=== fifo_push_arbiter ===
==> fifo_push_arbiter/final_congestion.png <==
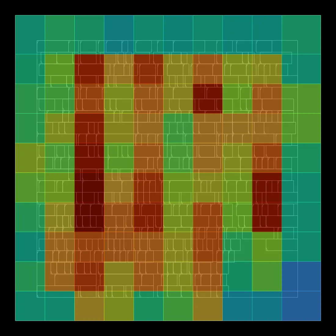

==> src/rtl/fifo_push_arbiter.sv <==
// Purpose: round-robin arbiter sharing one FIFO push port among NUM_REQ producers, bounded bursts of MAX_BURST.
// Latency: zero-cycle req->gnt in IDLE; one idle bubble after every ownership period that ends from BURST.
// Backpressure: no grant while fifo_full_i; a stalled owner keeps ownership. Optional FIFO_ARB_STALL_CNT_EN adds stall_cnt_o.
module fifo_push_arbiter #(
    parameter int NUM_REQ   = 4,
    parameter int DATA_W    = 16,
    parameter int MAX_BURST = 4,
    localparam int OW       = (NUM_REQ > 1) ? $clog2(NUM_REQ) : 1
) (
    input  logic                       clk,
    input  logic                       reset,
    input  logic [NUM_REQ-1:0]         req_i,
    input  logic [NUM_REQ*DATA_W-1:0]  req_data_i,
    input  logic [NUM_REQ-1:0]         req_last_i,
    output logic [NUM_REQ-1:0]         gnt_o,
    output logic                       fifo_push_o,
    output logic [DATA_W-1:0]          fifo_push_data_o,
    input  logic                       fifo_full_i,
    output logic                       busy_o,
    output logic [OW-1:0]              owner_o
`ifdef FIFO_ARB_STALL_CNT_EN
    ,
    output logic [15:0]                stall_cnt_o
`endif
);

    typedef enum logic {IDLE, BURST} state_t;

    state_t             state;
    logic [3:0]         count;
    logic [OW-1:0]      last_owner;
    logic               bubble;      // first IDLE cycle after a burst ended on a push: no grant
    logic               win_vld;
    logic [OW-1:0]      win_idx;
    logic [NUM_REQ-1:0] gnt;

    // Round-robin search starting just after the last owner, wrapping modulo NUM_REQ
    always_comb begin
        int            idx;
        logic [OW-1:0] cand;
        win_vld = 1'b0;
        win_idx = '0;
        idx     = 0;
        cand    = '0;
        for (int k = 1; k <= NUM_REQ; k++) begin
            idx  = (int'(last_owner) + k) % NUM_REQ;
            cand = OW'(idx);
            if (!win_vld && req_i[cand]) begin
                win_vld = 1'b1;
                win_idx = cand;
            end
        end
    end

    // Grant: arbitration winner in IDLE, only the owner in BURST; never into a full FIFO or during reset
    always_comb begin
        gnt = '0;
        if (!reset && !fifo_full_i) begin
            if (state == IDLE) begin
                if (win_vld && !bubble) begin
                    gnt[win_idx] = 1'b1;
                end
            end else if (req_i[owner_o]) begin
                gnt[owner_o] = 1'b1;
            end
        end
    end

    // Push data mux: granted requester's slice, zero when nobody is granted
    always_comb begin
        fifo_push_data_o = '0;
        for (int r = 0; r < NUM_REQ; r++) begin
            if (gnt[r]) begin
                fifo_push_data_o = req_data_i[r*DATA_W +: DATA_W];
            end
        end
    end

    assign gnt_o       = gnt;
    assign fifo_push_o = |gnt;

    // Ownership FSM: burst counting, exit on last/cap/owner drop, pointer update on exit
    always_ff @(posedge clk or posedge reset) begin
        if (reset) begin
            state      <= IDLE;
            busy_o     <= 1'b0;
            owner_o    <= '0;
            count      <= 4'd0;
            last_owner <= OW'(NUM_REQ - 1);
            bubble     <= 1'b0;
        end else begin
            bubble <= 1'b0;
            case (state)
                IDLE: begin
                    if (|gnt) begin
                        owner_o <= win_idx;
                        count   <= 4'd1;
                        if (req_last_i[win_idx] || MAX_BURST == 1) begin
                            last_owner <= win_idx;
                        end else begin
                            state  <= BURST;
                            busy_o <= 1'b1;
                        end
                    end
                end
                BURST: begin
                    if (|gnt) begin
                        count <= count + 4'd1;
                        if (req_last_i[owner_o] || (count + 4'd1 == 4'(MAX_BURST))) begin
                            state      <= IDLE;
                            busy_o     <= 1'b0;
                            last_owner <= owner_o;
                            bubble     <= 1'b1;
                        end
                    end else if (!req_i[owner_o]) begin
                        // owner gave up: this no-push cycle is already the bubble
                        state      <= IDLE;
                        busy_o     <= 1'b0;
                        last_owner <= owner_o;
                    end
                end
                default: begin
                    state  <= IDLE;
                    busy_o <= 1'b0;
                end
            endcase
        end
    end

`ifdef FIFO_ARB_STALL_CNT_EN
    // Saturating count of cycles where someone wants to push but the FIFO is full
    always_ff @(posedge clk or posedge reset) begin
        if (reset) begin
            stall_cnt_o <= 16'd0;
        end else if ((|req_i) && fifo_full_i && (stall_cnt_o != 16'hFFFF)) begin
            stall_cnt_o <= stall_cnt_o + 16'd1;
        end
    end
`endif

endmodule

==> config.mk <==
export PLATFORM = sky130hd
export DESIGN_NAME = fifo_push_arbiter
export DESIGN_NICKNAME = d
export VERILOG_FILES = /design/src/rtl/fifo_push_arbiter.sv
export SDC_FILE = /design/constraint.sdc
export NUM_CORES = 1
export LEC_CHECK = 0
export ABC_AREA = 1
export CORE_MARGIN = 5
export CORE_UTILIZATION = 39
export CTS_BUF_LIST = sky130_fd_sc_hd__clkbuf_16
export DETAILED_ROUTE_END_ITERATION = 12
export MAX_ROUTING_LAYER = met4
export PLACE_DENSITY = 0.87
export RECOVER_POWER = 25
export SETUP_SLACK_MARGIN = 0.02
export SLEW_MARGIN = 20
export SYNTH_ARGS = -nofsm -noshare
export SYNTH_HDL_FRONTEND = slang
export SYNTH_SLANG_ARGS = --single-unit
==> constraint.sdc <==
create_clock -name clk -period 3.45 [get_ports clk]
set_input_delay 0.69 -clock clk [delete_from_list [all_inputs] [get_ports clk]]
set_output_delay 0.69 -clock clk [all_outputs]
set_load 0.1 [all_outputs]
=== busif_n ===
### src/rtl/busif_n.sv
// busif_n: decodes the MicroBlaze MCS IO bus into BANKS peripheral banks with per-bank ready wait.
// Define BUSIF_TIMEOUT_EN to abort hung wait-bank accesses after TIMEOUT cycles and flag BUSERR.
module busif_n #(
  parameter int          BANKS     = 8,
  parameter int          BANK_LSB  = 28,
  parameter logic [15:0] WAIT_MASK = 16'h0001,
  parameter int          TIMEOUT   = 1024,
  parameter logic [31:0] ERR_DATA  = 32'hDEAD_BEEF
) (
  input  logic                       CLK,
  input  logic                       RST,
  input  logic                       IO_Addr_Strobe,
  input  logic                       IO_Read_Strobe,
  input  logic                       IO_Write_Strobe,
  input  logic [31:0]                IO_Address,
  output logic [31:0]                IO_Read_Data,
  output logic                       IO_Ready,
  output logic [BANKS-1:0]           WR,
  output logic [BANKS-1:0]           RD,
  input  logic [32*BANKS-1:0]        RDATA,
  input  logic [BANKS-1:0]           BANK_RDY,
  output logic                       BUSERR,
  output logic [$clog2(BANKS)-1:0]   ERR_BANK
);
  localparam int BW = $clog2(BANKS);
  localparam logic [1:0] S_IDLE = 2'd0;
  localparam logic [1:0] S_ACC  = 2'd1;
  localparam logic [1:0] S_DONE = 2'd2;

  logic [1:0]       state_q, state_d;
  logic [BW-1:0]    bank_q, bank_d;
  logic [31:0]      rdata_q, rdata_d;
  logic             ready_q, ready_d;
  logic [BANKS-1:0] wr_q, wr_d, rd_q, rd_d;
  logic             buserr_q, buserr_d;
  logic [BW-1:0]    err_bank_q, err_bank_d;
  logic [BW-1:0]    new_bank_s;
  logic [BANKS-1:0] new_oh_s, sel_oh_s;
  logic             wait_s, rdy_s, expire_s;
  logic [31:0]      bank_data_s;
  logic             unused_s;

  assign new_bank_s  = IO_Address[BANK_LSB +: BW];
  assign new_oh_s    = {{(BANKS-1){1'b0}}, 1'b1} << new_bank_s;
  assign sel_oh_s    = {{(BANKS-1){1'b0}}, 1'b1} << bank_q;
  assign wait_s      = |(WAIT_MASK[BANKS-1:0] & sel_oh_s);
  assign rdy_s       = |(BANK_RDY & sel_oh_s);
  assign bank_data_s = RDATA[{bank_q, 5'd0} +: 32];
  // Read qualifier is implied (a non-write access is a read); address bits outside the bank field are don't-care.
  assign unused_s    = ^{IO_Read_Strobe, IO_Address, ERR_DATA, TIMEOUT[0]};

`ifdef BUSIF_TIMEOUT_EN
  localparam int CW = (TIMEOUT > 2) ? $clog2(TIMEOUT) : 1;
  logic [CW-1:0] cnt_q, cnt_d;

  assign expire_s = (cnt_q == CW'(TIMEOUT - 1));

  // Access-time counter: zero outside ACC, so it restarts on every entry.
  always_comb begin
    if (state_q == S_ACC) begin
      cnt_d = cnt_q + {{(CW-1){1'b0}}, 1'b1};
    end else begin
      cnt_d = {CW{1'b0}};
    end
  end

  // Counter register.
  always_ff @(posedge CLK) begin
    if (RST) begin
      cnt_q <= {CW{1'b0}};
    end else begin
      cnt_q <= cnt_d;
    end
  end
`else
  assign expire_s = 1'b0;
`endif

  // Access FSM: strobe launches a bank pulse, completion captures data and raises IO_Ready.
  always_comb begin
    state_d    = state_q;
    bank_d     = bank_q;
    rdata_d    = rdata_q;
    ready_d    = 1'b0;
    wr_d       = {BANKS{1'b0}};
    rd_d       = {BANKS{1'b0}};
    buserr_d   = buserr_q;
    err_bank_d = err_bank_q;
    case (state_q)
      S_IDLE, S_DONE: begin
        if (IO_Addr_Strobe) begin
          state_d = S_ACC;
          bank_d  = new_bank_s;
          if (IO_Write_Strobe) begin
            wr_d = new_oh_s;
          end else begin
            rd_d = new_oh_s;
          end
        end else begin
          state_d = S_IDLE;
        end
      end
      S_ACC: begin
        // Ready beats expiry when both land on the same edge.
        if (!wait_s || rdy_s) begin
          state_d = S_DONE;
          rdata_d = bank_data_s;
          ready_d = 1'b1;
        end else if (expire_s) begin
          state_d    = S_DONE;
          rdata_d    = ERR_DATA;
          ready_d    = 1'b1;
          buserr_d   = 1'b1;
          err_bank_d = bank_q;
        end else begin
          state_d = S_ACC;
        end
      end
      default: begin
        state_d = S_IDLE;
      end
    endcase
  end

  // State and output registers.
  always_ff @(posedge CLK) begin
    if (RST) begin
      state_q    <= S_IDLE;
      bank_q     <= {BW{1'b0}};
      rdata_q    <= 32'd0;
      ready_q    <= 1'b0;
      wr_q       <= {BANKS{1'b0}};
      rd_q       <= {BANKS{1'b0}};
      buserr_q   <= 1'b0;
      err_bank_q <= {BW{1'b0}};
    end else begin
      state_q    <= state_d;
      bank_q     <= bank_d;
      rdata_q    <= rdata_d;
      ready_q    <= ready_d;
      wr_q       <= wr_d;
      rd_q       <= rd_d;
      buserr_q   <= buserr_d;
      err_bank_q <= err_bank_d;
    end
  end

  assign IO_Read_Data = rdata_q;
  assign IO_Ready     = ready_q;
  assign WR           = wr_q;
  assign RD           = rd_q;
  assign BUSERR       = buserr_q;
  assign ERR_BANK     = err_bank_q;
endmodule

### config.mk
export PLATFORM = sky130hd
export DESIGN_NAME = busif_n
export DESIGN_NICKNAME = d
export VERILOG_FILES = /design/src/rtl/busif_n.sv
export SDC_FILE = /design/constraint.sdc
export NUM_CORES = 1
export LEC_CHECK = 0
export ABC_CLOCK_PERIOD_IN_PS = 2400
export CAP_MARGIN = 20
export CORE_MARGIN = 5
export CORE_UTILIZATION = 23
export DETAILED_ROUTE_END_ITERATION = 16
export PLACE_DENSITY = 0.67
export SLEW_MARGIN = 20
export SYNTH_ARGS = -nofsm -noshare
export SYNTH_HDL_FRONTEND = slang
export SYNTH_SLANG_ARGS = --single-unit
export TNS_END_PERCENT = 50
### constraint.sdc
create_clock -name CLK -period 2.4 [get_ports CLK]
set_clock_uncertainty 0.05 [all_clocks]
set_input_delay 0.6 -clock CLK [delete_from_list [all_inputs] [get_ports CLK]]
set_output_delay 0.6 -clock CLK [all_outputs]
set_load 0.01 [all_outputs]
=== sdram_request_arbiter ===
<file path="src/rtl/sdram_request_arbiter.sv">
// sdram_request_arbiter
// Shares one SDRAM controller between NUM_REQ requesters. A round-robin
// arbiter picks one instruction at a time and presents it as a one-entry
// FIFO. An in-order tag queue records which requester issued each read, so
// every returned read word can be routed back to its issuer.
// Build option: define ARB_STRICT_PRIORITY_EN to make the lowest eligible
// index always win. The round-robin pointer is then held at 0.
module sdram_request_arbiter #(
    parameter int NUM_REQ   = 4,
    parameter int ADDR_BITS = 13,
    parameter int BA_BITS   = 2,
    parameter int DQ_BITS   = 16,
    parameter int TAG_DEPTH = 4,
    parameter int INST_W    = ADDR_BITS + BA_BITS + DQ_BITS + 1
) (
    input  logic                        Clk,
    input  logic                        Rst_n,
    input  logic [NUM_REQ-1:0]          Req_Valid,
    input  logic [NUM_REQ*INST_W-1:0]   Req_Instruction,
    output logic [NUM_REQ-1:0]          Req_Ready,
    output logic [NUM_REQ-1:0]          Rsp_Valid,
    output logic [DQ_BITS-1:0]          Rsp_Data,
    output logic [$clog2(NUM_REQ)-1:0]  Grant_Id,
    output logic [INST_W-1:0]           FIFO_In_Instruction,
    output logic                        FIFO_In_Empty,
    input  logic                        FIFO_In_Rd_En,
    input  logic                        FIFO_Out_DV,
    input  logic [DQ_BITS-1:0]          FIFO_Out_Data,
    output logic                        FIFO_Out_Full,
    output logic                        Tag_Overflow
);

    localparam int ID_W  = $clog2(NUM_REQ);
    localparam int PTR_W = $clog2(TAG_DEPTH);

    localparam logic [0:0] ST_IDLE  = 1'b0;
    localparam logic [0:0] ST_OFFER = 1'b1;

    logic [0:0]         state_q,     state_d;
    logic [INST_W-1:0]  instr_q,     instr_d;
    logic [ID_W-1:0]    grant_q,     grant_d;
    logic [ID_W-1:0]    rr_ptr_q,    rr_ptr_d;
    logic [PTR_W:0]     wr_ptr_q,    wr_ptr_d;
    logic [PTR_W:0]     rd_ptr_q,    rd_ptr_d;
    logic [NUM_REQ-1:0] rsp_valid_q, rsp_valid_d;
    logic [DQ_BITS-1:0] rsp_data_q,  rsp_data_d;
    logic               overflow_q,  overflow_d;

    logic [ID_W-1:0]    tag_mem_q [TAG_DEPTH];

    logic               tag_empty, tag_full;
    logic               tag_push, tag_pop;
    logic [NUM_REQ-1:0] eligible;
    logic [ID_W-1:0]    search_base;
    logic               win_found;
    logic [ID_W-1:0]    win_id;
    int                 sel_idx;

`ifdef ARB_STRICT_PRIORITY_EN
    assign search_base = '0;
`else
    assign search_base = rr_ptr_q;
`endif

    // Tag queue status and per-requester eligibility (reads need a free tag).
    always_comb begin
        tag_empty = (wr_ptr_q == rd_ptr_q);
        tag_full  = (wr_ptr_q[PTR_W-1:0] == rd_ptr_q[PTR_W-1:0]) &&
                    (wr_ptr_q[PTR_W] != rd_ptr_q[PTR_W]);
        for (int i = 0; i < NUM_REQ; i++) begin
            eligible[i] = Req_Valid[i] & (Req_Instruction[i*INST_W] | ~tag_full);
        end
    end

    // Winner search: first eligible index at or after the search base, wrapping.
    always_comb begin
        // NOTE: every output of a combinational block gets a default first, so no path leaves it unassigned and a latch is never inferred.
        win_found = 1'b0;
        win_id    = '0;
        sel_idx   = 0;
        for (int k = 0; k < NUM_REQ; k++) begin
            sel_idx = (int'(search_base) + k) % NUM_REQ;
            if (!win_found && eligible[sel_idx[ID_W-1:0]]) begin
                win_found = 1'b1;
                win_id    = sel_idx[ID_W-1:0];
            end
        end
    end

    // Offer FSM: accept the winner in IDLE, hold it until the controller pops it.
    always_comb begin
        state_d   = state_q;
        instr_d   = instr_q;
        grant_d   = grant_q;
        rr_ptr_d  = rr_ptr_q;
        tag_push  = 1'b0;
        Req_Ready = '0;
        case (state_q)
            ST_IDLE: begin
                if (win_found) begin
                    // Rst_n gating keeps Ready low during a reset cycle.
                    Req_Ready[win_id] = Rst_n;
                    instr_d  = Req_Instruction[int'(win_id)*INST_W +: INST_W];
                    grant_d  = win_id;
                    state_d  = ST_OFFER;
`ifndef ARB_STRICT_PRIORITY_EN
                    rr_ptr_d = (win_id == ID_W'(NUM_REQ - 1)) ? '0 : win_id + ID_W'(1);
`endif
                end
            end
            ST_OFFER: begin
                if (FIFO_In_Rd_En) begin
                    tag_push = ~instr_q[0];
                    state_d  = ST_IDLE;
                end
            end
            default: state_d = ST_IDLE;
        endcase
    end

    // Response routing: pop the head tag on each read word and steer it home.
    always_comb begin
        tag_pop     = FIFO_Out_DV & ~tag_empty;
        wr_ptr_d    = wr_ptr_q + (PTR_W+1)'(tag_push);
        rd_ptr_d    = rd_ptr_q + (PTR_W+1)'(tag_pop);
        rsp_valid_d = '0;
        rsp_data_d  = rsp_data_q;
        overflow_d  = overflow_q | (FIFO_Out_DV & tag_empty);
        if (tag_pop) begin
            rsp_valid_d[tag_mem_q[rd_ptr_q[PTR_W-1:0]]] = 1'b1;
            rsp_data_d = FIFO_Out_Data;
        end
    end

    // State registers with synchronous active-low reset.
    always_ff @(posedge Clk) begin
        // NOTE: sequential state uses non-blocking assignments so every flop samples pre-edge values regardless of statement order.
        if (!Rst_n) begin
            state_q     <= ST_IDLE;
            instr_q     <= '0;
            grant_q     <= '0;
            rr_ptr_q    <= '0;
            wr_ptr_q    <= '0;
            rd_ptr_q    <= '0;
            rsp_valid_q <= '0;
            rsp_data_q  <= '0;
            overflow_q  <= 1'b0;
        end else begin
            state_q     <= state_d;
            instr_q     <= instr_d;
            grant_q     <= grant_d;
            rr_ptr_q    <= rr_ptr_d;
            wr_ptr_q    <= wr_ptr_d;
            rd_ptr_q    <= rd_ptr_d;
            rsp_valid_q <= rsp_valid_d;
            rsp_data_q  <= rsp_data_d;
            overflow_q  <= overflow_d;
        end
    end

    // Tag storage: writes the granted requester id on each read pop.
    always_ff @(posedge Clk) begin
        // NOTE: the tag array is not reset; resetting the pointers makes it empty, and stale entries are never read.
        if (tag_push) begin
            tag_mem_q[wr_ptr_q[PTR_W-1:0]] <= grant_q;
        end
    end

    assign FIFO_In_Instruction = instr_q;
    assign FIFO_In_Empty       = (state_q == ST_IDLE);
    assign Grant_Id            = grant_q;
    assign Rsp_Valid           = rsp_valid_q;
    assign Rsp_Data            = rsp_data_q;
    assign Tag_Overflow        = overflow_q;
    assign FIFO_Out_Full       = 1'b0;

endmodule

</file>
<file path="config.mk">
export PLATFORM = sky130hd
export DESIGN_NAME = sdram_request_arbiter
export DESIGN_NICKNAME = d
export VERILOG_FILES = /design/src/rtl/sdram_request_arbiter.sv
export SDC_FILE = /design/constraint.sdc
export NUM_CORES = 1
export LEC_CHECK = 0
export ABC_CLOCK_PERIOD_IN_PS = 4080
export CELL_PAD_IN_SITES_DETAIL_PLACEMENT = 0
export CELL_PAD_IN_SITES_GLOBAL_PLACEMENT = 2
export CORE_UTILIZATION = 23
export CTS_BUF_LIST = sky130_fd_sc_hd__clkbuf_8
export CTS_CLUSTER_DIAMETER = 40
export CTS_CLUSTER_SIZE = 10
export DETAILED_ROUTE_END_ITERATION = 16
export PLACE_DENSITY = 0.9
export SKIP_CTS_REPAIR_TIMING = 1
export SYNTH_ARGS = -nofsm -noshare
export SYNTH_HDL_FRONTEND = slang
export SYNTH_SLANG_ARGS = --single-unit
</file>
<file path="constraint.sdc">
create_clock -name Clk -period 4.08 [get_ports Clk]
set_input_delay 0.816 -clock Clk [delete_from_list [all_inputs] [get_ports Clk]]
set_output_delay 0.816 -clock Clk [all_outputs]
set_load 0.01 [all_outputs]
</file>
=== residue7_sched ===
File: src/rtl/residue7_sched.sv
// residue7_sched: round-robin front end feeding a serial 3-bit-per-cycle mod-7 folder.
// Define RES7_CANON_EN to report canonical residues 0..6 instead of raw 0..7.
module residue7_sched #(
    parameter int S    = 48,
    parameter int NREQ = 2,
    localparam int TW    = (NREQ > 1) ? $clog2(NREQ) : 1,
    localparam int NSTEP = S / 3,
    localparam int CW    = (NSTEP > 1) ? $clog2(NSTEP) : 1
) (
    input  logic              clk,
    input  logic              rst_n,
    input  logic [NREQ-1:0]   req_valid,
    input  logic [NREQ*S-1:0] req_data,
    output logic [NREQ-1:0]   req_ready,
    output logic              out_valid,
    input  logic              out_ready,
    output logic [2:0]        out_res,
    output logic [TW-1:0]     out_tag,
    output logic              busy
);

    typedef enum logic [1:0] {IDLE, RUN, DONE} state_t;

    state_t          state_q, state_d;
    logic [S-1:0]    sh_q, sh_d;
    logic [2:0]      acc_q, acc_d;
    logic [2:0]      res_q, res_d;
    logic [TW-1:0]   tag_q, tag_d;
    logic [TW-1:0]   last_q, last_d;
    logic [CW-1:0]   cnt_q, cnt_d;

    logic            gnt_vld;
    logic [TW-1:0]   gnt_idx;
    logic [S-1:0]    gnt_data;
    logic [2:0]      chunk;
    logic [3:0]      sum;
    logic [2:0]      fold;

    // Two passes: indices above last_grant first, then wrap to the rest.
    always_comb begin
        gnt_vld  = 1'b0;
        gnt_idx  = '0;
        gnt_data = '0;
        for (int i = 0; i < NREQ; i++) begin
            if (!gnt_vld && req_valid[i] && (TW'(i) > last_q)) begin
                gnt_vld  = 1'b1;
                gnt_idx  = TW'(i);
                gnt_data = req_data[i*S +: S];
            end
        end
        for (int i = 0; i < NREQ; i++) begin
            if (!gnt_vld && req_valid[i] && (TW'(i) <= last_q)) begin
                gnt_vld  = 1'b1;
                gnt_idx  = TW'(i);
                gnt_data = req_data[i*S +: S];
            end
        end
    end

    // 8 == 1 mod 7, so folding a chunk is an end-around-carry add.
    assign chunk = sh_q[S-1 -: 3];
    assign sum   = {1'b0, acc_q} + {1'b0, chunk};
    assign fold  = sum[2:0] + {2'b00, sum[3]};

    always_comb begin
        state_d   = state_q;
        sh_d      = sh_q;
        acc_d     = acc_q;
        res_d     = res_q;
        tag_d     = tag_q;
        last_d    = last_q;
        cnt_d     = cnt_q;
        req_ready = '0;
        unique case (state_q)
            IDLE: begin
                if (gnt_vld) begin
                    req_ready[gnt_idx] = 1'b1;
                    sh_d    = gnt_data;
                    acc_d   = 3'd0;
                    tag_d   = gnt_idx;
                    last_d  = gnt_idx;
                    cnt_d   = CW'(NSTEP - 1);
                    state_d = RUN;
                end
            end
            RUN: begin
                sh_d  = sh_q << 3;
                acc_d = fold;
                if (cnt_q == '0) begin
                    state_d = DONE;
`ifdef RES7_CANON_EN
                    res_d = (fold == 3'd7) ? 3'd0 : fold;
`else
                    res_d = fold;
`endif
                end else begin
                    cnt_d = cnt_q - 1'b1;
                end
            end
            DONE: begin
                if (out_ready) begin
                    state_d = IDLE;
                end
            end
            default: state_d = IDLE;
        endcase
    end

    always_ff @(posedge clk or negedge rst_n) begin
        if (!rst_n) begin
            state_q <= IDLE;
            sh_q    <= '0;
            acc_q   <= 3'd0;
            res_q   <= 3'd0;
            tag_q   <= '0;
            last_q  <= TW'(NREQ - 1);
            cnt_q   <= '0;
        end else begin
            state_q <= state_d;
            sh_q    <= sh_d;
            acc_q   <= acc_d;
            res_q   <= res_d;
            tag_q   <= tag_d;
            last_q  <= last_d;
            cnt_q   <= cnt_d;
        end
    end

    assign out_valid = (state_q == DONE);
    assign out_res   = res_q;
    assign out_tag   = tag_q;
    assign busy      = (state_q != IDLE);

endmodule

File: config.mk
export PLATFORM = sky130hd
export DESIGN_NAME = residue7_sched
export DESIGN_NICKNAME = d
export VERILOG_FILES = /design/src/rtl/residue7_sched.sv
export SDC_FILE = /design/constraint.sdc
export NUM_CORES = 1
export LEC_CHECK = 0
export CORE_MARGIN = 2
export CORE_UTILIZATION = 69
export DETAILED_ROUTE_END_ITERATION = 16
export DONT_BUFFER_PORTS = 1
export GPL_ROUTABILITY_DRIVEN = 1
export HOLD_SLACK_MARGIN = 0.1
export PLACE_DENSITY_LB_ADDON = 0.1
export SYNTH_ARGS = -nofsm -noshare
export SYNTH_HDL_FRONTEND = slang
export SYNTH_SLANG_ARGS = --single-unit
File: constraint.sdc
create_clock -name clk -period 5 [get_ports clk]
set_input_delay 1 -clock clk [delete_from_list [all_inputs] [get_ports clk]]
set_output_delay 1 -clock clk [all_outputs]
set_load 0.05 [all_outputs]
=== down_timer ===
[src/rtl/down_timer.sv]
// Memory-mapped down-counting timer: software loads PRESET, the block counts
// COUNT toward zero and raises an interrupt, either once or periodically.
module down_timer #(
  parameter int WIDTH = 32
) (
  input  logic             Clk,
  input  logic             Reset,
  input  logic [1:0]       Addr,
  input  logic             WE,
  input  logic [WIDTH-1:0] DataIn,
  output logic [WIDTH-1:0] DataOut,
  output logic             IRQ
);

  localparam logic [1:0] ADDR_CTRL   = 2'd0;
  localparam logic [1:0] ADDR_PRESET = 2'd1;
  localparam logic [1:0] ADDR_COUNT  = 2'd2;

  localparam logic [1:0] MODE_RELOAD = 2'b01;

  typedef enum logic [1:0] {
    S_IDLE,
    S_LOAD,
    S_CNT,
    S_INT
  } state_e;

  state_e           state_q, state_d;
  logic [3:0]       ctrl_q, ctrl_d;
  logic [WIDTH-1:0] preset_q, preset_d;
  logic [WIDTH-1:0] count_q, count_d;
  logic             irq_flag_q, irq_flag_d;

  logic ctrl_en, ctrl_im, auto_reload;
  logic wr_ctrl, wr_preset;

  assign ctrl_en     = ctrl_q[0];
  assign ctrl_im     = ctrl_q[3];
  assign auto_reload = (ctrl_q[2:1] == MODE_RELOAD);
  assign wr_ctrl     = WE && (Addr == ADDR_CTRL);
  assign wr_preset   = WE && (Addr == ADDR_PRESET);

  always_comb begin
    // NOTE: every variable gets its hold value first so no path leaves it
    // unassigned; otherwise synthesis infers a latch.
    state_d    = state_q;
    ctrl_d     = ctrl_q;
    preset_d   = preset_q;
    count_d    = count_q;
    irq_flag_d = irq_flag_q;

    // Software acknowledge comes first so a same-cycle expiry is not lost.
    if (wr_ctrl || wr_preset) irq_flag_d = 1'b0;

    unique case (state_q)
      S_IDLE: if (ctrl_en) state_d = S_LOAD;
      S_LOAD: begin
        count_d = preset_q;
        state_d = S_CNT;
      end
      S_CNT: begin
        if (!ctrl_en) begin
          state_d = S_IDLE;
        end else if (count_q == '0) begin
          irq_flag_d = 1'b1;
          state_d    = S_INT;
        end else begin
          count_d = count_q - WIDTH'(1);
        end
      end
      S_INT: begin
        if (auto_reload) begin
          irq_flag_d = 1'b0;
          state_d    = S_LOAD;
        end else begin
          ctrl_d[0] = 1'b0;
          state_d   = S_IDLE;
        end
      end
      default: state_d = S_IDLE;
    endcase

    // Applied after the FSM so a software CTRL write overrides the En clear.
    if (wr_ctrl)   ctrl_d   = DataIn[3:0];
    if (wr_preset) preset_d = DataIn;
  end

  // NOTE: state registers use non-blocking assignments so every flop samples
  // the pre-edge values, independent of statement order.
  always_ff @(posedge Clk or negedge Reset) begin
    if (!Reset) begin
      state_q    <= S_IDLE;
      ctrl_q     <= '0;
      preset_q   <= '0;
      count_q    <= '0;
      irq_flag_q <= 1'b0;
    end else begin
      state_q    <= state_d;
      ctrl_q     <= ctrl_d;
      preset_q   <= preset_d;
      count_q    <= count_d;
      irq_flag_q <= irq_flag_d;
    end
  end

  always_comb begin
    DataOut = '0;
    unique case (Addr)
      ADDR_CTRL:   DataOut = {{(WIDTH-4){1'b0}}, ctrl_q};
      ADDR_PRESET: DataOut = preset_q;
      ADDR_COUNT:  DataOut = count_q;
      default:     DataOut = '0;
    endcase
  end

  assign IRQ = irq_flag_q & ctrl_im;

endmodule
[config.mk]
export PLATFORM = sky130hd
export DESIGN_NAME = down_timer
export DESIGN_NICKNAME = d
export VERILOG_FILES = /design/src/rtl/down_timer.sv
export SDC_FILE = /design/constraint.sdc
export NUM_CORES = 1
export LEC_CHECK = 0
export CAP_MARGIN = 20
export CORE_MARGIN = 4
export CORE_UTILIZATION = 50
export CTS_BUF_LIST = sky130_fd_sc_hd__clkbuf_8
export CTS_CLUSTER_DIAMETER = 40
export CTS_CLUSTER_SIZE = 20
export DETAILED_ROUTE_END_ITERATION = 12
export MAX_ROUTING_LAYER = met4
export PLACE_DENSITY = 0.78
export SETUP_SLACK_MARGIN = 0.5
export SLEW_MARGIN = 10
export SYNTH_ARGS = -nofsm -noshare
export SYNTH_HDL_FRONTEND = slang
export SYNTH_SLANG_ARGS = --single-unit
[constraint.sdc]
create_clock -name Clk -period 2.35 [get_ports Clk]
set_clock_uncertainty 0.2 [all_clocks]
set_input_delay 0.47 -clock Clk [delete_from_list [all_inputs] [get_ports Clk]]
set_output_delay 0.47 -clock Clk [all_outputs]
set_load 0.01 [all_outputs]
==> sdram_request_arbiter/met2.png <==
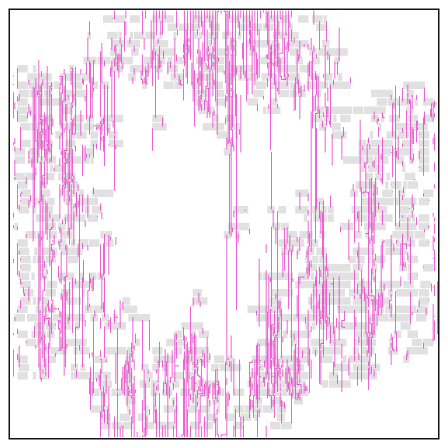
main direction: vertical
nets with wire on the layer: 688
wire length on this layer: 7280 um
share of all routed wire: 48%
via count: 4551
total wire length: 15.2 mm
met2 Track Usage GR: 26.9%

==> ci_impl_report.md, sdram_request_arbiter <==
### Flow metrics

| Metric | Value |
|---|---|
| Placer Congestion | `approximately 0.76` |
| Clock latency (worst-skew pair) | `approximately 360 ps` |
| Die width | `about 140 um` |
| Worst-path fanout max | `4` |
| Post-Route Setup TNS | `0 ps` |
| Post-Place Setup Slack | `-97.2 ps` |
| Delay-heaviest family, CP | `buffers and inverters` |
| I/O Buffers | `between 200 and 250` |
| Log Warnings | `29` |
| Required time of the worst setup path | `roughly 3300 ps` |
| AND-OR/OR-AND share of the synthesized area | `roughly 37%` |
| Top Layout Cells | `clkdlybuf4s50_1 (206), a211oi_1 (107), inv_1 (66)` |
| Max_slew headroom | `41.9%` |
| Sequential Power Share | `between 30% and 40%` |
| Finished Layout Cells | `940` |
| Total global-route track usage | `15.7%` |
| Crit Path Category | `in -> out` |
| CORE AREA | `approximately 19000 um^2` |
| Outcome | `finished, final reports clean` |
| Crit-path cells | `clkdlybuf4s50_1, or4_1, a221o_2, a21oi_4, buf_4, inv_2, ha_1, and3_1, dlymetal6s2s_1` |
| P&R area growth vs syn | `57.5%` |
| Total CTS buffers | `9` |
| ANT cells | `0` |
sdram_request_arbiter: worst paths after layout:
kind	start	endpoint
worst min register to register	Rsp_Data[9]	Rsp_Data[9]
worst min-delay path	Rsp_Data[9]	Rsp_Data[9]
worst max-delay path	Req_Instruction[0]	Req_Ready[0]
worst max register to register	rd_ptr_q[0]	FIFO_In_Instruction[31]
sdram_request_arbiter: routing by layer:
| layer | up-vias | wire length [um] | GRT usage (%) |
|---|---|---|---|
| met4 | 0 | 191 | 4.11 |
| met5 | - | 0 | 0 |
| met2 | 168 | 7280 | 26.9 |
| li1 | 2256 | - | - |
| met3 | 9 | 1230 | 6.02 |
| met1 | 2118 | 6500 | 18.3 |
sdram_request_arbiter: power groups by stage:
stage               clock, mW  sequential (mW)  combinational [mW]
detailed placement          0            0.858               0.842
finish                  0.601            0.841               0.842
floorplan                   0            0.881               0.425
global placement            0            0.854               0.846
global route            0.657            0.852               0.918
CTS                     0.633            0.842               0.845
sdram_request_arbiter: layout make-up:
class	instances	area [um^2]
Fill cell	1949	11800
Multi-Input combinational cell	316	2370
Timing Repair Buffer	233	2280
Sequential cell	72	1520
Tap cell	234	293
Inverter	69	259
Clock buffer	9	124
Clock inverter	7	80.1
==> down_timer/final_congestion.png <==
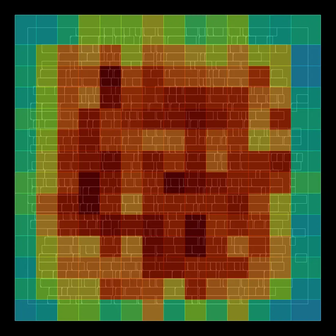
total global-route track usage: 35.4%
Final Core Density: 82.8%

==> down_timer/met1.png <==
Supply wires on this layer in grey.
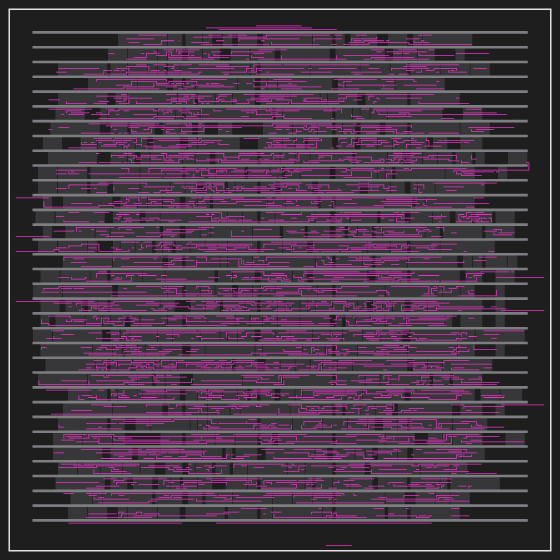
share of all routed wire: 35%
nets with wire on the layer: 562
wire length on this layer: 6780 um
longest straight run: 39.6 um
main direction: horizontal
total wire length: 19.5 mm
via count: 5036
GR Util met1: 43.0%

==> ci_impl_report.md, down_timer <==
### Flow metrics

| Metric | Value |
|---|---|
| Syn. warnings | `0` |
| Logic power comb | `4.24 mW` |
| Required time of the worst setup path | `approximately 2400 ps` |
| CTS tree | `done` |
| Worst-path clk slew | `around 80 ps` |
| Syn nets | `450` |
| Placer Congestion | `0.911` |
| DIE HEIGHT | `99.3 um` |
| Crit Path Category | `reg -> reg` |
| Fmax | `~0.38 GHz` |
| Final hold violation count | `0` |
| Die width | `between 90 and 100 um` |
| Log Warnings | `29` |
| Failing checks | `negative setup slack` |
| DRC Markers | `0` |
| CP Depth | `8` |
| Number of I/O pins | `~70` |
| Synth area leader | `dfrtp_1` |
| CORE AREA | `8180 um^2` |
| P&R area growth vs syn | `62.3%` |
| Adder Area Share | `less than 1%` |
| 1st-pass router iterations | `6` |
| # fillers | `approximately 380` |
| Worst-margin pin slew | `between 600 and 700 ps` |
| Power Clock | `approximately 0.90 mW` |
| Setup Viol. Count Final | `33` |
| Outcome | `finished with violations` |
| Seq/Total Area, Yosys | `42.6%` |
| Number of distinct library cells after synthesis | `between 50 and 60` |
| Final worst slack | `-272 ps` |
| CTS root buffer | `clkbuf_8` |
| R2r worst-path depth | `8` |
| Post-Route Setup TNS | `-5460 ps` |
| Most common cell in the synthesized netlist | `dfrtp_1` |
| Post-CTS Setup Bufs | `37` |
| Synth top cells by count | `dfrtp_1 (71), mux2_2 (35), a22o_1 (27), nand2_1 (27), nor2_1 (25)` |
| CP startpoint kind | `flip-flop` |
| Share of cells above drive strength 1 | `50.1%` |
| Floorplan utilization | `between 50 and 60%` |
[down_timer: per-layer routing]
layer	up-vias	routed length, um	global-route usage, %
met5	-	0	-
met4	0	1640	20.4
met3	181	2350	6.94
met2	536	8720	55.0
met1	2375	6780	43.0
li1	1944	-	-
[down_timer: final timing paths]
check                            start            to  slack, ps
setup reg to reg           count_q[11]   count_q[20]       -270
setup / recovery           count_q[11]   count_q[20]       -270
hold reg to reg            count_q[23]   count_q[23]        360
max in group asynchronous        Reset   count_q[26]       1010
min in group asynchronous        Reset  preset_q[17]        430
hold / removal                 Addr[0]     ctrl_q[0]        300
[down_timer: through the flow]
step	utilization [%]	cells	instance area [um^2]	hold WS (ps)	setup slack (ps)
floorplan	-	412	4320	-25.6	-61.4
global placement	65.9	612	5390	284	-433
detailed placement	65.9	612	5390	290	-483
CTS	77.7	676	6350	251	-58.1
global route	82.8	685	6770	294	-310
finish	82.8	685	6770	296	-272
[down_timer: cell type report]
type,count,area (um^2),area share (%)
sequential,71,1780,26.3
timing repair buffer,191,1880,27.8
multi-input combinational,299,2800,41.3
antenna,1,2.50,0.0370
clock buffer,11,151,2.24
clock inverter,3,12.5,0.185
inverter,4,15.0,0.222
tap,105,131,1.94
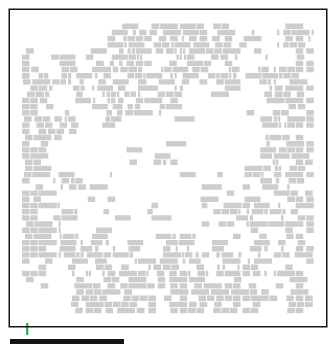
(busif_n/port_nets.png)
The bar under the picture is 50 um long.
legend:
  `IO_Read_Strobe`:
    colour: green
    bits: 1
    direction: input
    end_cells: 0
    buffers: 0

==> busif_n/met1.png <==
Supply wires on this layer in grey.
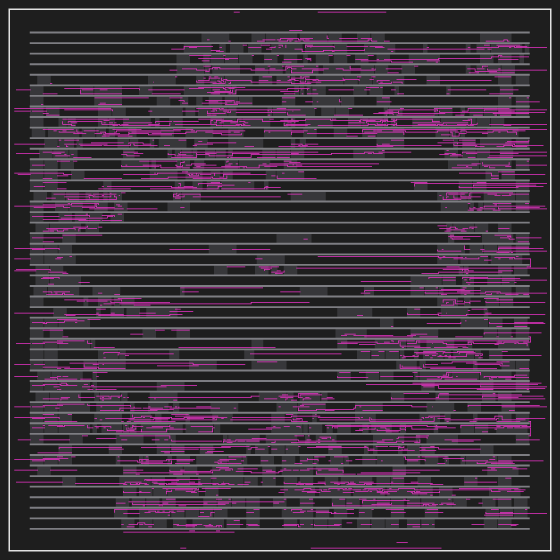
main direction: horizontal
longest straight run: 64.4 um
wire length on this layer: 7000 um
nets with wire on the layer: 797

==> ci_impl_report.md, busif_n <==
### Flow metrics

| Metric | Value |
|---|---|
| Logic power comb | `1.12 mW` |
| Outcome | `finished, final reports clean` |
| Dominant class by area | `buffers` |
| GR Layer Usage met3 | `~5%` |
| Clock group share of total power | `a little over a quarter` |
| GR Util met1 | `20.5%` |
| Syn Inst Count | `roughly 330` |
| WL per Instance | `around 21 um` |
| Share of cells above drive strength 1 | `17.6%` |
| Hold path start | `IO_Read_Data[30]` |
| Post-cts hold-fix buffer tally | `0` |
| # clock sinks | `around 54` |
| ANT cells | `1` |
| Flop share of the area | `between 10% and 20%` |
| Post-Place Setup Slack | `202 ps` |
| P&R area growth vs syn | `92.8%` |
| Top Layout Cells | `clkdlybuf4s50_1 (311), mux4_2 (60), dfxtp_1 (52)` |
| DIE HEIGHT | `~140 um` |
| Seq/Total Area, Yosys | `around 28%` |
| Hold Slack | `approximately 450 ps` |
| Total die size | `19300 um^2` |
| Logic area | `roughly 2500 um^2` |
| Die width | `approximately 140 um` |
| Tapcells | `between 200 and 250` |
| Vias per cell | `slightly below 5` |
| Worst-path fanout max | `24` |
| Crit path to | `IO_Read_Data[21]` |
| Sequential Power Share | `between 30% and 40%` |
| AND-OR/OR-AND share of the synthesized area | `15.7%` |
| Max-slew violations | `0` |
| Bufs on Longest Clock Path | `2` |
| Largest net degree at the start of global routing | `29` |
| Buffers & Inverters on Critical Path | `1` |
| Final worst slack | `498 ps` |
| Max VDD drop | `0.000219 V` |
| Vias in the first global route | `approximately 4600` |
| Post-CTS Resized | `0` |
| Worst-path clk slew | `roughly 80 ps` |
| Clock-cell share of area | `just under 2%` |
| Post-DP HPWL | `approximately 15 mm` |
| Final hold violation count | `0` |
| Crit-path cells | `buf_4, mux4_2, nor2_1, a2111oi_2` |
| H-tree depth | `2` |
[busif_n: synthesized netlist by cell type]
library cell,instances
nand4bb_1,2
a2111oi_1,8
nand2b_1,6
dfxtp_1,54
a2111oi_2,20
clkbuf_1,16
buf_2,7
o32ai_1,2
a21oi_1,31
nor3_1,4
inv_1,30
a221o_1,2
nor3_2,1
or3_1,1
buf_8,1
buf_6,4
a211oi_1,2
buf_4,7
mux4_2,60
mux2i_1,9
or4_1,1
nand3b_1,1
conb_1,1
nor4_2,1
nor4bb_1,2
o22ai_1,2
nand3_1,1
mux2_2,2
nor2_1,46
nor2b_1,3
nand2_1,1
nand4b_1,1
or4b_1,1
[busif_n: metrics by stage]
stage	util, %	instance area (um^2)	total power, mW	instances
after detailed placement	44.0	7240	2.15	847
final	44.9	7390	2.86	856
after global routing	44.9	7390	3.01	856
after CTS	44.9	7390	2.91	855
after floorplan	-	3840	1.49	333
after global placement	44.0	7240	2.13	847
[busif_n: routing by layer]
metal,vias to the layer above,wire length (um)
li1,1886,-
met2,233,9140
met4,2,280
met1,1969,7000
met3,24,1400
met5,-,13
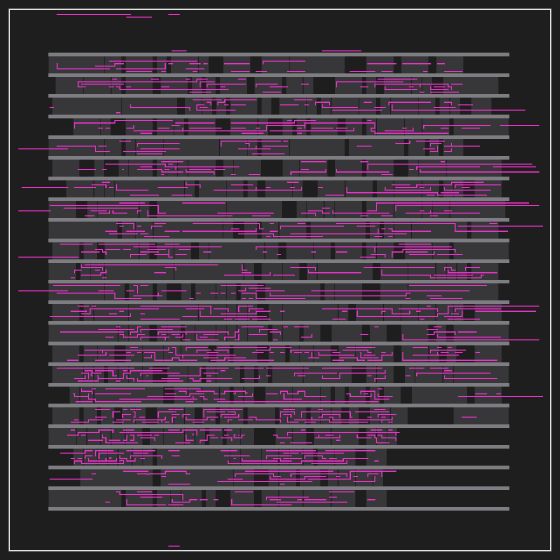
(fifo_push_arbiter/met1.png)
Supply wires on this layer in grey.
wire length on this layer: 2420 um
main direction: horizontal
total wire length: 6.31 mm
GR Util met1: 27.1%
via count: 2183

==> fifo_push_arbiter/registers.png <==
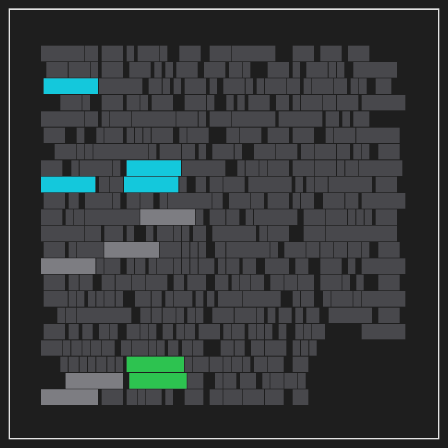
legend:
  `count`:
    colour: cyan
    placed_flops: 4
    where: left middle
  `last_owner`:
    colour: green
    placed_flops: 2
not coloured: 5

About fifo_push_arbiter/final_congestion.png:
total global-route track usage: 23.9%
WL per Instance: 15.3 um
Final Core Density: 82.3%
met2 Track Usage GR: 44.6%

==> ci_impl_report.md, fifo_push_arbiter <==
### Flow metrics

| Metric | Value |
|---|---|
| GR Layer Usage met3 | `under 10%` |
| I/O Buffers | `about 100` |
| Worst reg2reg path endpoint | `last_owner[1]` |
| Gr busiest metal | `met2` |
| # fillers | `241` |
| Fraction of registers with async set/reset | `100%` |
| Post-CTS Resized | `6` |
| Max_slew headroom | `a little over a third` |
| Ys flop type | `dfrtp_1` |
| Max VDD drop | `roughly 0.0012 V` |
| Syn. warnings | `0` |
| Top Layout Cells | `nand2_1 (102), clkdlybuf4s50_1 (70), nand2_2 (29)` |
| Final worst slack | `~110 ps` |
| Hold Slack | `between 500 and 600 ps` |
| Outcome | `finished, final reports clean` |
| GR Overflow Total | `0` |
| Post-synth tally of flip-flops with integrated enable | `0` |
| Met2 wire length | `about 3.4 mm` |
| Seq power | `approximately 0.26 mW` |
| Synth top cells by count | `nand2_1 (115), nand4_1 (22), nand3_1 (19), inv_1 (17), nand2_2 (17)` |
| Yosys chip area | `between 1000 and 1500 um^2` |
| Log Warnings | `28` |
| Max Cap Violations | `0` |
| Final hold violation count | `0` |
| Mean Syn Cell Area | `5.77 um^2` |
| Hold crit path type | `reg -> reg` |
| DRC Markers | `0` |
| Placed Area | `2810 um^2` |
[fifo_push_arbiter: sequential cells by signal (all words and copies together) (netlist names)]
signal,flops
owner_o,2
bubble,1
busy_o,1
last_owner,2
state,1
count,4
[fifo_push_arbiter: critical path, cell delays in order (launching register included)]
cell and delay [ps]:
dfstp_2 570, buf_4 150, nand2_1 70, nand2_2 110
nand2_2 90, a21boi_1 250, nand3_4 140, nand2_2 90
o21ai_2 70, nand2_1 100, clkinv_2 100, bufbuf_16 280
nand2_1 50, nand4_1 140, buf_12 210
[fifo_push_arbiter: area by class of cell]
| type | instances | area (um^2) | area share (%) |
|---|---|---|---|
| Timing Repair Buffer | 117 | 1390 | 46.4 |
| Multi-Input combinational cell | 208 | 1080 | 36.0 |
| Sequential cell | 11 | 280 | 9.37 |
| Inverter | 25 | 106 | 3.56 |
| Clock buffer | 3 | 75.1 | 2.51 |
| Tap cell | 48 | 60.1 | 2.01 |
| Clock inverter | 1 | 3.75 | 0.126 |
[fifo_push_arbiter: cell families after synthesis]
family	share of synthesized area, %
compound gates	5.75
xor+xnor	1.20
buf+inv	10.9
fa+ha+maj	1.71
flops	19.0
mux	1.03
simple gates	60.4
==> residue7_sched/registers.png <==
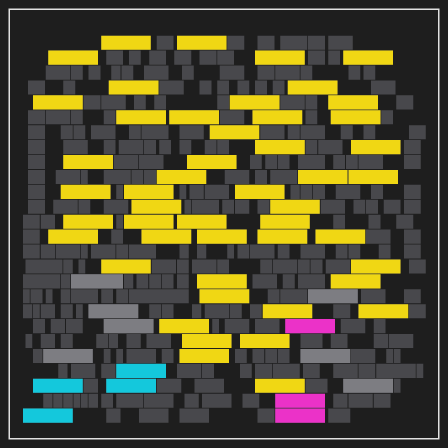
legend:
  `out_res`:
    colour: magenta
    placed_flops: 3
  `sh_q`:
    colour: yellow
    placed_flops: 48
  `cnt_q`:
    colour: cyan
    placed_flops: 4
    where: bottom left
not coloured: 7
Sequential cell area: 1550 um^2
Seq power: 0.991 mW

==> residue7_sched/port_nets.png <==
The bar under the picture is 20 um long.
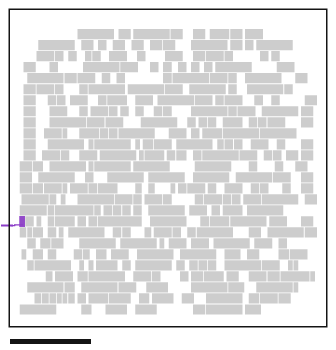
legend:
  `busy`:
    colour: purple
    bits: 1
    direction: output
    end_cells: 1
    buffers: 0
    wire: 2.90 um
I/O Buffers: 0
number of I/O pins: 109

==> ci_impl_report.md, residue7_sched <==
### Flow metrics

| Metric | Value |
|---|---|
| Outcome | `finished, final reports clean` |
| Cells after DPL | `about 380` |
| Final worst slack | `2270 ps` |
| Logic area | `~2000 um^2` |
| Worst-path fanout max | `a little over 50` |
| Top cell excl fill/tap | `dfrtp_1` |
| Hold crit path type | `in -> async` |
| First DRT Iteration DRCs | `153` |
| Total die size | `approximately 6100 um^2` |
| Post-Route Setup TNS | `0 ps` |
| Internal | `1.61 mW` |
| Floorplan utilization | `between 70 and 80%` |
| Placed Area | `around 3700 um^2` |
| Antenna Nets Post-Route | `0` |
| Sequential Power Share | `between 30 and 40%` |
| Flop2flop setup slack | `approximately 2300 ps` |
| Tot Pwr | `2.71 mW` |
| Log Warnings | `26` |
| Syn Inst Count | `around 340` |
| Top power group | `combinational logic` |
| 1st-pass router iterations | `4` |
| Max_slew headroom | `26.2%` |
| Synthesized area | `approximately 3800 um^2` |
| Clock group share of total power | `between 15 and 20%` |
| ANT cells | `0` |
| Max Clock Skew | `slightly above 8 ps` |
| Max VDD drop | `0.000597 V` |
| Syn. warnings | `0` |
| Vias per cell | `6.52` |
| Flops & latches, synth | `62` |
| Initial antenna violation count | `0` |
| CP startpoint kind | `flip-flop` |
| Top Layout Cells | `dfrtp_1 (61), nor2b_1 (45), o31ai_2 (45)` |
| Max Cap Violations | `0` |
| PwrDens | `between 600 and 700 nW/um^2` |
| Post-DP HPWL | `roughly 4.8 mm` |
| Slowest Stage Delay on Critical Path | `around 970 ps` |
| Yosys chip area | `approximately 3800 um^2` |
| CTS root buffer | `clkbuf_8` |
| Total wire length | `between 7 and 8 mm` |
| XOR/XNOR share of the synthesized area | `less than 1%` |
| Period utilization | `a little over half` |
| GR Overflow Total | `0` |
[residue7_sched: layer usage]
layer | wire (um) | share of wire (%) | global-route usage [%]
met5 | 0 | 0 | 0
met1 | 3200 | 45 | 35.0
met3 | 451 | 6.3 | 5.17
met4 | 111 | 1.6 | 8.95
met2 | 3350 | 47 | 37.8
[residue7_sched: cells in the mapped netlist (all sizes together), types with 3 or more instances]
library cell	n	area [um^2]
nor2b	46	288
ha	6	75.1
mux2	3	33.8
a22oi	3	22.5
o21ai	6	30.0
nand2	49	284
o31ai	45	563
a31oi	3	18.8
buf	26	214
a22o	3	26.3
a21oi	4	20.0
nor2	3	11.3
nor3	4	20.0
clkbuf	6	22.5
inv	9	33.8
a221oi	45	432
dfrtp	61	1530
[residue7_sched: area by class of cell]
cell class	instances	share of cell area [%]
Tap cell	70	2.25
Sequential cell	62	39.8
Multi-Input combinational cell	236	50.9
Clock inverter	4	1.16
Inverter	9	0.867
Clock buffer	12	3.98
Timing Repair Buffer	5	0.963
[residue7_sched: sequential cells by signal (all words and copies together) (netlist names)]
signal   cells
out_res      3
acc_q        3
out_tag      1
last_q       1
state_q      2
cnt_q        4
sh_q        48

=== perf_window_monitor_flat ===
==> perf_window_monitor_flat/final_congestion.png <==
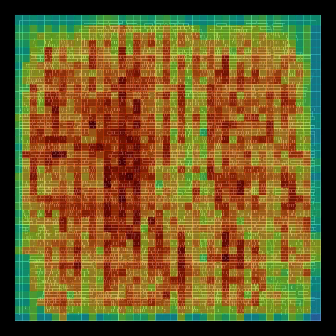

File: config.mk
export PLATFORM = sky130hd
export DESIGN_NAME = perf_window_monitor_flat
export DESIGN_NICKNAME = d
export VERILOG_FILES = /design/src/rtl/perf_window_monitor_if.sv /design/src/rtl/perf_window_monitor.sv /design/src/flat_wrapper.sv
export SDC_FILE = /design/constraint.sdc
export NUM_CORES = 2
export LEC_CHECK = 0
export CORE_MARGIN = 4
export CORE_UTILIZATION = 60
export DETAILED_ROUTE_END_ITERATION = 8
export GPL_TIMING_DRIVEN = 0
export HOLD_SLACK_MARGIN = 0.06
export PLACE_DENSITY_LB_ADDON = 0.25
export SETUP_SLACK_MARGIN = 0.02
export SLEW_MARGIN = 20
export SYNTH_ARGS = -nofsm -noshare
export SYNTH_HDL_FRONTEND = slang
export SYNTH_SLANG_ARGS = --single-unit
File: constraint.sdc
create_clock -name clk_i -period 9.9 [get_ports clk_i]
set_input_delay 0.99 -clock clk_i [delete_from_list [all_inputs] [get_ports clk_i]]
set_output_delay 0.99 -clock clk_i [all_outputs]
set_load 0.01 [all_outputs]
File: src/rtl/perf_window_monitor_if.sv
// Result channel of perf_window_monitor: valid/ready handshake plus rate fields and threshold flags.
// The monitor drives through the master modport; the optimizer or scoreboard uses the slave modport.
interface perf_window_monitor_if;
  logic        result_valid_o;
  logic        result_ready_i;
  logic [15:0] ipc_o;
  logic [15:0] cache_miss_pm_o;
  logic [15:0] branch_miss_pm_o;
  logic [15:0] stall_pm_o;
  logic        ipc_low_o;
  logic        cache_miss_high_o;
  logic        branch_miss_high_o;
  logic        stall_high_o;
  logic        overrun_o;

  modport master (
    output result_valid_o, ipc_o, cache_miss_pm_o, branch_miss_pm_o, stall_pm_o,
           ipc_low_o, cache_miss_high_o, branch_miss_high_o, stall_high_o, overrun_o,
    input  result_ready_i
  );

  modport slave (
    input  result_valid_o, ipc_o, cache_miss_pm_o, branch_miss_pm_o, stall_pm_o,
           ipc_low_o, cache_miss_high_o, branch_miss_high_o, stall_high_o, overrun_o,
    output result_ready_i
  );
endinterface

File: src/rtl/perf_window_monitor.sv
// Windowed core performance monitor: counts event strobes per window, then derives IPC and
// per-mille rates with one shared restoring divider and publishes them with threshold flags.
module perf_window_monitor #(
  parameter int unsigned WINDOW                   = 1024,
  parameter int unsigned COUNTER_WIDTH            = 32,
  parameter int unsigned IPC_PRECISION            = 1000,
  parameter int unsigned IPC_TARGET               = 85,
  parameter int unsigned CACHE_MISS_THRESHOLD     = 15,
  parameter int unsigned BRANCH_MISS_THRESHOLD    = 10,
  parameter int unsigned PIPELINE_STALL_THRESHOLD = 20
) (
  input  logic                  clk_i,
  input  logic                  rst_ni,
  input  logic                  enable_i,
  input  logic                  clear_i,
  input  logic [1:0]            retire_cnt_i,
  input  logic                  stall_i,
  input  logic                  cache_access_i,
  input  logic                  cache_miss_i,
  input  logic                  branch_i,
  input  logic                  branch_mispred_i,
  perf_window_monitor_if.master result
);

  localparam int unsigned CW       = COUNTER_WIDTH;
  localparam int unsigned DIV_ITER = COUNTER_WIDTH + 10;
  localparam int unsigned WIN_W    = $clog2(WINDOW);
  localparam int unsigned ITER_W   = $clog2(DIV_ITER);
  localparam int unsigned NUM_EV   = 6;

  localparam int EV_RET   = 0;
  localparam int EV_STALL = 1;
  localparam int EV_ACC   = 2;
  localparam int EV_MISS  = 3;
  localparam int EV_BR    = 4;
  localparam int EV_MISP  = 5;

  localparam logic [15:0] PM_MAX     = 16'd1000;
  localparam logic [15:0] IPC_LOW_TH = 16'(IPC_TARGET * IPC_PRECISION / 100);
  localparam logic [15:0] CACHE_TH   = 16'(CACHE_MISS_THRESHOLD * 10);
  localparam logic [15:0] BRANCH_TH  = 16'(BRANCH_MISS_THRESHOLD * 10);
  localparam logic [15:0] STALL_TH   = 16'(PIPELINE_STALL_THRESHOLD * 10);

  // The divider must be idle again before the next window closes, and the scaled
  // dividend must fit in DIV_ITER bits.
  if (WINDOW < 256 || WINDOW < 4 * DIV_ITER + 4 || IPC_PRECISION > 1024) begin : g_bad_params
    $error("perf_window_monitor: WINDOW too small or IPC_PRECISION too large");
  end

  typedef enum logic [2:0] {
    ST_IDLE, ST_SNAP, ST_DIV0, ST_DIV1, ST_DIV2, ST_DIV3, ST_CMP, ST_PUB
  } state_t;

  function automatic logic [CW-1:0] sat_add(input logic [CW-1:0] a, input logic [1:0] b);
    logic [CW:0] sum;
    sum = {1'b0, a} + (CW+1)'(b);
    return sum[CW] ? {CW{1'b1}} : sum[CW-1:0];
  endfunction

  function automatic logic [15:0] clamp_pm(input logic [DIV_ITER-1:0] q);
    return (q > DIV_ITER'(PM_MAX)) ? PM_MAX : q[15:0];
  endfunction

  logic [WIN_W-1:0] r_win_cnt;
  logic [CW-1:0]    r_cnt      [NUM_EV];
  logic [CW-1:0]    r_snap     [NUM_EV];
  logic [CW-1:0]    w_cnt_next [NUM_EV];
  logic [1:0]       w_inc      [NUM_EV];
  logic             w_win_end;

  always_comb begin
    w_inc[EV_RET]   = retire_cnt_i;
    w_inc[EV_STALL] = {1'b0, stall_i};
    w_inc[EV_ACC]   = {1'b0, cache_access_i};
    w_inc[EV_MISS]  = {1'b0, cache_miss_i};
    w_inc[EV_BR]    = {1'b0, branch_i};
    w_inc[EV_MISP]  = {1'b0, branch_mispred_i};
    for (int i = 0; i < NUM_EV; i++) w_cnt_next[i] = sat_add(r_cnt[i], w_inc[i]);
  end

  assign w_win_end = enable_i && (r_win_cnt == WIN_W'(WINDOW - 1));

  // The closing cycle's own events go straight into the snapshot; the next window starts at zero.
  always_ff @(posedge clk_i or negedge rst_ni) begin
    // NOTE: sequential state uses non-blocking assignments only, so every register samples
    // pre-edge values regardless of statement order inside the block.
    if (!rst_ni) begin
      r_win_cnt <= '0;
      // NOTE: the snapshot and counter arrays are plain flops (not RAM), so they are reset
      // like any other register and never expose undefined values.
      for (int i = 0; i < NUM_EV; i++) begin
        r_cnt[i]  <= '0;
        r_snap[i] <= '0;
      end
    end else if (clear_i) begin
      r_win_cnt <= '0;
      for (int i = 0; i < NUM_EV; i++) begin
        r_cnt[i]  <= '0;
        r_snap[i] <= '0;
      end
    end else if (enable_i) begin
      if (w_win_end) begin
        r_win_cnt <= '0;
        for (int i = 0; i < NUM_EV; i++) begin
          r_snap[i] <= w_cnt_next[i];
          r_cnt[i]  <= '0;
        end
      end else begin
        r_win_cnt <= r_win_cnt + WIN_W'(1);
        for (int i = 0; i < NUM_EV; i++) r_cnt[i] <= w_cnt_next[i];
      end
    end
  end

  state_t              r_state;
  logic [ITER_W-1:0]   r_iter;
  logic [CW-1:0]       r_rem;
  logic [DIV_ITER-1:0] r_quo;
  logic [CW-1:0]       r_den;
  logic                r_dvz;
  logic [DIV_ITER-1:0] r_quot [4];

  logic [1:0]          w_div_idx;
  logic [1:0]          w_next_idx;
  logic [CW-1:0]       w_num;
  logic [CW-1:0]       w_den;
  logic [DIV_ITER-1:0] w_scale;
  logic [DIV_ITER-1:0] w_dividend;

  always_comb begin
    w_div_idx = 2'd0;
    unique case (r_state)
      ST_DIV1: w_div_idx = 2'd1;
      ST_DIV2: w_div_idx = 2'd2;
      ST_DIV3: w_div_idx = 2'd3;
      default: w_div_idx = 2'd0;
    endcase
  end

  assign w_next_idx = (r_state == ST_SNAP) ? 2'd0 : w_div_idx + 2'd1;

  // Operands for the division that is about to start, in the order ipc, cache, branch, stall.
  always_comb begin
    // NOTE: every output gets a default first, so no path through the case can infer a latch.
    w_num   = '0;
    w_den   = '0;
    w_scale = DIV_ITER'(PM_MAX);
    unique case (w_next_idx)
      2'd0: begin
        w_num   = r_snap[EV_RET];
        w_den   = CW'(WINDOW);
        w_scale = DIV_ITER'(IPC_PRECISION);
      end
      2'd1: begin
        w_num = r_snap[EV_MISS];
        w_den = r_snap[EV_ACC];
      end
      2'd2: begin
        w_num = r_snap[EV_MISP];
        w_den = r_snap[EV_BR];
      end
      default: begin
        w_num = r_snap[EV_STALL];
        w_den = CW'(WINDOW);
      end
    endcase
    w_dividend = DIV_ITER'(w_num) * w_scale;
  end

  // One restoring step per cycle: dividend bits shift out of r_quo's top, quotient bits in at the bottom.
  logic [CW:0]         w_rem_sh;
  logic                w_ge;
  logic [CW-1:0]       w_rem_nx;
  logic [DIV_ITER-1:0] w_quo_nx;

  assign w_rem_sh = {r_rem, r_quo[DIV_ITER-1]};
  assign w_ge     = (w_rem_sh >= {1'b0, r_den});
  assign w_rem_nx = w_ge ? (w_rem_sh[CW-1:0] - r_den) : w_rem_sh[CW-1:0];
  assign w_quo_nx = {r_quo[DIV_ITER-2:0], w_ge};

  logic [15:0] w_ipc_sat;
  logic [15:0] w_cache_pm;
  logic [15:0] w_branch_pm;
  logic [15:0] w_stall_pm;

  assign w_ipc_sat   = (|r_quot[0][DIV_ITER-1:16]) ? 16'hFFFF : r_quot[0][15:0];
  assign w_cache_pm  = clamp_pm(r_quot[1]);
  assign w_branch_pm = clamp_pm(r_quot[2]);
  assign w_stall_pm  = clamp_pm(r_quot[3]);

  logic [15:0] r_cmp_ipc, r_cmp_cache, r_cmp_branch, r_cmp_stall;
  logic [3:0]  r_cmp_flags;
  logic        r_valid, r_overrun;
  logic [15:0] r_ipc, r_cache_pm, r_branch_pm, r_stall_pm;
  logic [3:0]  r_flags;

  always_ff @(posedge clk_i or negedge rst_ni) begin
    if (!rst_ni) begin
      r_state      <= ST_IDLE;
      r_iter       <= '0;
      r_rem        <= '0;
      r_quo        <= '0;
      r_den        <= '0;
      r_dvz        <= 1'b0;
      for (int i = 0; i < 4; i++) r_quot[i] <= '0;
      r_cmp_ipc    <= '0;
      r_cmp_cache  <= '0;
      r_cmp_branch <= '0;
      r_cmp_stall  <= '0;
      r_cmp_flags  <= '0;
      r_valid      <= 1'b0;
      r_overrun    <= 1'b0;
      r_ipc        <= '0;
      r_cache_pm   <= '0;
      r_branch_pm  <= '0;
      r_stall_pm   <= '0;
      r_flags      <= '0;
    end else if (clear_i) begin
      r_state   <= ST_IDLE;
      r_iter    <= '0;
      r_valid   <= 1'b0;
      r_overrun <= 1'b0;
    end else begin
      unique case (r_state)
        ST_IDLE: if (w_win_end) r_state <= ST_SNAP;
        ST_SNAP: begin
          r_quo   <= w_dividend;
          r_rem   <= '0;
          r_den   <= w_den;
          r_dvz   <= (w_den == '0);
          r_iter  <= '0;
          r_state <= ST_DIV0;
        end
        ST_DIV0, ST_DIV1, ST_DIV2, ST_DIV3: begin
          // A zero divisor idles for the full slot so result latency never varies.
          if (!r_dvz) begin
            r_rem <= w_rem_nx;
            r_quo <= w_quo_nx;
          end
          if (r_iter == ITER_W'(DIV_ITER - 1)) begin
            r_iter            <= '0;
            r_quot[w_div_idx] <= r_dvz ? '0 : w_quo_nx;
            if (r_state == ST_DIV3) begin
              r_state <= ST_CMP;
            end else begin
              r_quo   <= w_dividend;
              r_rem   <= '0;
              r_den   <= w_den;
              r_dvz   <= (w_den == '0);
              r_state <= state_t'(r_state + 3'd1);
            end
          end else begin
            r_iter <= r_iter + ITER_W'(1);
          end
        end
        ST_CMP: begin
          r_cmp_ipc    <= w_ipc_sat;
          r_cmp_cache  <= w_cache_pm;
          r_cmp_branch <= w_branch_pm;
          r_cmp_stall  <= w_stall_pm;
          r_cmp_flags  <= {w_ipc_sat < IPC_LOW_TH, w_cache_pm > CACHE_TH,
                           w_branch_pm > BRANCH_TH, w_stall_pm > STALL_TH};
          r_state      <= ST_PUB;
        end
        ST_PUB:  r_state <= ST_IDLE;
        default: r_state <= ST_IDLE;
      endcase

      // A publish wins over a same-cycle acceptance; publishing over an unaccepted result is an overrun.
      if (r_state == ST_PUB) begin
        r_valid     <= 1'b1;
        r_ipc       <= r_cmp_ipc;
        r_cache_pm  <= r_cmp_cache;
        r_branch_pm <= r_cmp_branch;
        r_stall_pm  <= r_cmp_stall;
        r_flags     <= r_cmp_flags;
        if (r_valid && !result.result_ready_i) r_overrun <= 1'b1;
      end else if (r_valid && result.result_ready_i) begin
        r_valid <= 1'b0;
      end
    end
  end

  assign result.result_valid_o     = r_valid;
  assign result.overrun_o          = r_overrun;
  assign result.ipc_o              = r_ipc;
  assign result.cache_miss_pm_o    = r_cache_pm;
  assign result.branch_miss_pm_o   = r_branch_pm;
  assign result.stall_pm_o         = r_stall_pm;
  assign result.ipc_low_o          = r_flags[3];
  assign result.cache_miss_high_o  = r_flags[2];
  assign result.branch_miss_high_o = r_flags[1];
  assign result.stall_high_o       = r_flags[0];

endmodule
File: src/flat_wrapper.sv
// flat-port wrapper written by rule: the top's interface ports become plain ports
module perf_window_monitor_flat 
#(
  parameter int unsigned WINDOW                   = 1024,
  parameter int unsigned COUNTER_WIDTH            = 32,
  parameter int unsigned IPC_PRECISION            = 1000,
  parameter int unsigned IPC_TARGET               = 85,
  parameter int unsigned CACHE_MISS_THRESHOLD     = 15,
  parameter int unsigned BRANCH_MISS_THRESHOLD    = 10,
  parameter int unsigned PIPELINE_STALL_THRESHOLD = 20
)
  (clk_i, rst_ni, enable_i, clear_i, retire_cnt_i, stall_i, cache_access_i, cache_miss_i, branch_i, branch_mispred_i, result_result_valid_o, result_ipc_o, result_cache_miss_pm_o, result_branch_miss_pm_o, result_stall_pm_o, result_ipc_low_o, result_cache_miss_high_o, result_branch_miss_high_o, result_stall_high_o, result_overrun_o, result_result_ready_i);
  perf_window_monitor_if result_i ();
  input  logic clk_i;
  input  logic rst_ni;
  input  logic enable_i;
  input  logic clear_i;
  input  logic [1:0] retire_cnt_i;
  input  logic stall_i;
  input  logic cache_access_i;
  input  logic cache_miss_i;
  input  logic branch_i;
  input  logic branch_mispred_i;
  output wire logic [$bits(result_i.result_valid_o)-1:0] result_result_valid_o;
  output wire logic [$bits(result_i.ipc_o)-1:0] result_ipc_o;
  output wire logic [$bits(result_i.cache_miss_pm_o)-1:0] result_cache_miss_pm_o;
  output wire logic [$bits(result_i.branch_miss_pm_o)-1:0] result_branch_miss_pm_o;
  output wire logic [$bits(result_i.stall_pm_o)-1:0] result_stall_pm_o;
  output wire logic [$bits(result_i.ipc_low_o)-1:0] result_ipc_low_o;
  output wire logic [$bits(result_i.cache_miss_high_o)-1:0] result_cache_miss_high_o;
  output wire logic [$bits(result_i.branch_miss_high_o)-1:0] result_branch_miss_high_o;
  output wire logic [$bits(result_i.stall_high_o)-1:0] result_stall_high_o;
  output wire logic [$bits(result_i.overrun_o)-1:0] result_overrun_o;
  input wire logic [$bits(result_i.result_ready_i)-1:0] result_result_ready_i;
  assign result_result_valid_o = result_i.result_valid_o;
  assign result_ipc_o = result_i.ipc_o;
  assign result_cache_miss_pm_o = result_i.cache_miss_pm_o;
  assign result_branch_miss_pm_o = result_i.branch_miss_pm_o;
  assign result_stall_pm_o = result_i.stall_pm_o;
  assign result_ipc_low_o = result_i.ipc_low_o;
  assign result_cache_miss_high_o = result_i.cache_miss_high_o;
  assign result_branch_miss_high_o = result_i.branch_miss_high_o;
  assign result_stall_high_o = result_i.stall_high_o;
  assign result_overrun_o = result_i.overrun_o;
  assign result_i.result_ready_i = result_result_ready_i;
  perf_window_monitor #(.WINDOW(WINDOW), .COUNTER_WIDTH(COUNTER_WIDTH), .IPC_PRECISION(IPC_PRECISION), .IPC_TARGET(IPC_TARGET), .CACHE_MISS_THRESHOLD(CACHE_MISS_THRESHOLD), .BRANCH_MISS_THRESHOLD(BRANCH_MISS_THRESHOLD), .PIPELINE_STALL_THRESHOLD(PIPELINE_STALL_THRESHOLD)) u_core (.clk_i(clk_i), .rst_ni(rst_ni), .enable_i(enable_i), .clear_i(clear_i), .retire_cnt_i(retire_cnt_i), .stall_i(stall_i), .cache_access_i(cache_access_i), .cache_miss_i(cache_miss_i), .branch_i(branch_i), .branch_mispred_i(branch_mispred_i), .result(result_i));
endmodule
=== lampfpu_div_iter ===
<file path="src/rtl/lampfpu_div_iter.sv">
// Iterative floating-point divider with a radix-2 restoring mantissa core.
// Operands are IEEE-style {sign, exponent, fraction}; results never go subnormal.
module lampfpu_div_iter #(
  parameter int unsigned E_DW = 8,
  parameter int unsigned F_DW = 23
) (
  input  logic                 clk,
  input  logic                 rst,
  input  logic                 start_i,
  input  logic                 flush_i,
  input  logic                 padv_i,
  input  logic                 rnd_mode_i,
  input  logic [E_DW+F_DW:0]   op1_i,
  input  logic [E_DW+F_DW:0]   op2_i,
  output logic [E_DW+F_DW:0]   result_o,
  output logic [4:0]           flags_o,
  output logic                 valid_o,
  output logic                 ready_o,
  output logic                 busy_o
);

  localparam int unsigned DW  = 1 + E_DW + F_DW;
  localparam int unsigned M   = F_DW + 1;         // significand incl. hidden bit
  localparam int unsigned QW  = F_DW + 3;         // significand + guard + round
  localparam int unsigned EW  = E_DW + 2;         // signed working exponent
  localparam int unsigned LZW = $clog2(F_DW + 1);
  localparam int unsigned CW  = $clog2(QW + 1);

  localparam logic [EW-1:0] BIAS = EW'((1 << (E_DW - 1)) - 1);
  localparam logic [EW-1:0] EMAX = EW'((1 << E_DW) - 1);
  localparam logic [DW-1:0] QNAN = {1'b0, {E_DW{1'b1}}, 1'b1, {(F_DW-1){1'b0}}};

  typedef enum logic [2:0] {StIdle, StPrep, StIter, StRound, StDone} state_e;

  typedef struct packed {
    logic          s;
    logic          zero;
    logic          inf;
    logic          nan;
    logic          snan;
    logic [EW-1:0] e;
    logic [M-1:0]  m;
  } unp_t;

  // Split an operand; subnormals come back normalised with a negative exponent.
  function automatic unp_t unpack(input logic [DW-1:0] x);
    unp_t            u;
    logic [E_DW-1:0] ef;
    logic [F_DW-1:0] fr;
    logic [LZW-1:0]  lz;
    ef = x[DW-2:F_DW];
    fr = x[F_DW-1:0];
    lz = '0;
    for (int i = 0; i < F_DW; i++) begin
      if (fr[i]) lz = LZW'(F_DW - 1 - i);
    end
    u.s    = x[DW-1];
    u.zero = (ef == '0) && (fr == '0);
    u.inf  = (&ef) && (fr == '0);
    u.nan  = (&ef) && (fr != '0);
    u.snan = u.nan && !fr[F_DW-1];
    if (ef == '0) begin
      u.m = {1'b0, fr} << (lz + LZW'(1));
      u.e = EW'(0) - EW'(lz);
    end else begin
      u.m = {1'b1, fr};
      u.e = EW'(ef);
    end
    return u;
  endfunction

  state_e         state_q;
  logic [DW-1:0]  opa_q, opb_q, result_q, spec_res_q;
  logic [4:0]     flags_q, spec_flg_q;
  logic           rnd_q, sgn_q, spec_q, valid_q;
  logic [EW-1:0]  exp_q;
  logic [M:0]     rem_q;
  logic [M-1:0]   div_q;
  logic [QW-1:0]  q_q;
  logic [CW-1:0]  cnt_q;

  unp_t           ua, ub;
  logic           sgn_d, spec_d;
  logic [DW-1:0]  spec_res_d, rnd_res_d;
  logic [4:0]     spec_flg_d, rnd_flg_d;
  logic [EW-1:0]  exp_d;
  logic [M:0]     rem_d, rem_it_d;
  logic [QW-1:0]  q_it_d;

  // Operand classification, special-case result and initial divider state.
  always_comb begin
    ua         = unpack(opa_q);
    ub         = unpack(opb_q);
    sgn_d      = ua.s ^ ub.s;
    spec_d     = 1'b1;
    spec_res_d = '0;
    spec_flg_d = '0;
    if (ua.nan || ub.nan) begin
      spec_res_d    = QNAN;
      spec_flg_d[4] = ua.snan | ub.snan;
    end else if ((ua.zero && ub.zero) || (ua.inf && ub.inf)) begin
      spec_res_d = QNAN;
      spec_flg_d = 5'b10000;
    end else if (ua.inf) begin
      spec_res_d = {sgn_d, {E_DW{1'b1}}, {F_DW{1'b0}}};
    end else if (ub.zero) begin
      spec_res_d = {sgn_d, {E_DW{1'b1}}, {F_DW{1'b0}}};
      spec_flg_d = 5'b01000;
    end else if (ua.zero || ub.inf) begin
      spec_res_d = {sgn_d, {(DW-1){1'b0}}};
    end else begin
      spec_d = 1'b0;
    end
    exp_d = ua.e - ub.e + BIAS;
    // Pre-scale so the quotient lands in [1,2) and its first bit is always 1.
    if (ua.m < ub.m) begin
      rem_d = {ua.m, 1'b0};
      exp_d = exp_d - EW'(1);
    end else begin
      rem_d = {1'b0, ua.m};
    end
  end

  // One restoring-division step.
  always_comb begin
    logic ge;
    ge       = rem_q >= {1'b0, div_q};
    rem_it_d = (ge ? rem_q - {1'b0, div_q} : rem_q) << 1;
    q_it_d   = {q_q[QW-2:0], ge};
  end

  // Rounding, renormalisation and overflow/underflow packing.
  always_comb begin
    logic          g, r, st, inc, nx;
    logic [M:0]    sum;
    logic [EW-1:0] e;
    logic [F_DW-1:0] frac;
    g    = q_q[1];
    r    = q_q[0];
    st   = rem_q != '0;
    nx   = g | r | st;
    inc  = !rnd_q && g && (r || st || q_q[2]);
    sum  = {1'b0, q_q[QW-1:2]} + {{M{1'b0}}, inc};
    frac = sum[M] ? '0 : sum[F_DW-1:0];
    e    = exp_q + {{(EW-1){1'b0}}, sum[M]};
    if (!e[EW-1] && (e >= EMAX)) begin
      rnd_res_d = rnd_q ? {sgn_q, {(E_DW-1){1'b1}}, 1'b0, {F_DW{1'b1}}}
                        : {sgn_q, {E_DW{1'b1}}, {F_DW{1'b0}}};
      rnd_flg_d = 5'b00101;
    end else if (e[EW-1] || (e == '0)) begin
      rnd_res_d = {sgn_q, {(DW-1){1'b0}}};
      rnd_flg_d = 5'b00011;
    end else begin
      rnd_res_d = {sgn_q, e[E_DW-1:0], frac};
      rnd_flg_d = {4'b0000, nx};
    end
  end

  // Control FSM and datapath registers; flush overrides every other request.
  always_ff @(posedge clk or negedge rst) begin
    if (!rst) begin
      state_q    <= StIdle;
      opa_q      <= '0;
      opb_q      <= '0;
      rnd_q      <= 1'b0;
      sgn_q      <= 1'b0;
      spec_q     <= 1'b0;
      spec_res_q <= '0;
      spec_flg_q <= '0;
      exp_q      <= '0;
      rem_q      <= '0;
      div_q      <= '0;
      q_q        <= '0;
      cnt_q      <= '0;
      result_q   <= '0;
      flags_q    <= '0;
      valid_q    <= 1'b0;
    end else if (flush_i) begin
      state_q <= StIdle;
      valid_q <= 1'b0;
    end else begin
      case (state_q)
        StIdle: begin
          if (start_i) begin
            opa_q   <= op1_i;
            opb_q   <= op2_i;
            rnd_q   <= rnd_mode_i;
            state_q <= StPrep;
          end
        end
        StPrep: begin
          sgn_q  <= sgn_d;
          spec_q <= spec_d;
          if (spec_d) begin
            // Specials retire through ROUND so result_o is only written there.
            spec_res_q <= spec_res_d;
            spec_flg_q <= spec_flg_d;
            state_q    <= StRound;
          end else begin
            exp_q   <= exp_d;
            rem_q   <= rem_d;
            div_q   <= ub.m;
            q_q     <= '0;
            cnt_q   <= CW'(QW);
            state_q <= StIter;
          end
        end
        StIter: begin
          rem_q <= rem_it_d;
          q_q   <= q_it_d;
          cnt_q <= cnt_q - CW'(1);
          if (cnt_q == CW'(1)) state_q <= StRound;
        end
        StRound: begin
          result_q <= spec_q ? spec_res_q : rnd_res_d;
          flags_q  <= spec_q ? spec_flg_q : rnd_flg_d;
          valid_q  <= 1'b1;
          state_q  <= StDone;
        end
        StDone: begin
          if (start_i) begin
            opa_q   <= op1_i;
            opb_q   <= op2_i;
            rnd_q   <= rnd_mode_i;
            valid_q <= 1'b0;
            state_q <= StPrep;
          end else if (padv_i) begin
            valid_q <= 1'b0;
            state_q <= StIdle;
          end
        end
        default: state_q <= StIdle;
      endcase
    end
  end

  assign result_o = result_q;
  assign flags_o  = flags_q;
  assign valid_o  = valid_q;
  assign ready_o  = (state_q == StIdle) || (state_q == StDone);
  assign busy_o   = (state_q == StPrep) || (state_q == StIter) || (state_q == StRound);

endmodule

</file>
<file path="config.mk">
export PLATFORM = sky130hd
export DESIGN_NAME = lampfpu_div_iter
export DESIGN_NICKNAME = d
export VERILOG_FILES = /design/src/rtl/lampfpu_div_iter.sv
export SDC_FILE = /design/constraint.sdc
export NUM_CORES = 1
export LEC_CHECK = 0
export ABC_AREA = 0
export CELL_PAD_IN_SITES_DETAIL_PLACEMENT = 0
export CELL_PAD_IN_SITES_GLOBAL_PLACEMENT = 1
export CORE_UTILIZATION = 29
export CTS_BUF_LIST = sky130_fd_sc_hd__clkbuf_2
export DETAILED_ROUTE_END_ITERATION = 7
export PLACE_DENSITY = 0.58
export SLEW_MARGIN = 20
export SYNTH_ARGS = -nofsm -noshare
export SYNTH_HDL_FRONTEND = slang
export SYNTH_SLANG_ARGS = --single-unit
</file>
<file path="constraint.sdc">
create_clock -name clk -period 6.92 [get_ports clk]
set_clock_uncertainty 0.15 [all_clocks]
set_input_delay 1.384 -clock clk [delete_from_list [all_inputs] [get_ports clk]]
set_output_delay 1.384 -clock clk [all_outputs]
set_load 0.02 [all_outputs]
</file>
=== and16 ===
`src/rtl/logic_pkg.sv`:
```
// +----------------------------------------------------------------------+
// | logic_pkg: word width and word type shared by the 16-bit gate cells. |
// | Revision: 1.0                                                        |
// +----------------------------------------------------------------------+
`default_nettype none

package logic_pkg;

  localparam int WORD_WIDTH = 16;

  typedef logic [WORD_WIDTH-1:0] word_t;

endpackage : logic_pkg

`default_nettype wire

```
`src/rtl/and_bit.sv`:
```
// +----------------------------------------------------------------------+
// | and_bit: single-bit AND cell, replicated to build wide AND gates.    |
// | Revision: 1.0                                                        |
// +----------------------------------------------------------------------+
`default_nettype none

module and_bit (
  input  logic a,
  input  logic b,
  output logic y
);

  assign y = a & b;

endmodule : and_bit

`default_nettype wire

```
`src/rtl/and16.sv`:
```
// +----------------------------------------------------------------------+
// | and16: 16-bit bitwise AND with a combinational result and a one-     |
// | cycle registered copy carrying valid and zero flags.                 |
// | Revision: 1.0                                                        |
// +----------------------------------------------------------------------+
`default_nettype none

module and16
  import logic_pkg::*;
#(
  parameter int WIDTH = WORD_WIDTH
) (
  input  logic             clk,
  input  logic             reset_n,
  input  logic [WIDTH-1:0] a,
  input  logic [WIDTH-1:0] b,
  input  logic             in_valid,
  output logic [WIDTH-1:0] y,
  output logic [WIDTH-1:0] y_q,
  output logic             out_valid,
  output logic             zero_q
);

  logic [WIDTH-1:0] w_y;
  logic [WIDTH-1:0] r_y_q;
  logic             r_out_valid;
  logic             r_zero_q;

  generate
    for (genvar i = 0; i < WIDTH; i++) begin : g_bit
      and_bit u_and_bit (
        .a (a[i]),
        .b (b[i]),
        .y (w_y[i])
      );
    end
  endgenerate

  // Idle cycles keep the last result and its zero flag; only valid drops.
  always_ff @(posedge clk) begin
    if (!reset_n) begin
      r_y_q       <= '0;
      r_out_valid <= 1'b0;
      r_zero_q    <= 1'b0;
    end else if (in_valid) begin
      r_y_q       <= w_y;
      r_out_valid <= 1'b1;
      r_zero_q    <= (w_y == '0);
    end else begin
      r_out_valid <= 1'b0;
    end
  end

  assign y         = w_y;
  assign y_q       = r_y_q;
  assign out_valid = r_out_valid;
  assign zero_q    = r_zero_q;

endmodule : and16

`default_nettype wire

```
`config.mk`:
```
export PLATFORM = sky130hd
export DESIGN_NAME = and16
export DESIGN_NICKNAME = d
export VERILOG_FILES = /design/src/rtl/logic_pkg.sv /design/src/rtl/and_bit.sv /design/src/rtl/and16.sv
export SDC_FILE = /design/constraint.sdc
export NUM_CORES = 1
export LEC_CHECK = 0
export CAP_MARGIN = 40
export CORE_ASPECT_RATIO = 0.8
export CORE_UTILIZATION = 31
export CTS_CLUSTER_DIAMETER = 40
export DETAILED_ROUTE_END_ITERATION = 12
export GPL_ROUTABILITY_DRIVEN = 0
export PLACE_DENSITY = 0.83
export REMOVE_ABC_BUFFERS = 1
export SLEW_MARGIN = 20
export SYNTH_ARGS = -nofsm -noshare
export SYNTH_HDL_FRONTEND = slang
export SYNTH_HIERARCHICAL = 1
export SYNTH_SLANG_ARGS = --single-unit
```
`constraint.sdc`:
```
create_clock -name clk -period 1.4 [get_ports clk]
set_input_delay 0.35 -clock clk [delete_from_list [all_inputs] [get_ports clk]]
set_output_delay 0.35 -clock clk [all_outputs]
set_load 0.01 [all_outputs]
```

## Gallery

Metal 2.
image #1
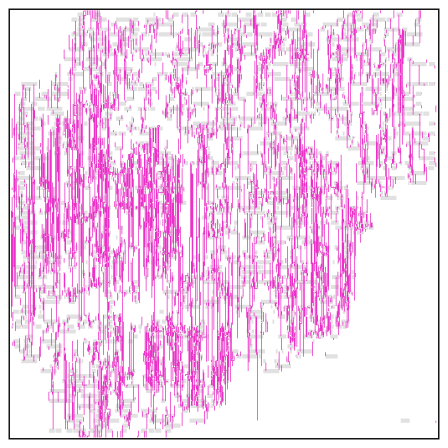
image #2
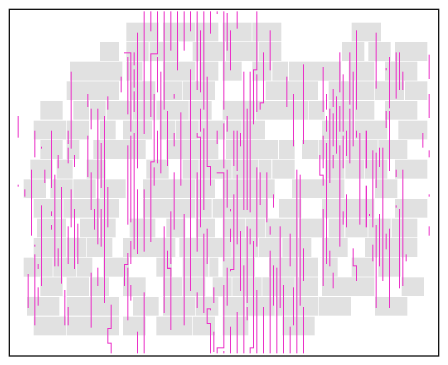
image #3
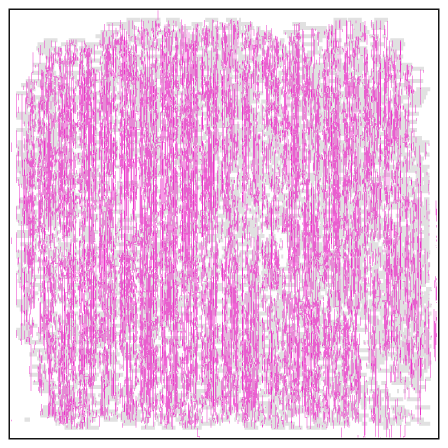
Image #2 comes from and16.
Image #1 comes from lampfpu_div_iter.
Image #3 comes from perf_window_monitor_flat.

Key to image #1:
nets with wire on the layer: 1725
main direction: vertical
wire length on this layer: 25.4 mm
share of all routed wire: 46%

==> lampfpu_div_iter/final_congestion.png <==
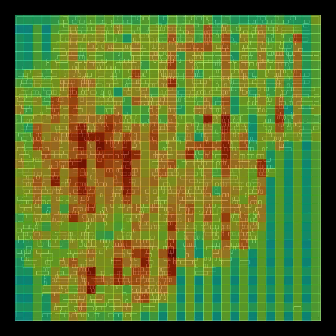
GR Util met1: 26.5%
total global-route track usage: 19.9%
gr busiest metal: met2
WL per Instance: 20.4 um
GR Layer Usage met3: 3.03%

==> lampfpu_div_iter/met1.png <==
Supply wires on this layer in grey.
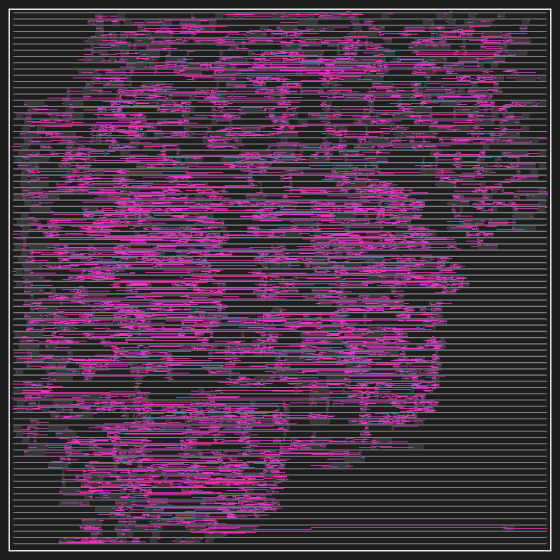
longest straight run: 85.3 um
wire length on this layer: 25.1 mm
main direction: horizontal
total wire length: 54.9 mm
via count: 14600

==> ci_impl_report.md, lampfpu_div_iter <==
### Flow metrics

| Metric | Value |
|---|---|
| Hold crit path type | `in -> async` |
| Top Layout Cells | `nand2_1 (224), dfrtp_1 (203), o21ai_0 (142)` |
| Setup Viol. Count Final | `0` |
| Rows | `approximately 85` |
| Met2 wire length | `25.4 mm` |
| Vias in the first global route | `14500` |
| Synth top cells by count | `nand2_1 (224), dfrtp_1 (203), o21ai_0 (142), nor2_1 (123), clkbuf_1 (113)` |
| Crit path DAT | `approximately 7200 ps` |
| AND-OR/OR-AND share of the synthesized area | `between 20% and 30%` |
| CP startpoint kind | `flip-flop` |
| Vias per cell | `between 5 and 6` |
| Log Warnings | `31` |
| Dominant comb cell | `AND-OR/OR-AND gates` |
| Post-CTS Setup Bufs | `0` |
| Max VDD drop | `between 0.0001 and 0.00015 V` |
| Hold Slack | `between 150 and 200 ps` |
| First DRT Iteration DRCs | `890` |
| Fraction of registers with async set/reset | `100%` |
| Non-clock buffers, area share | `9.02%` |
| Unrepaired setup endpoints after global routing | `false` |
| Die width | `approximately 240 um` |
| Max-slew violations | `0` |
| Simple-Gate Fraction of Synth Area | `a little under a fifth` |
| XOR/XNOR share of the synthesized area | `about 3.7%` |
| PwrDens | `403 nW/um^2` |
| ANT cells | `3` |
| Finished Cell Area | `around 18000 um^2` |
| Tot Pwr | `~7.4 mW` |
| Yosys chip area | `approximately 16000 um^2` |
| Adder Area Share | `6.13%` |
| Area fraction in mux cells | `between 10% and 20%` |
| Number of I/O pins | `between 100 and 150` |
| Final worst slack | `roughly 500 ps` |
| Cells after DPL | `approximately 2600` |
| Comb/total area | `approximately 54%` |
| FF+latch count | `around 200` |
| Bufs on Longest Clock Path | `3` |
| Outcome | `finished, final reports clean` |
| Clock-cell share of area | `under 10%` |
-- lampfpu_div_iter: path summary, 6_finish.rpt --
check / startpoint / cells after the start / to
hold / removal: rst / 1 / opb_q[20]
max in group asynchronous: rst / 2 / result_o[31]
setup reg to reg: opa_q[22] / 21 / rem_q[18]
min in group clk: q_q[25] / 2 / q_q[25]
setup / recovery: opa_q[22] / 21 / rem_q[18]
hold reg to reg: q_q[25] / 2 / q_q[25]
-- lampfpu_div_iter: critical path, stage by stage (launching register included) --
cell and delay (ps):
dfrtp_1 580, nor2b_1 180, or4_1 620, nor2_1 320, a21oi_2 170, ha_1 290, buf_4 210, xnor2_1 190
buf_4 230, or4_1 550, and3_1 190, a2111oi_2 510, ha_1 320, nand3_1 90, nor3_1 70, a221oi_1 250
o21ai_0 180, nor2_1 190, o21a_1 300, buf_4 180, mux2i_1 300, o221a_2 230
-- lampfpu_div_iter: power breakdown --
group | internal (mW) | total (mW) | switching, mW
Clock | 0.354 | 0.921 | 0.567
Sequential | 1.52 | 1.99 | 0.475
Combinational | 1.92 | 4.50 | 2.57
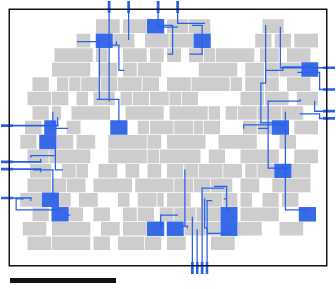
(and16/port_nets.png)
The bar under the picture is 20 um long.
legend:
  `y`:
    colour: blue
    bits: 16
    direction: output
    end_cells: 16
    buffers: 16
    wire: 353 um

==> ci_impl_report.md, and16 <==
### Flow metrics

| Metric | Value |
|---|---|
| Outcome | `finished, final reports clean` |
| Hold path start | `y_q[7]` |
| Worst-path fanout max | `2` |
| Tot Pwr | `around 1.2 mW` |
| First DRT Iteration DRCs | `11` |
| Worst-margin pin slew | `around 210 ps` |
| Hold Slack | `~530 ps` |
| Internal | `between 0.9 and 1 mW` |
| Floorplan utilization | `33.2%` |
| I/O Buffers | `68` |
| Required time of the worst setup path | `1050 ps` |
| Post-CTS Resized | `between 100 and 150` |
| Syn Inst Count | `a little under 80` |
| Adder Area Share | `0%` |
| Post-DP HPWL | `between 1.5 and 2 mm` |
| Bufs on Longest Clock Path | `2` |
| Worst reg2reg path endpoint | `y_q[1]` |
| Finished Layout Cells | `202` |
| Clock buf count | `4` |
| Final hold violation count | `0` |
| Total CTS buffers | `3` |
| Finished Cell Area | `1830 um^2` |
and16: cells in the mapped netlist, drive strengths merged:
library cell	instances	area [um^2]
nand3	1	5.00
dfxtp	18	360
o22ai	1	12.5
nor4	4	25.0
buf	2	31.3
nor2b	16	100
nand2	2	10.0
mux2i	16	160
and2	17	109
clkbuf	1	3.75
and16: layer usage:
layer  share of wire [%]  GRT usage (%)  vias to the layer above  wire [um]
met4                0.56           7.14                        0         15
met1                  37           20.0                      404        980
met3                 7.4           3.24                        2        197
met5                   0              0                        -          0
met2                  55           39.1                       38       1470
li1                    -              -                      438          -
and16: flip-flops by register name, indices dropped and copies added, names as in the netlist:
| name | count |
|---|---|
| zero_q | 1 |
| out_valid | 1 |
| y_q | 16 |
and16: worst max-delay path: cells and delay by family:
family / cells / cell delay [ps]
buffers and inverters: 2 / 540
and+or+nand+nor: 1 / 140
and16: how the worst max path moves through the flow:
| stage | startpoint | end |
|---|---|---|
| finish | b[8] | y[8] |
| global route | b[8] | y[8] |
| CTS | b[3] | y[3] |
| detailed placement | a[3] | y[3] |
| global placement | a[4] | y[4] |
| floorplan | a[14] | zero_q |
==> perf_window_monitor_flat/met1.png <==
Supply wires on this layer in grey.
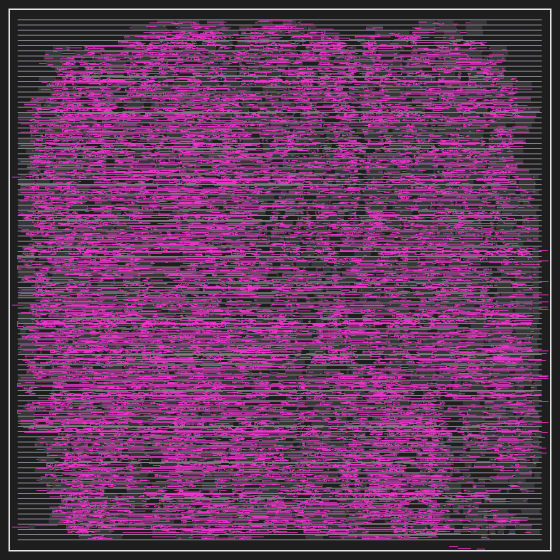
share of all routed wire: 39%
longest straight run: 65.8 um
main direction: horizontal
nets with wire on the layer: 5161

==> perf_window_monitor_flat/registers.png <==
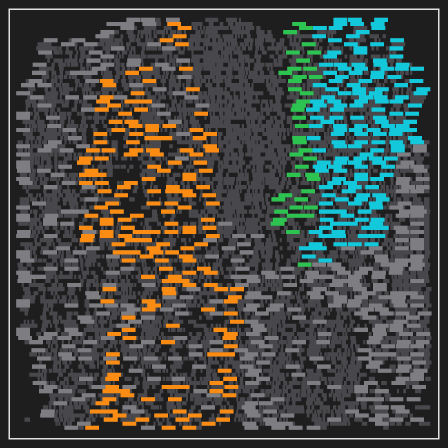
legend:
  `u_core.r_quot`:
    colour: cyan
    placed_flops: 168
  `u_core.r_quo`:
    colour: green
    placed_flops: 42
  `u_core.r_snap`:
    colour: orange
    placed_flops: 192
not coloured: 414

Notes on perf_window_monitor_flat/final_congestion.png above:
Final Core Density: 67.6%
met2 Track Usage GR: 59.3%
gr busiest metal: met2
total global-route track usage: 36.2%

==> ci_impl_report.md, perf_window_monitor_flat <==
### Flow metrics

| Metric | Value |
|---|---|
| Adder Area Share | `roughly 8%` |
| Unrepaired setup endpoints after global routing | `false` |
| Final worst slack | `roughly 550 ps` |
| First DRT Iteration DRCs | `between 4000 and 5000` |
| Floorplan utilization | `about 61%` |
| Post-DP HPWL | `between 100 and 150 mm` |
| Outcome | `finished, final reports clean` |
| Vias per cell | `between 6 and 7` |
| Cells after DPL | `between 6000 and 7000` |
| Worst setup startpoint | `u_core.r_state[1]` |
| Max_slew headroom | `between 10% and 20%` |
| Crit path DAT | `just under 10000 ps` |
| Number of I/O pins | `around 82` |
| Syn nets | `approximately 5300` |
| Leading post-synthesis cells by cell area | `dfrtp_1 (44%), nand2_1 (5.6%), o21ai_0 (4.3%), fa_1 (4.2%), a21oi_1 (3.8%)` |
| Sequential Power Share | `38.8%` |
| # Cells Yosys | `just over 5000` |
[perf_window_monitor_flat: cells in the mapped netlist, types with 62 or more instances]
| master | instances |
|---|---|
| nor2_1 | 365 |
| clkbuf_1 | 252 |
| o22a_1 | 62 |
| ha_1 | 134 |
| xnor2_1 | 147 |
| xor2_1 | 103 |
| mux2_2 | 85 |
| nand2_1 | 684 |
| a21oi_1 | 350 |
| a31oi_1 | 70 |
| o21ai_0 | 399 |
| dfrtp_1 | 816 |
| nor3_1 | 124 |
| inv_1 | 240 |
| nand3_1 | 165 |
| nand4_1 | 71 |
| a22o_1 | 81 |
| fa_1 | 97 |
[perf_window_monitor_flat: critical path: cells and delay by family (launching register included)]
kind                       cells  cell delay (ps)
DFF                            1              410
buffers and inverters          7             2110
AOI/OAI and AO/OA             10             2750
adders and majority gates      8             2930
xor gates and xnor gates       2              380
and+or+nand+nor                3              610
[perf_window_monitor_flat: state kept, by name, indices dropped and copies added (netlist names), 32 cells and up]
name	cells
u_core.r_quo	42
u_core.r_cnt	192
u_core.r_snap	192
u_core.r_rem	32
u_core.r_den	32
u_core.r_quot	168


==> notes/layouts.md <==
Pictures saved along the way, in no particular order.

Sequential cells coloured by netlist name.
shot_01.png
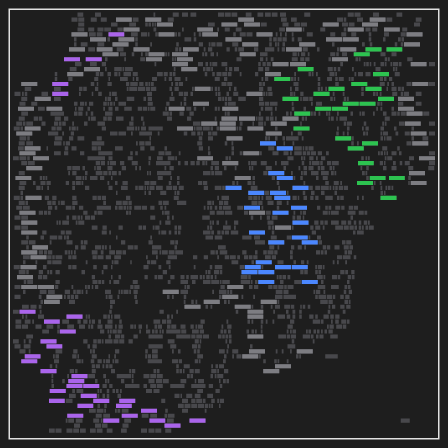
shot_02.png
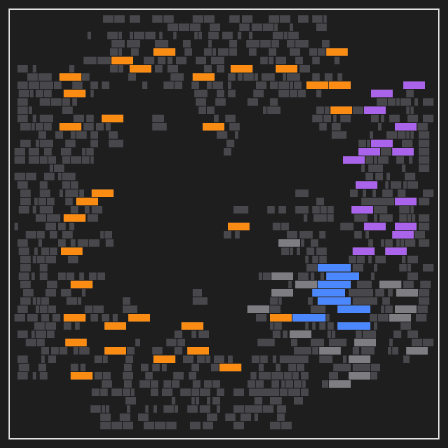
shot_03.png
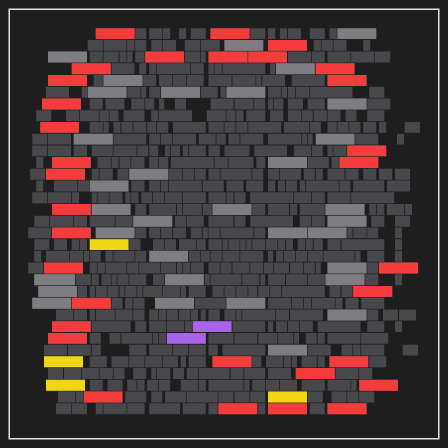
shot_04.png
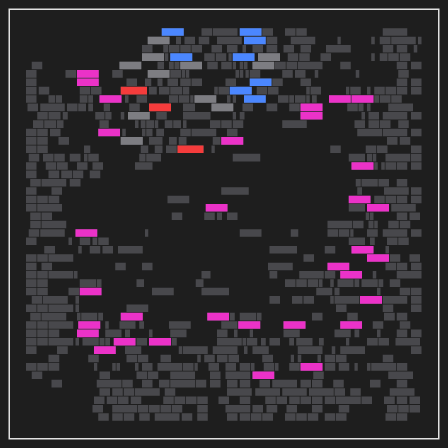
- shot_03.png = down_timer
- shot_04.png = busif_n
- shot_01.png = lampfpu_div_iter
- shot_02.png = sdram_request_arbiter
- fewest sequential cells: shot_04.png
- most sequential cells: shot_01.png


==> gallery <==
Routing congestion map.
panel A
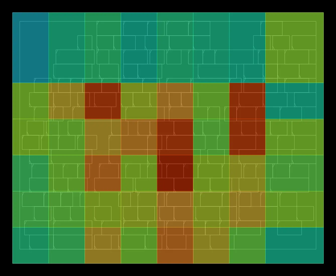
panel B
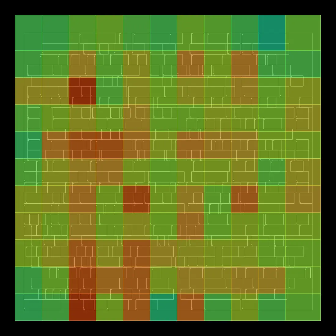
panel C
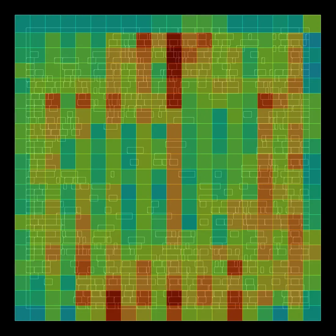
panel D
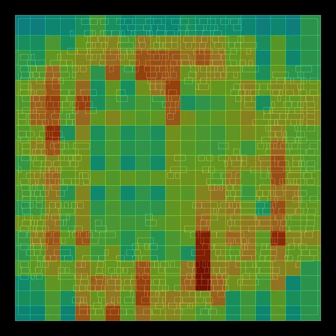
- panel A = and16
- panel C = busif_n
- panel D = sdram_request_arbiter
- panel B = residue7_sched
- highest track usage: panel B
- least wire per cell: panel A

Power and IR drop assume default switching activity.
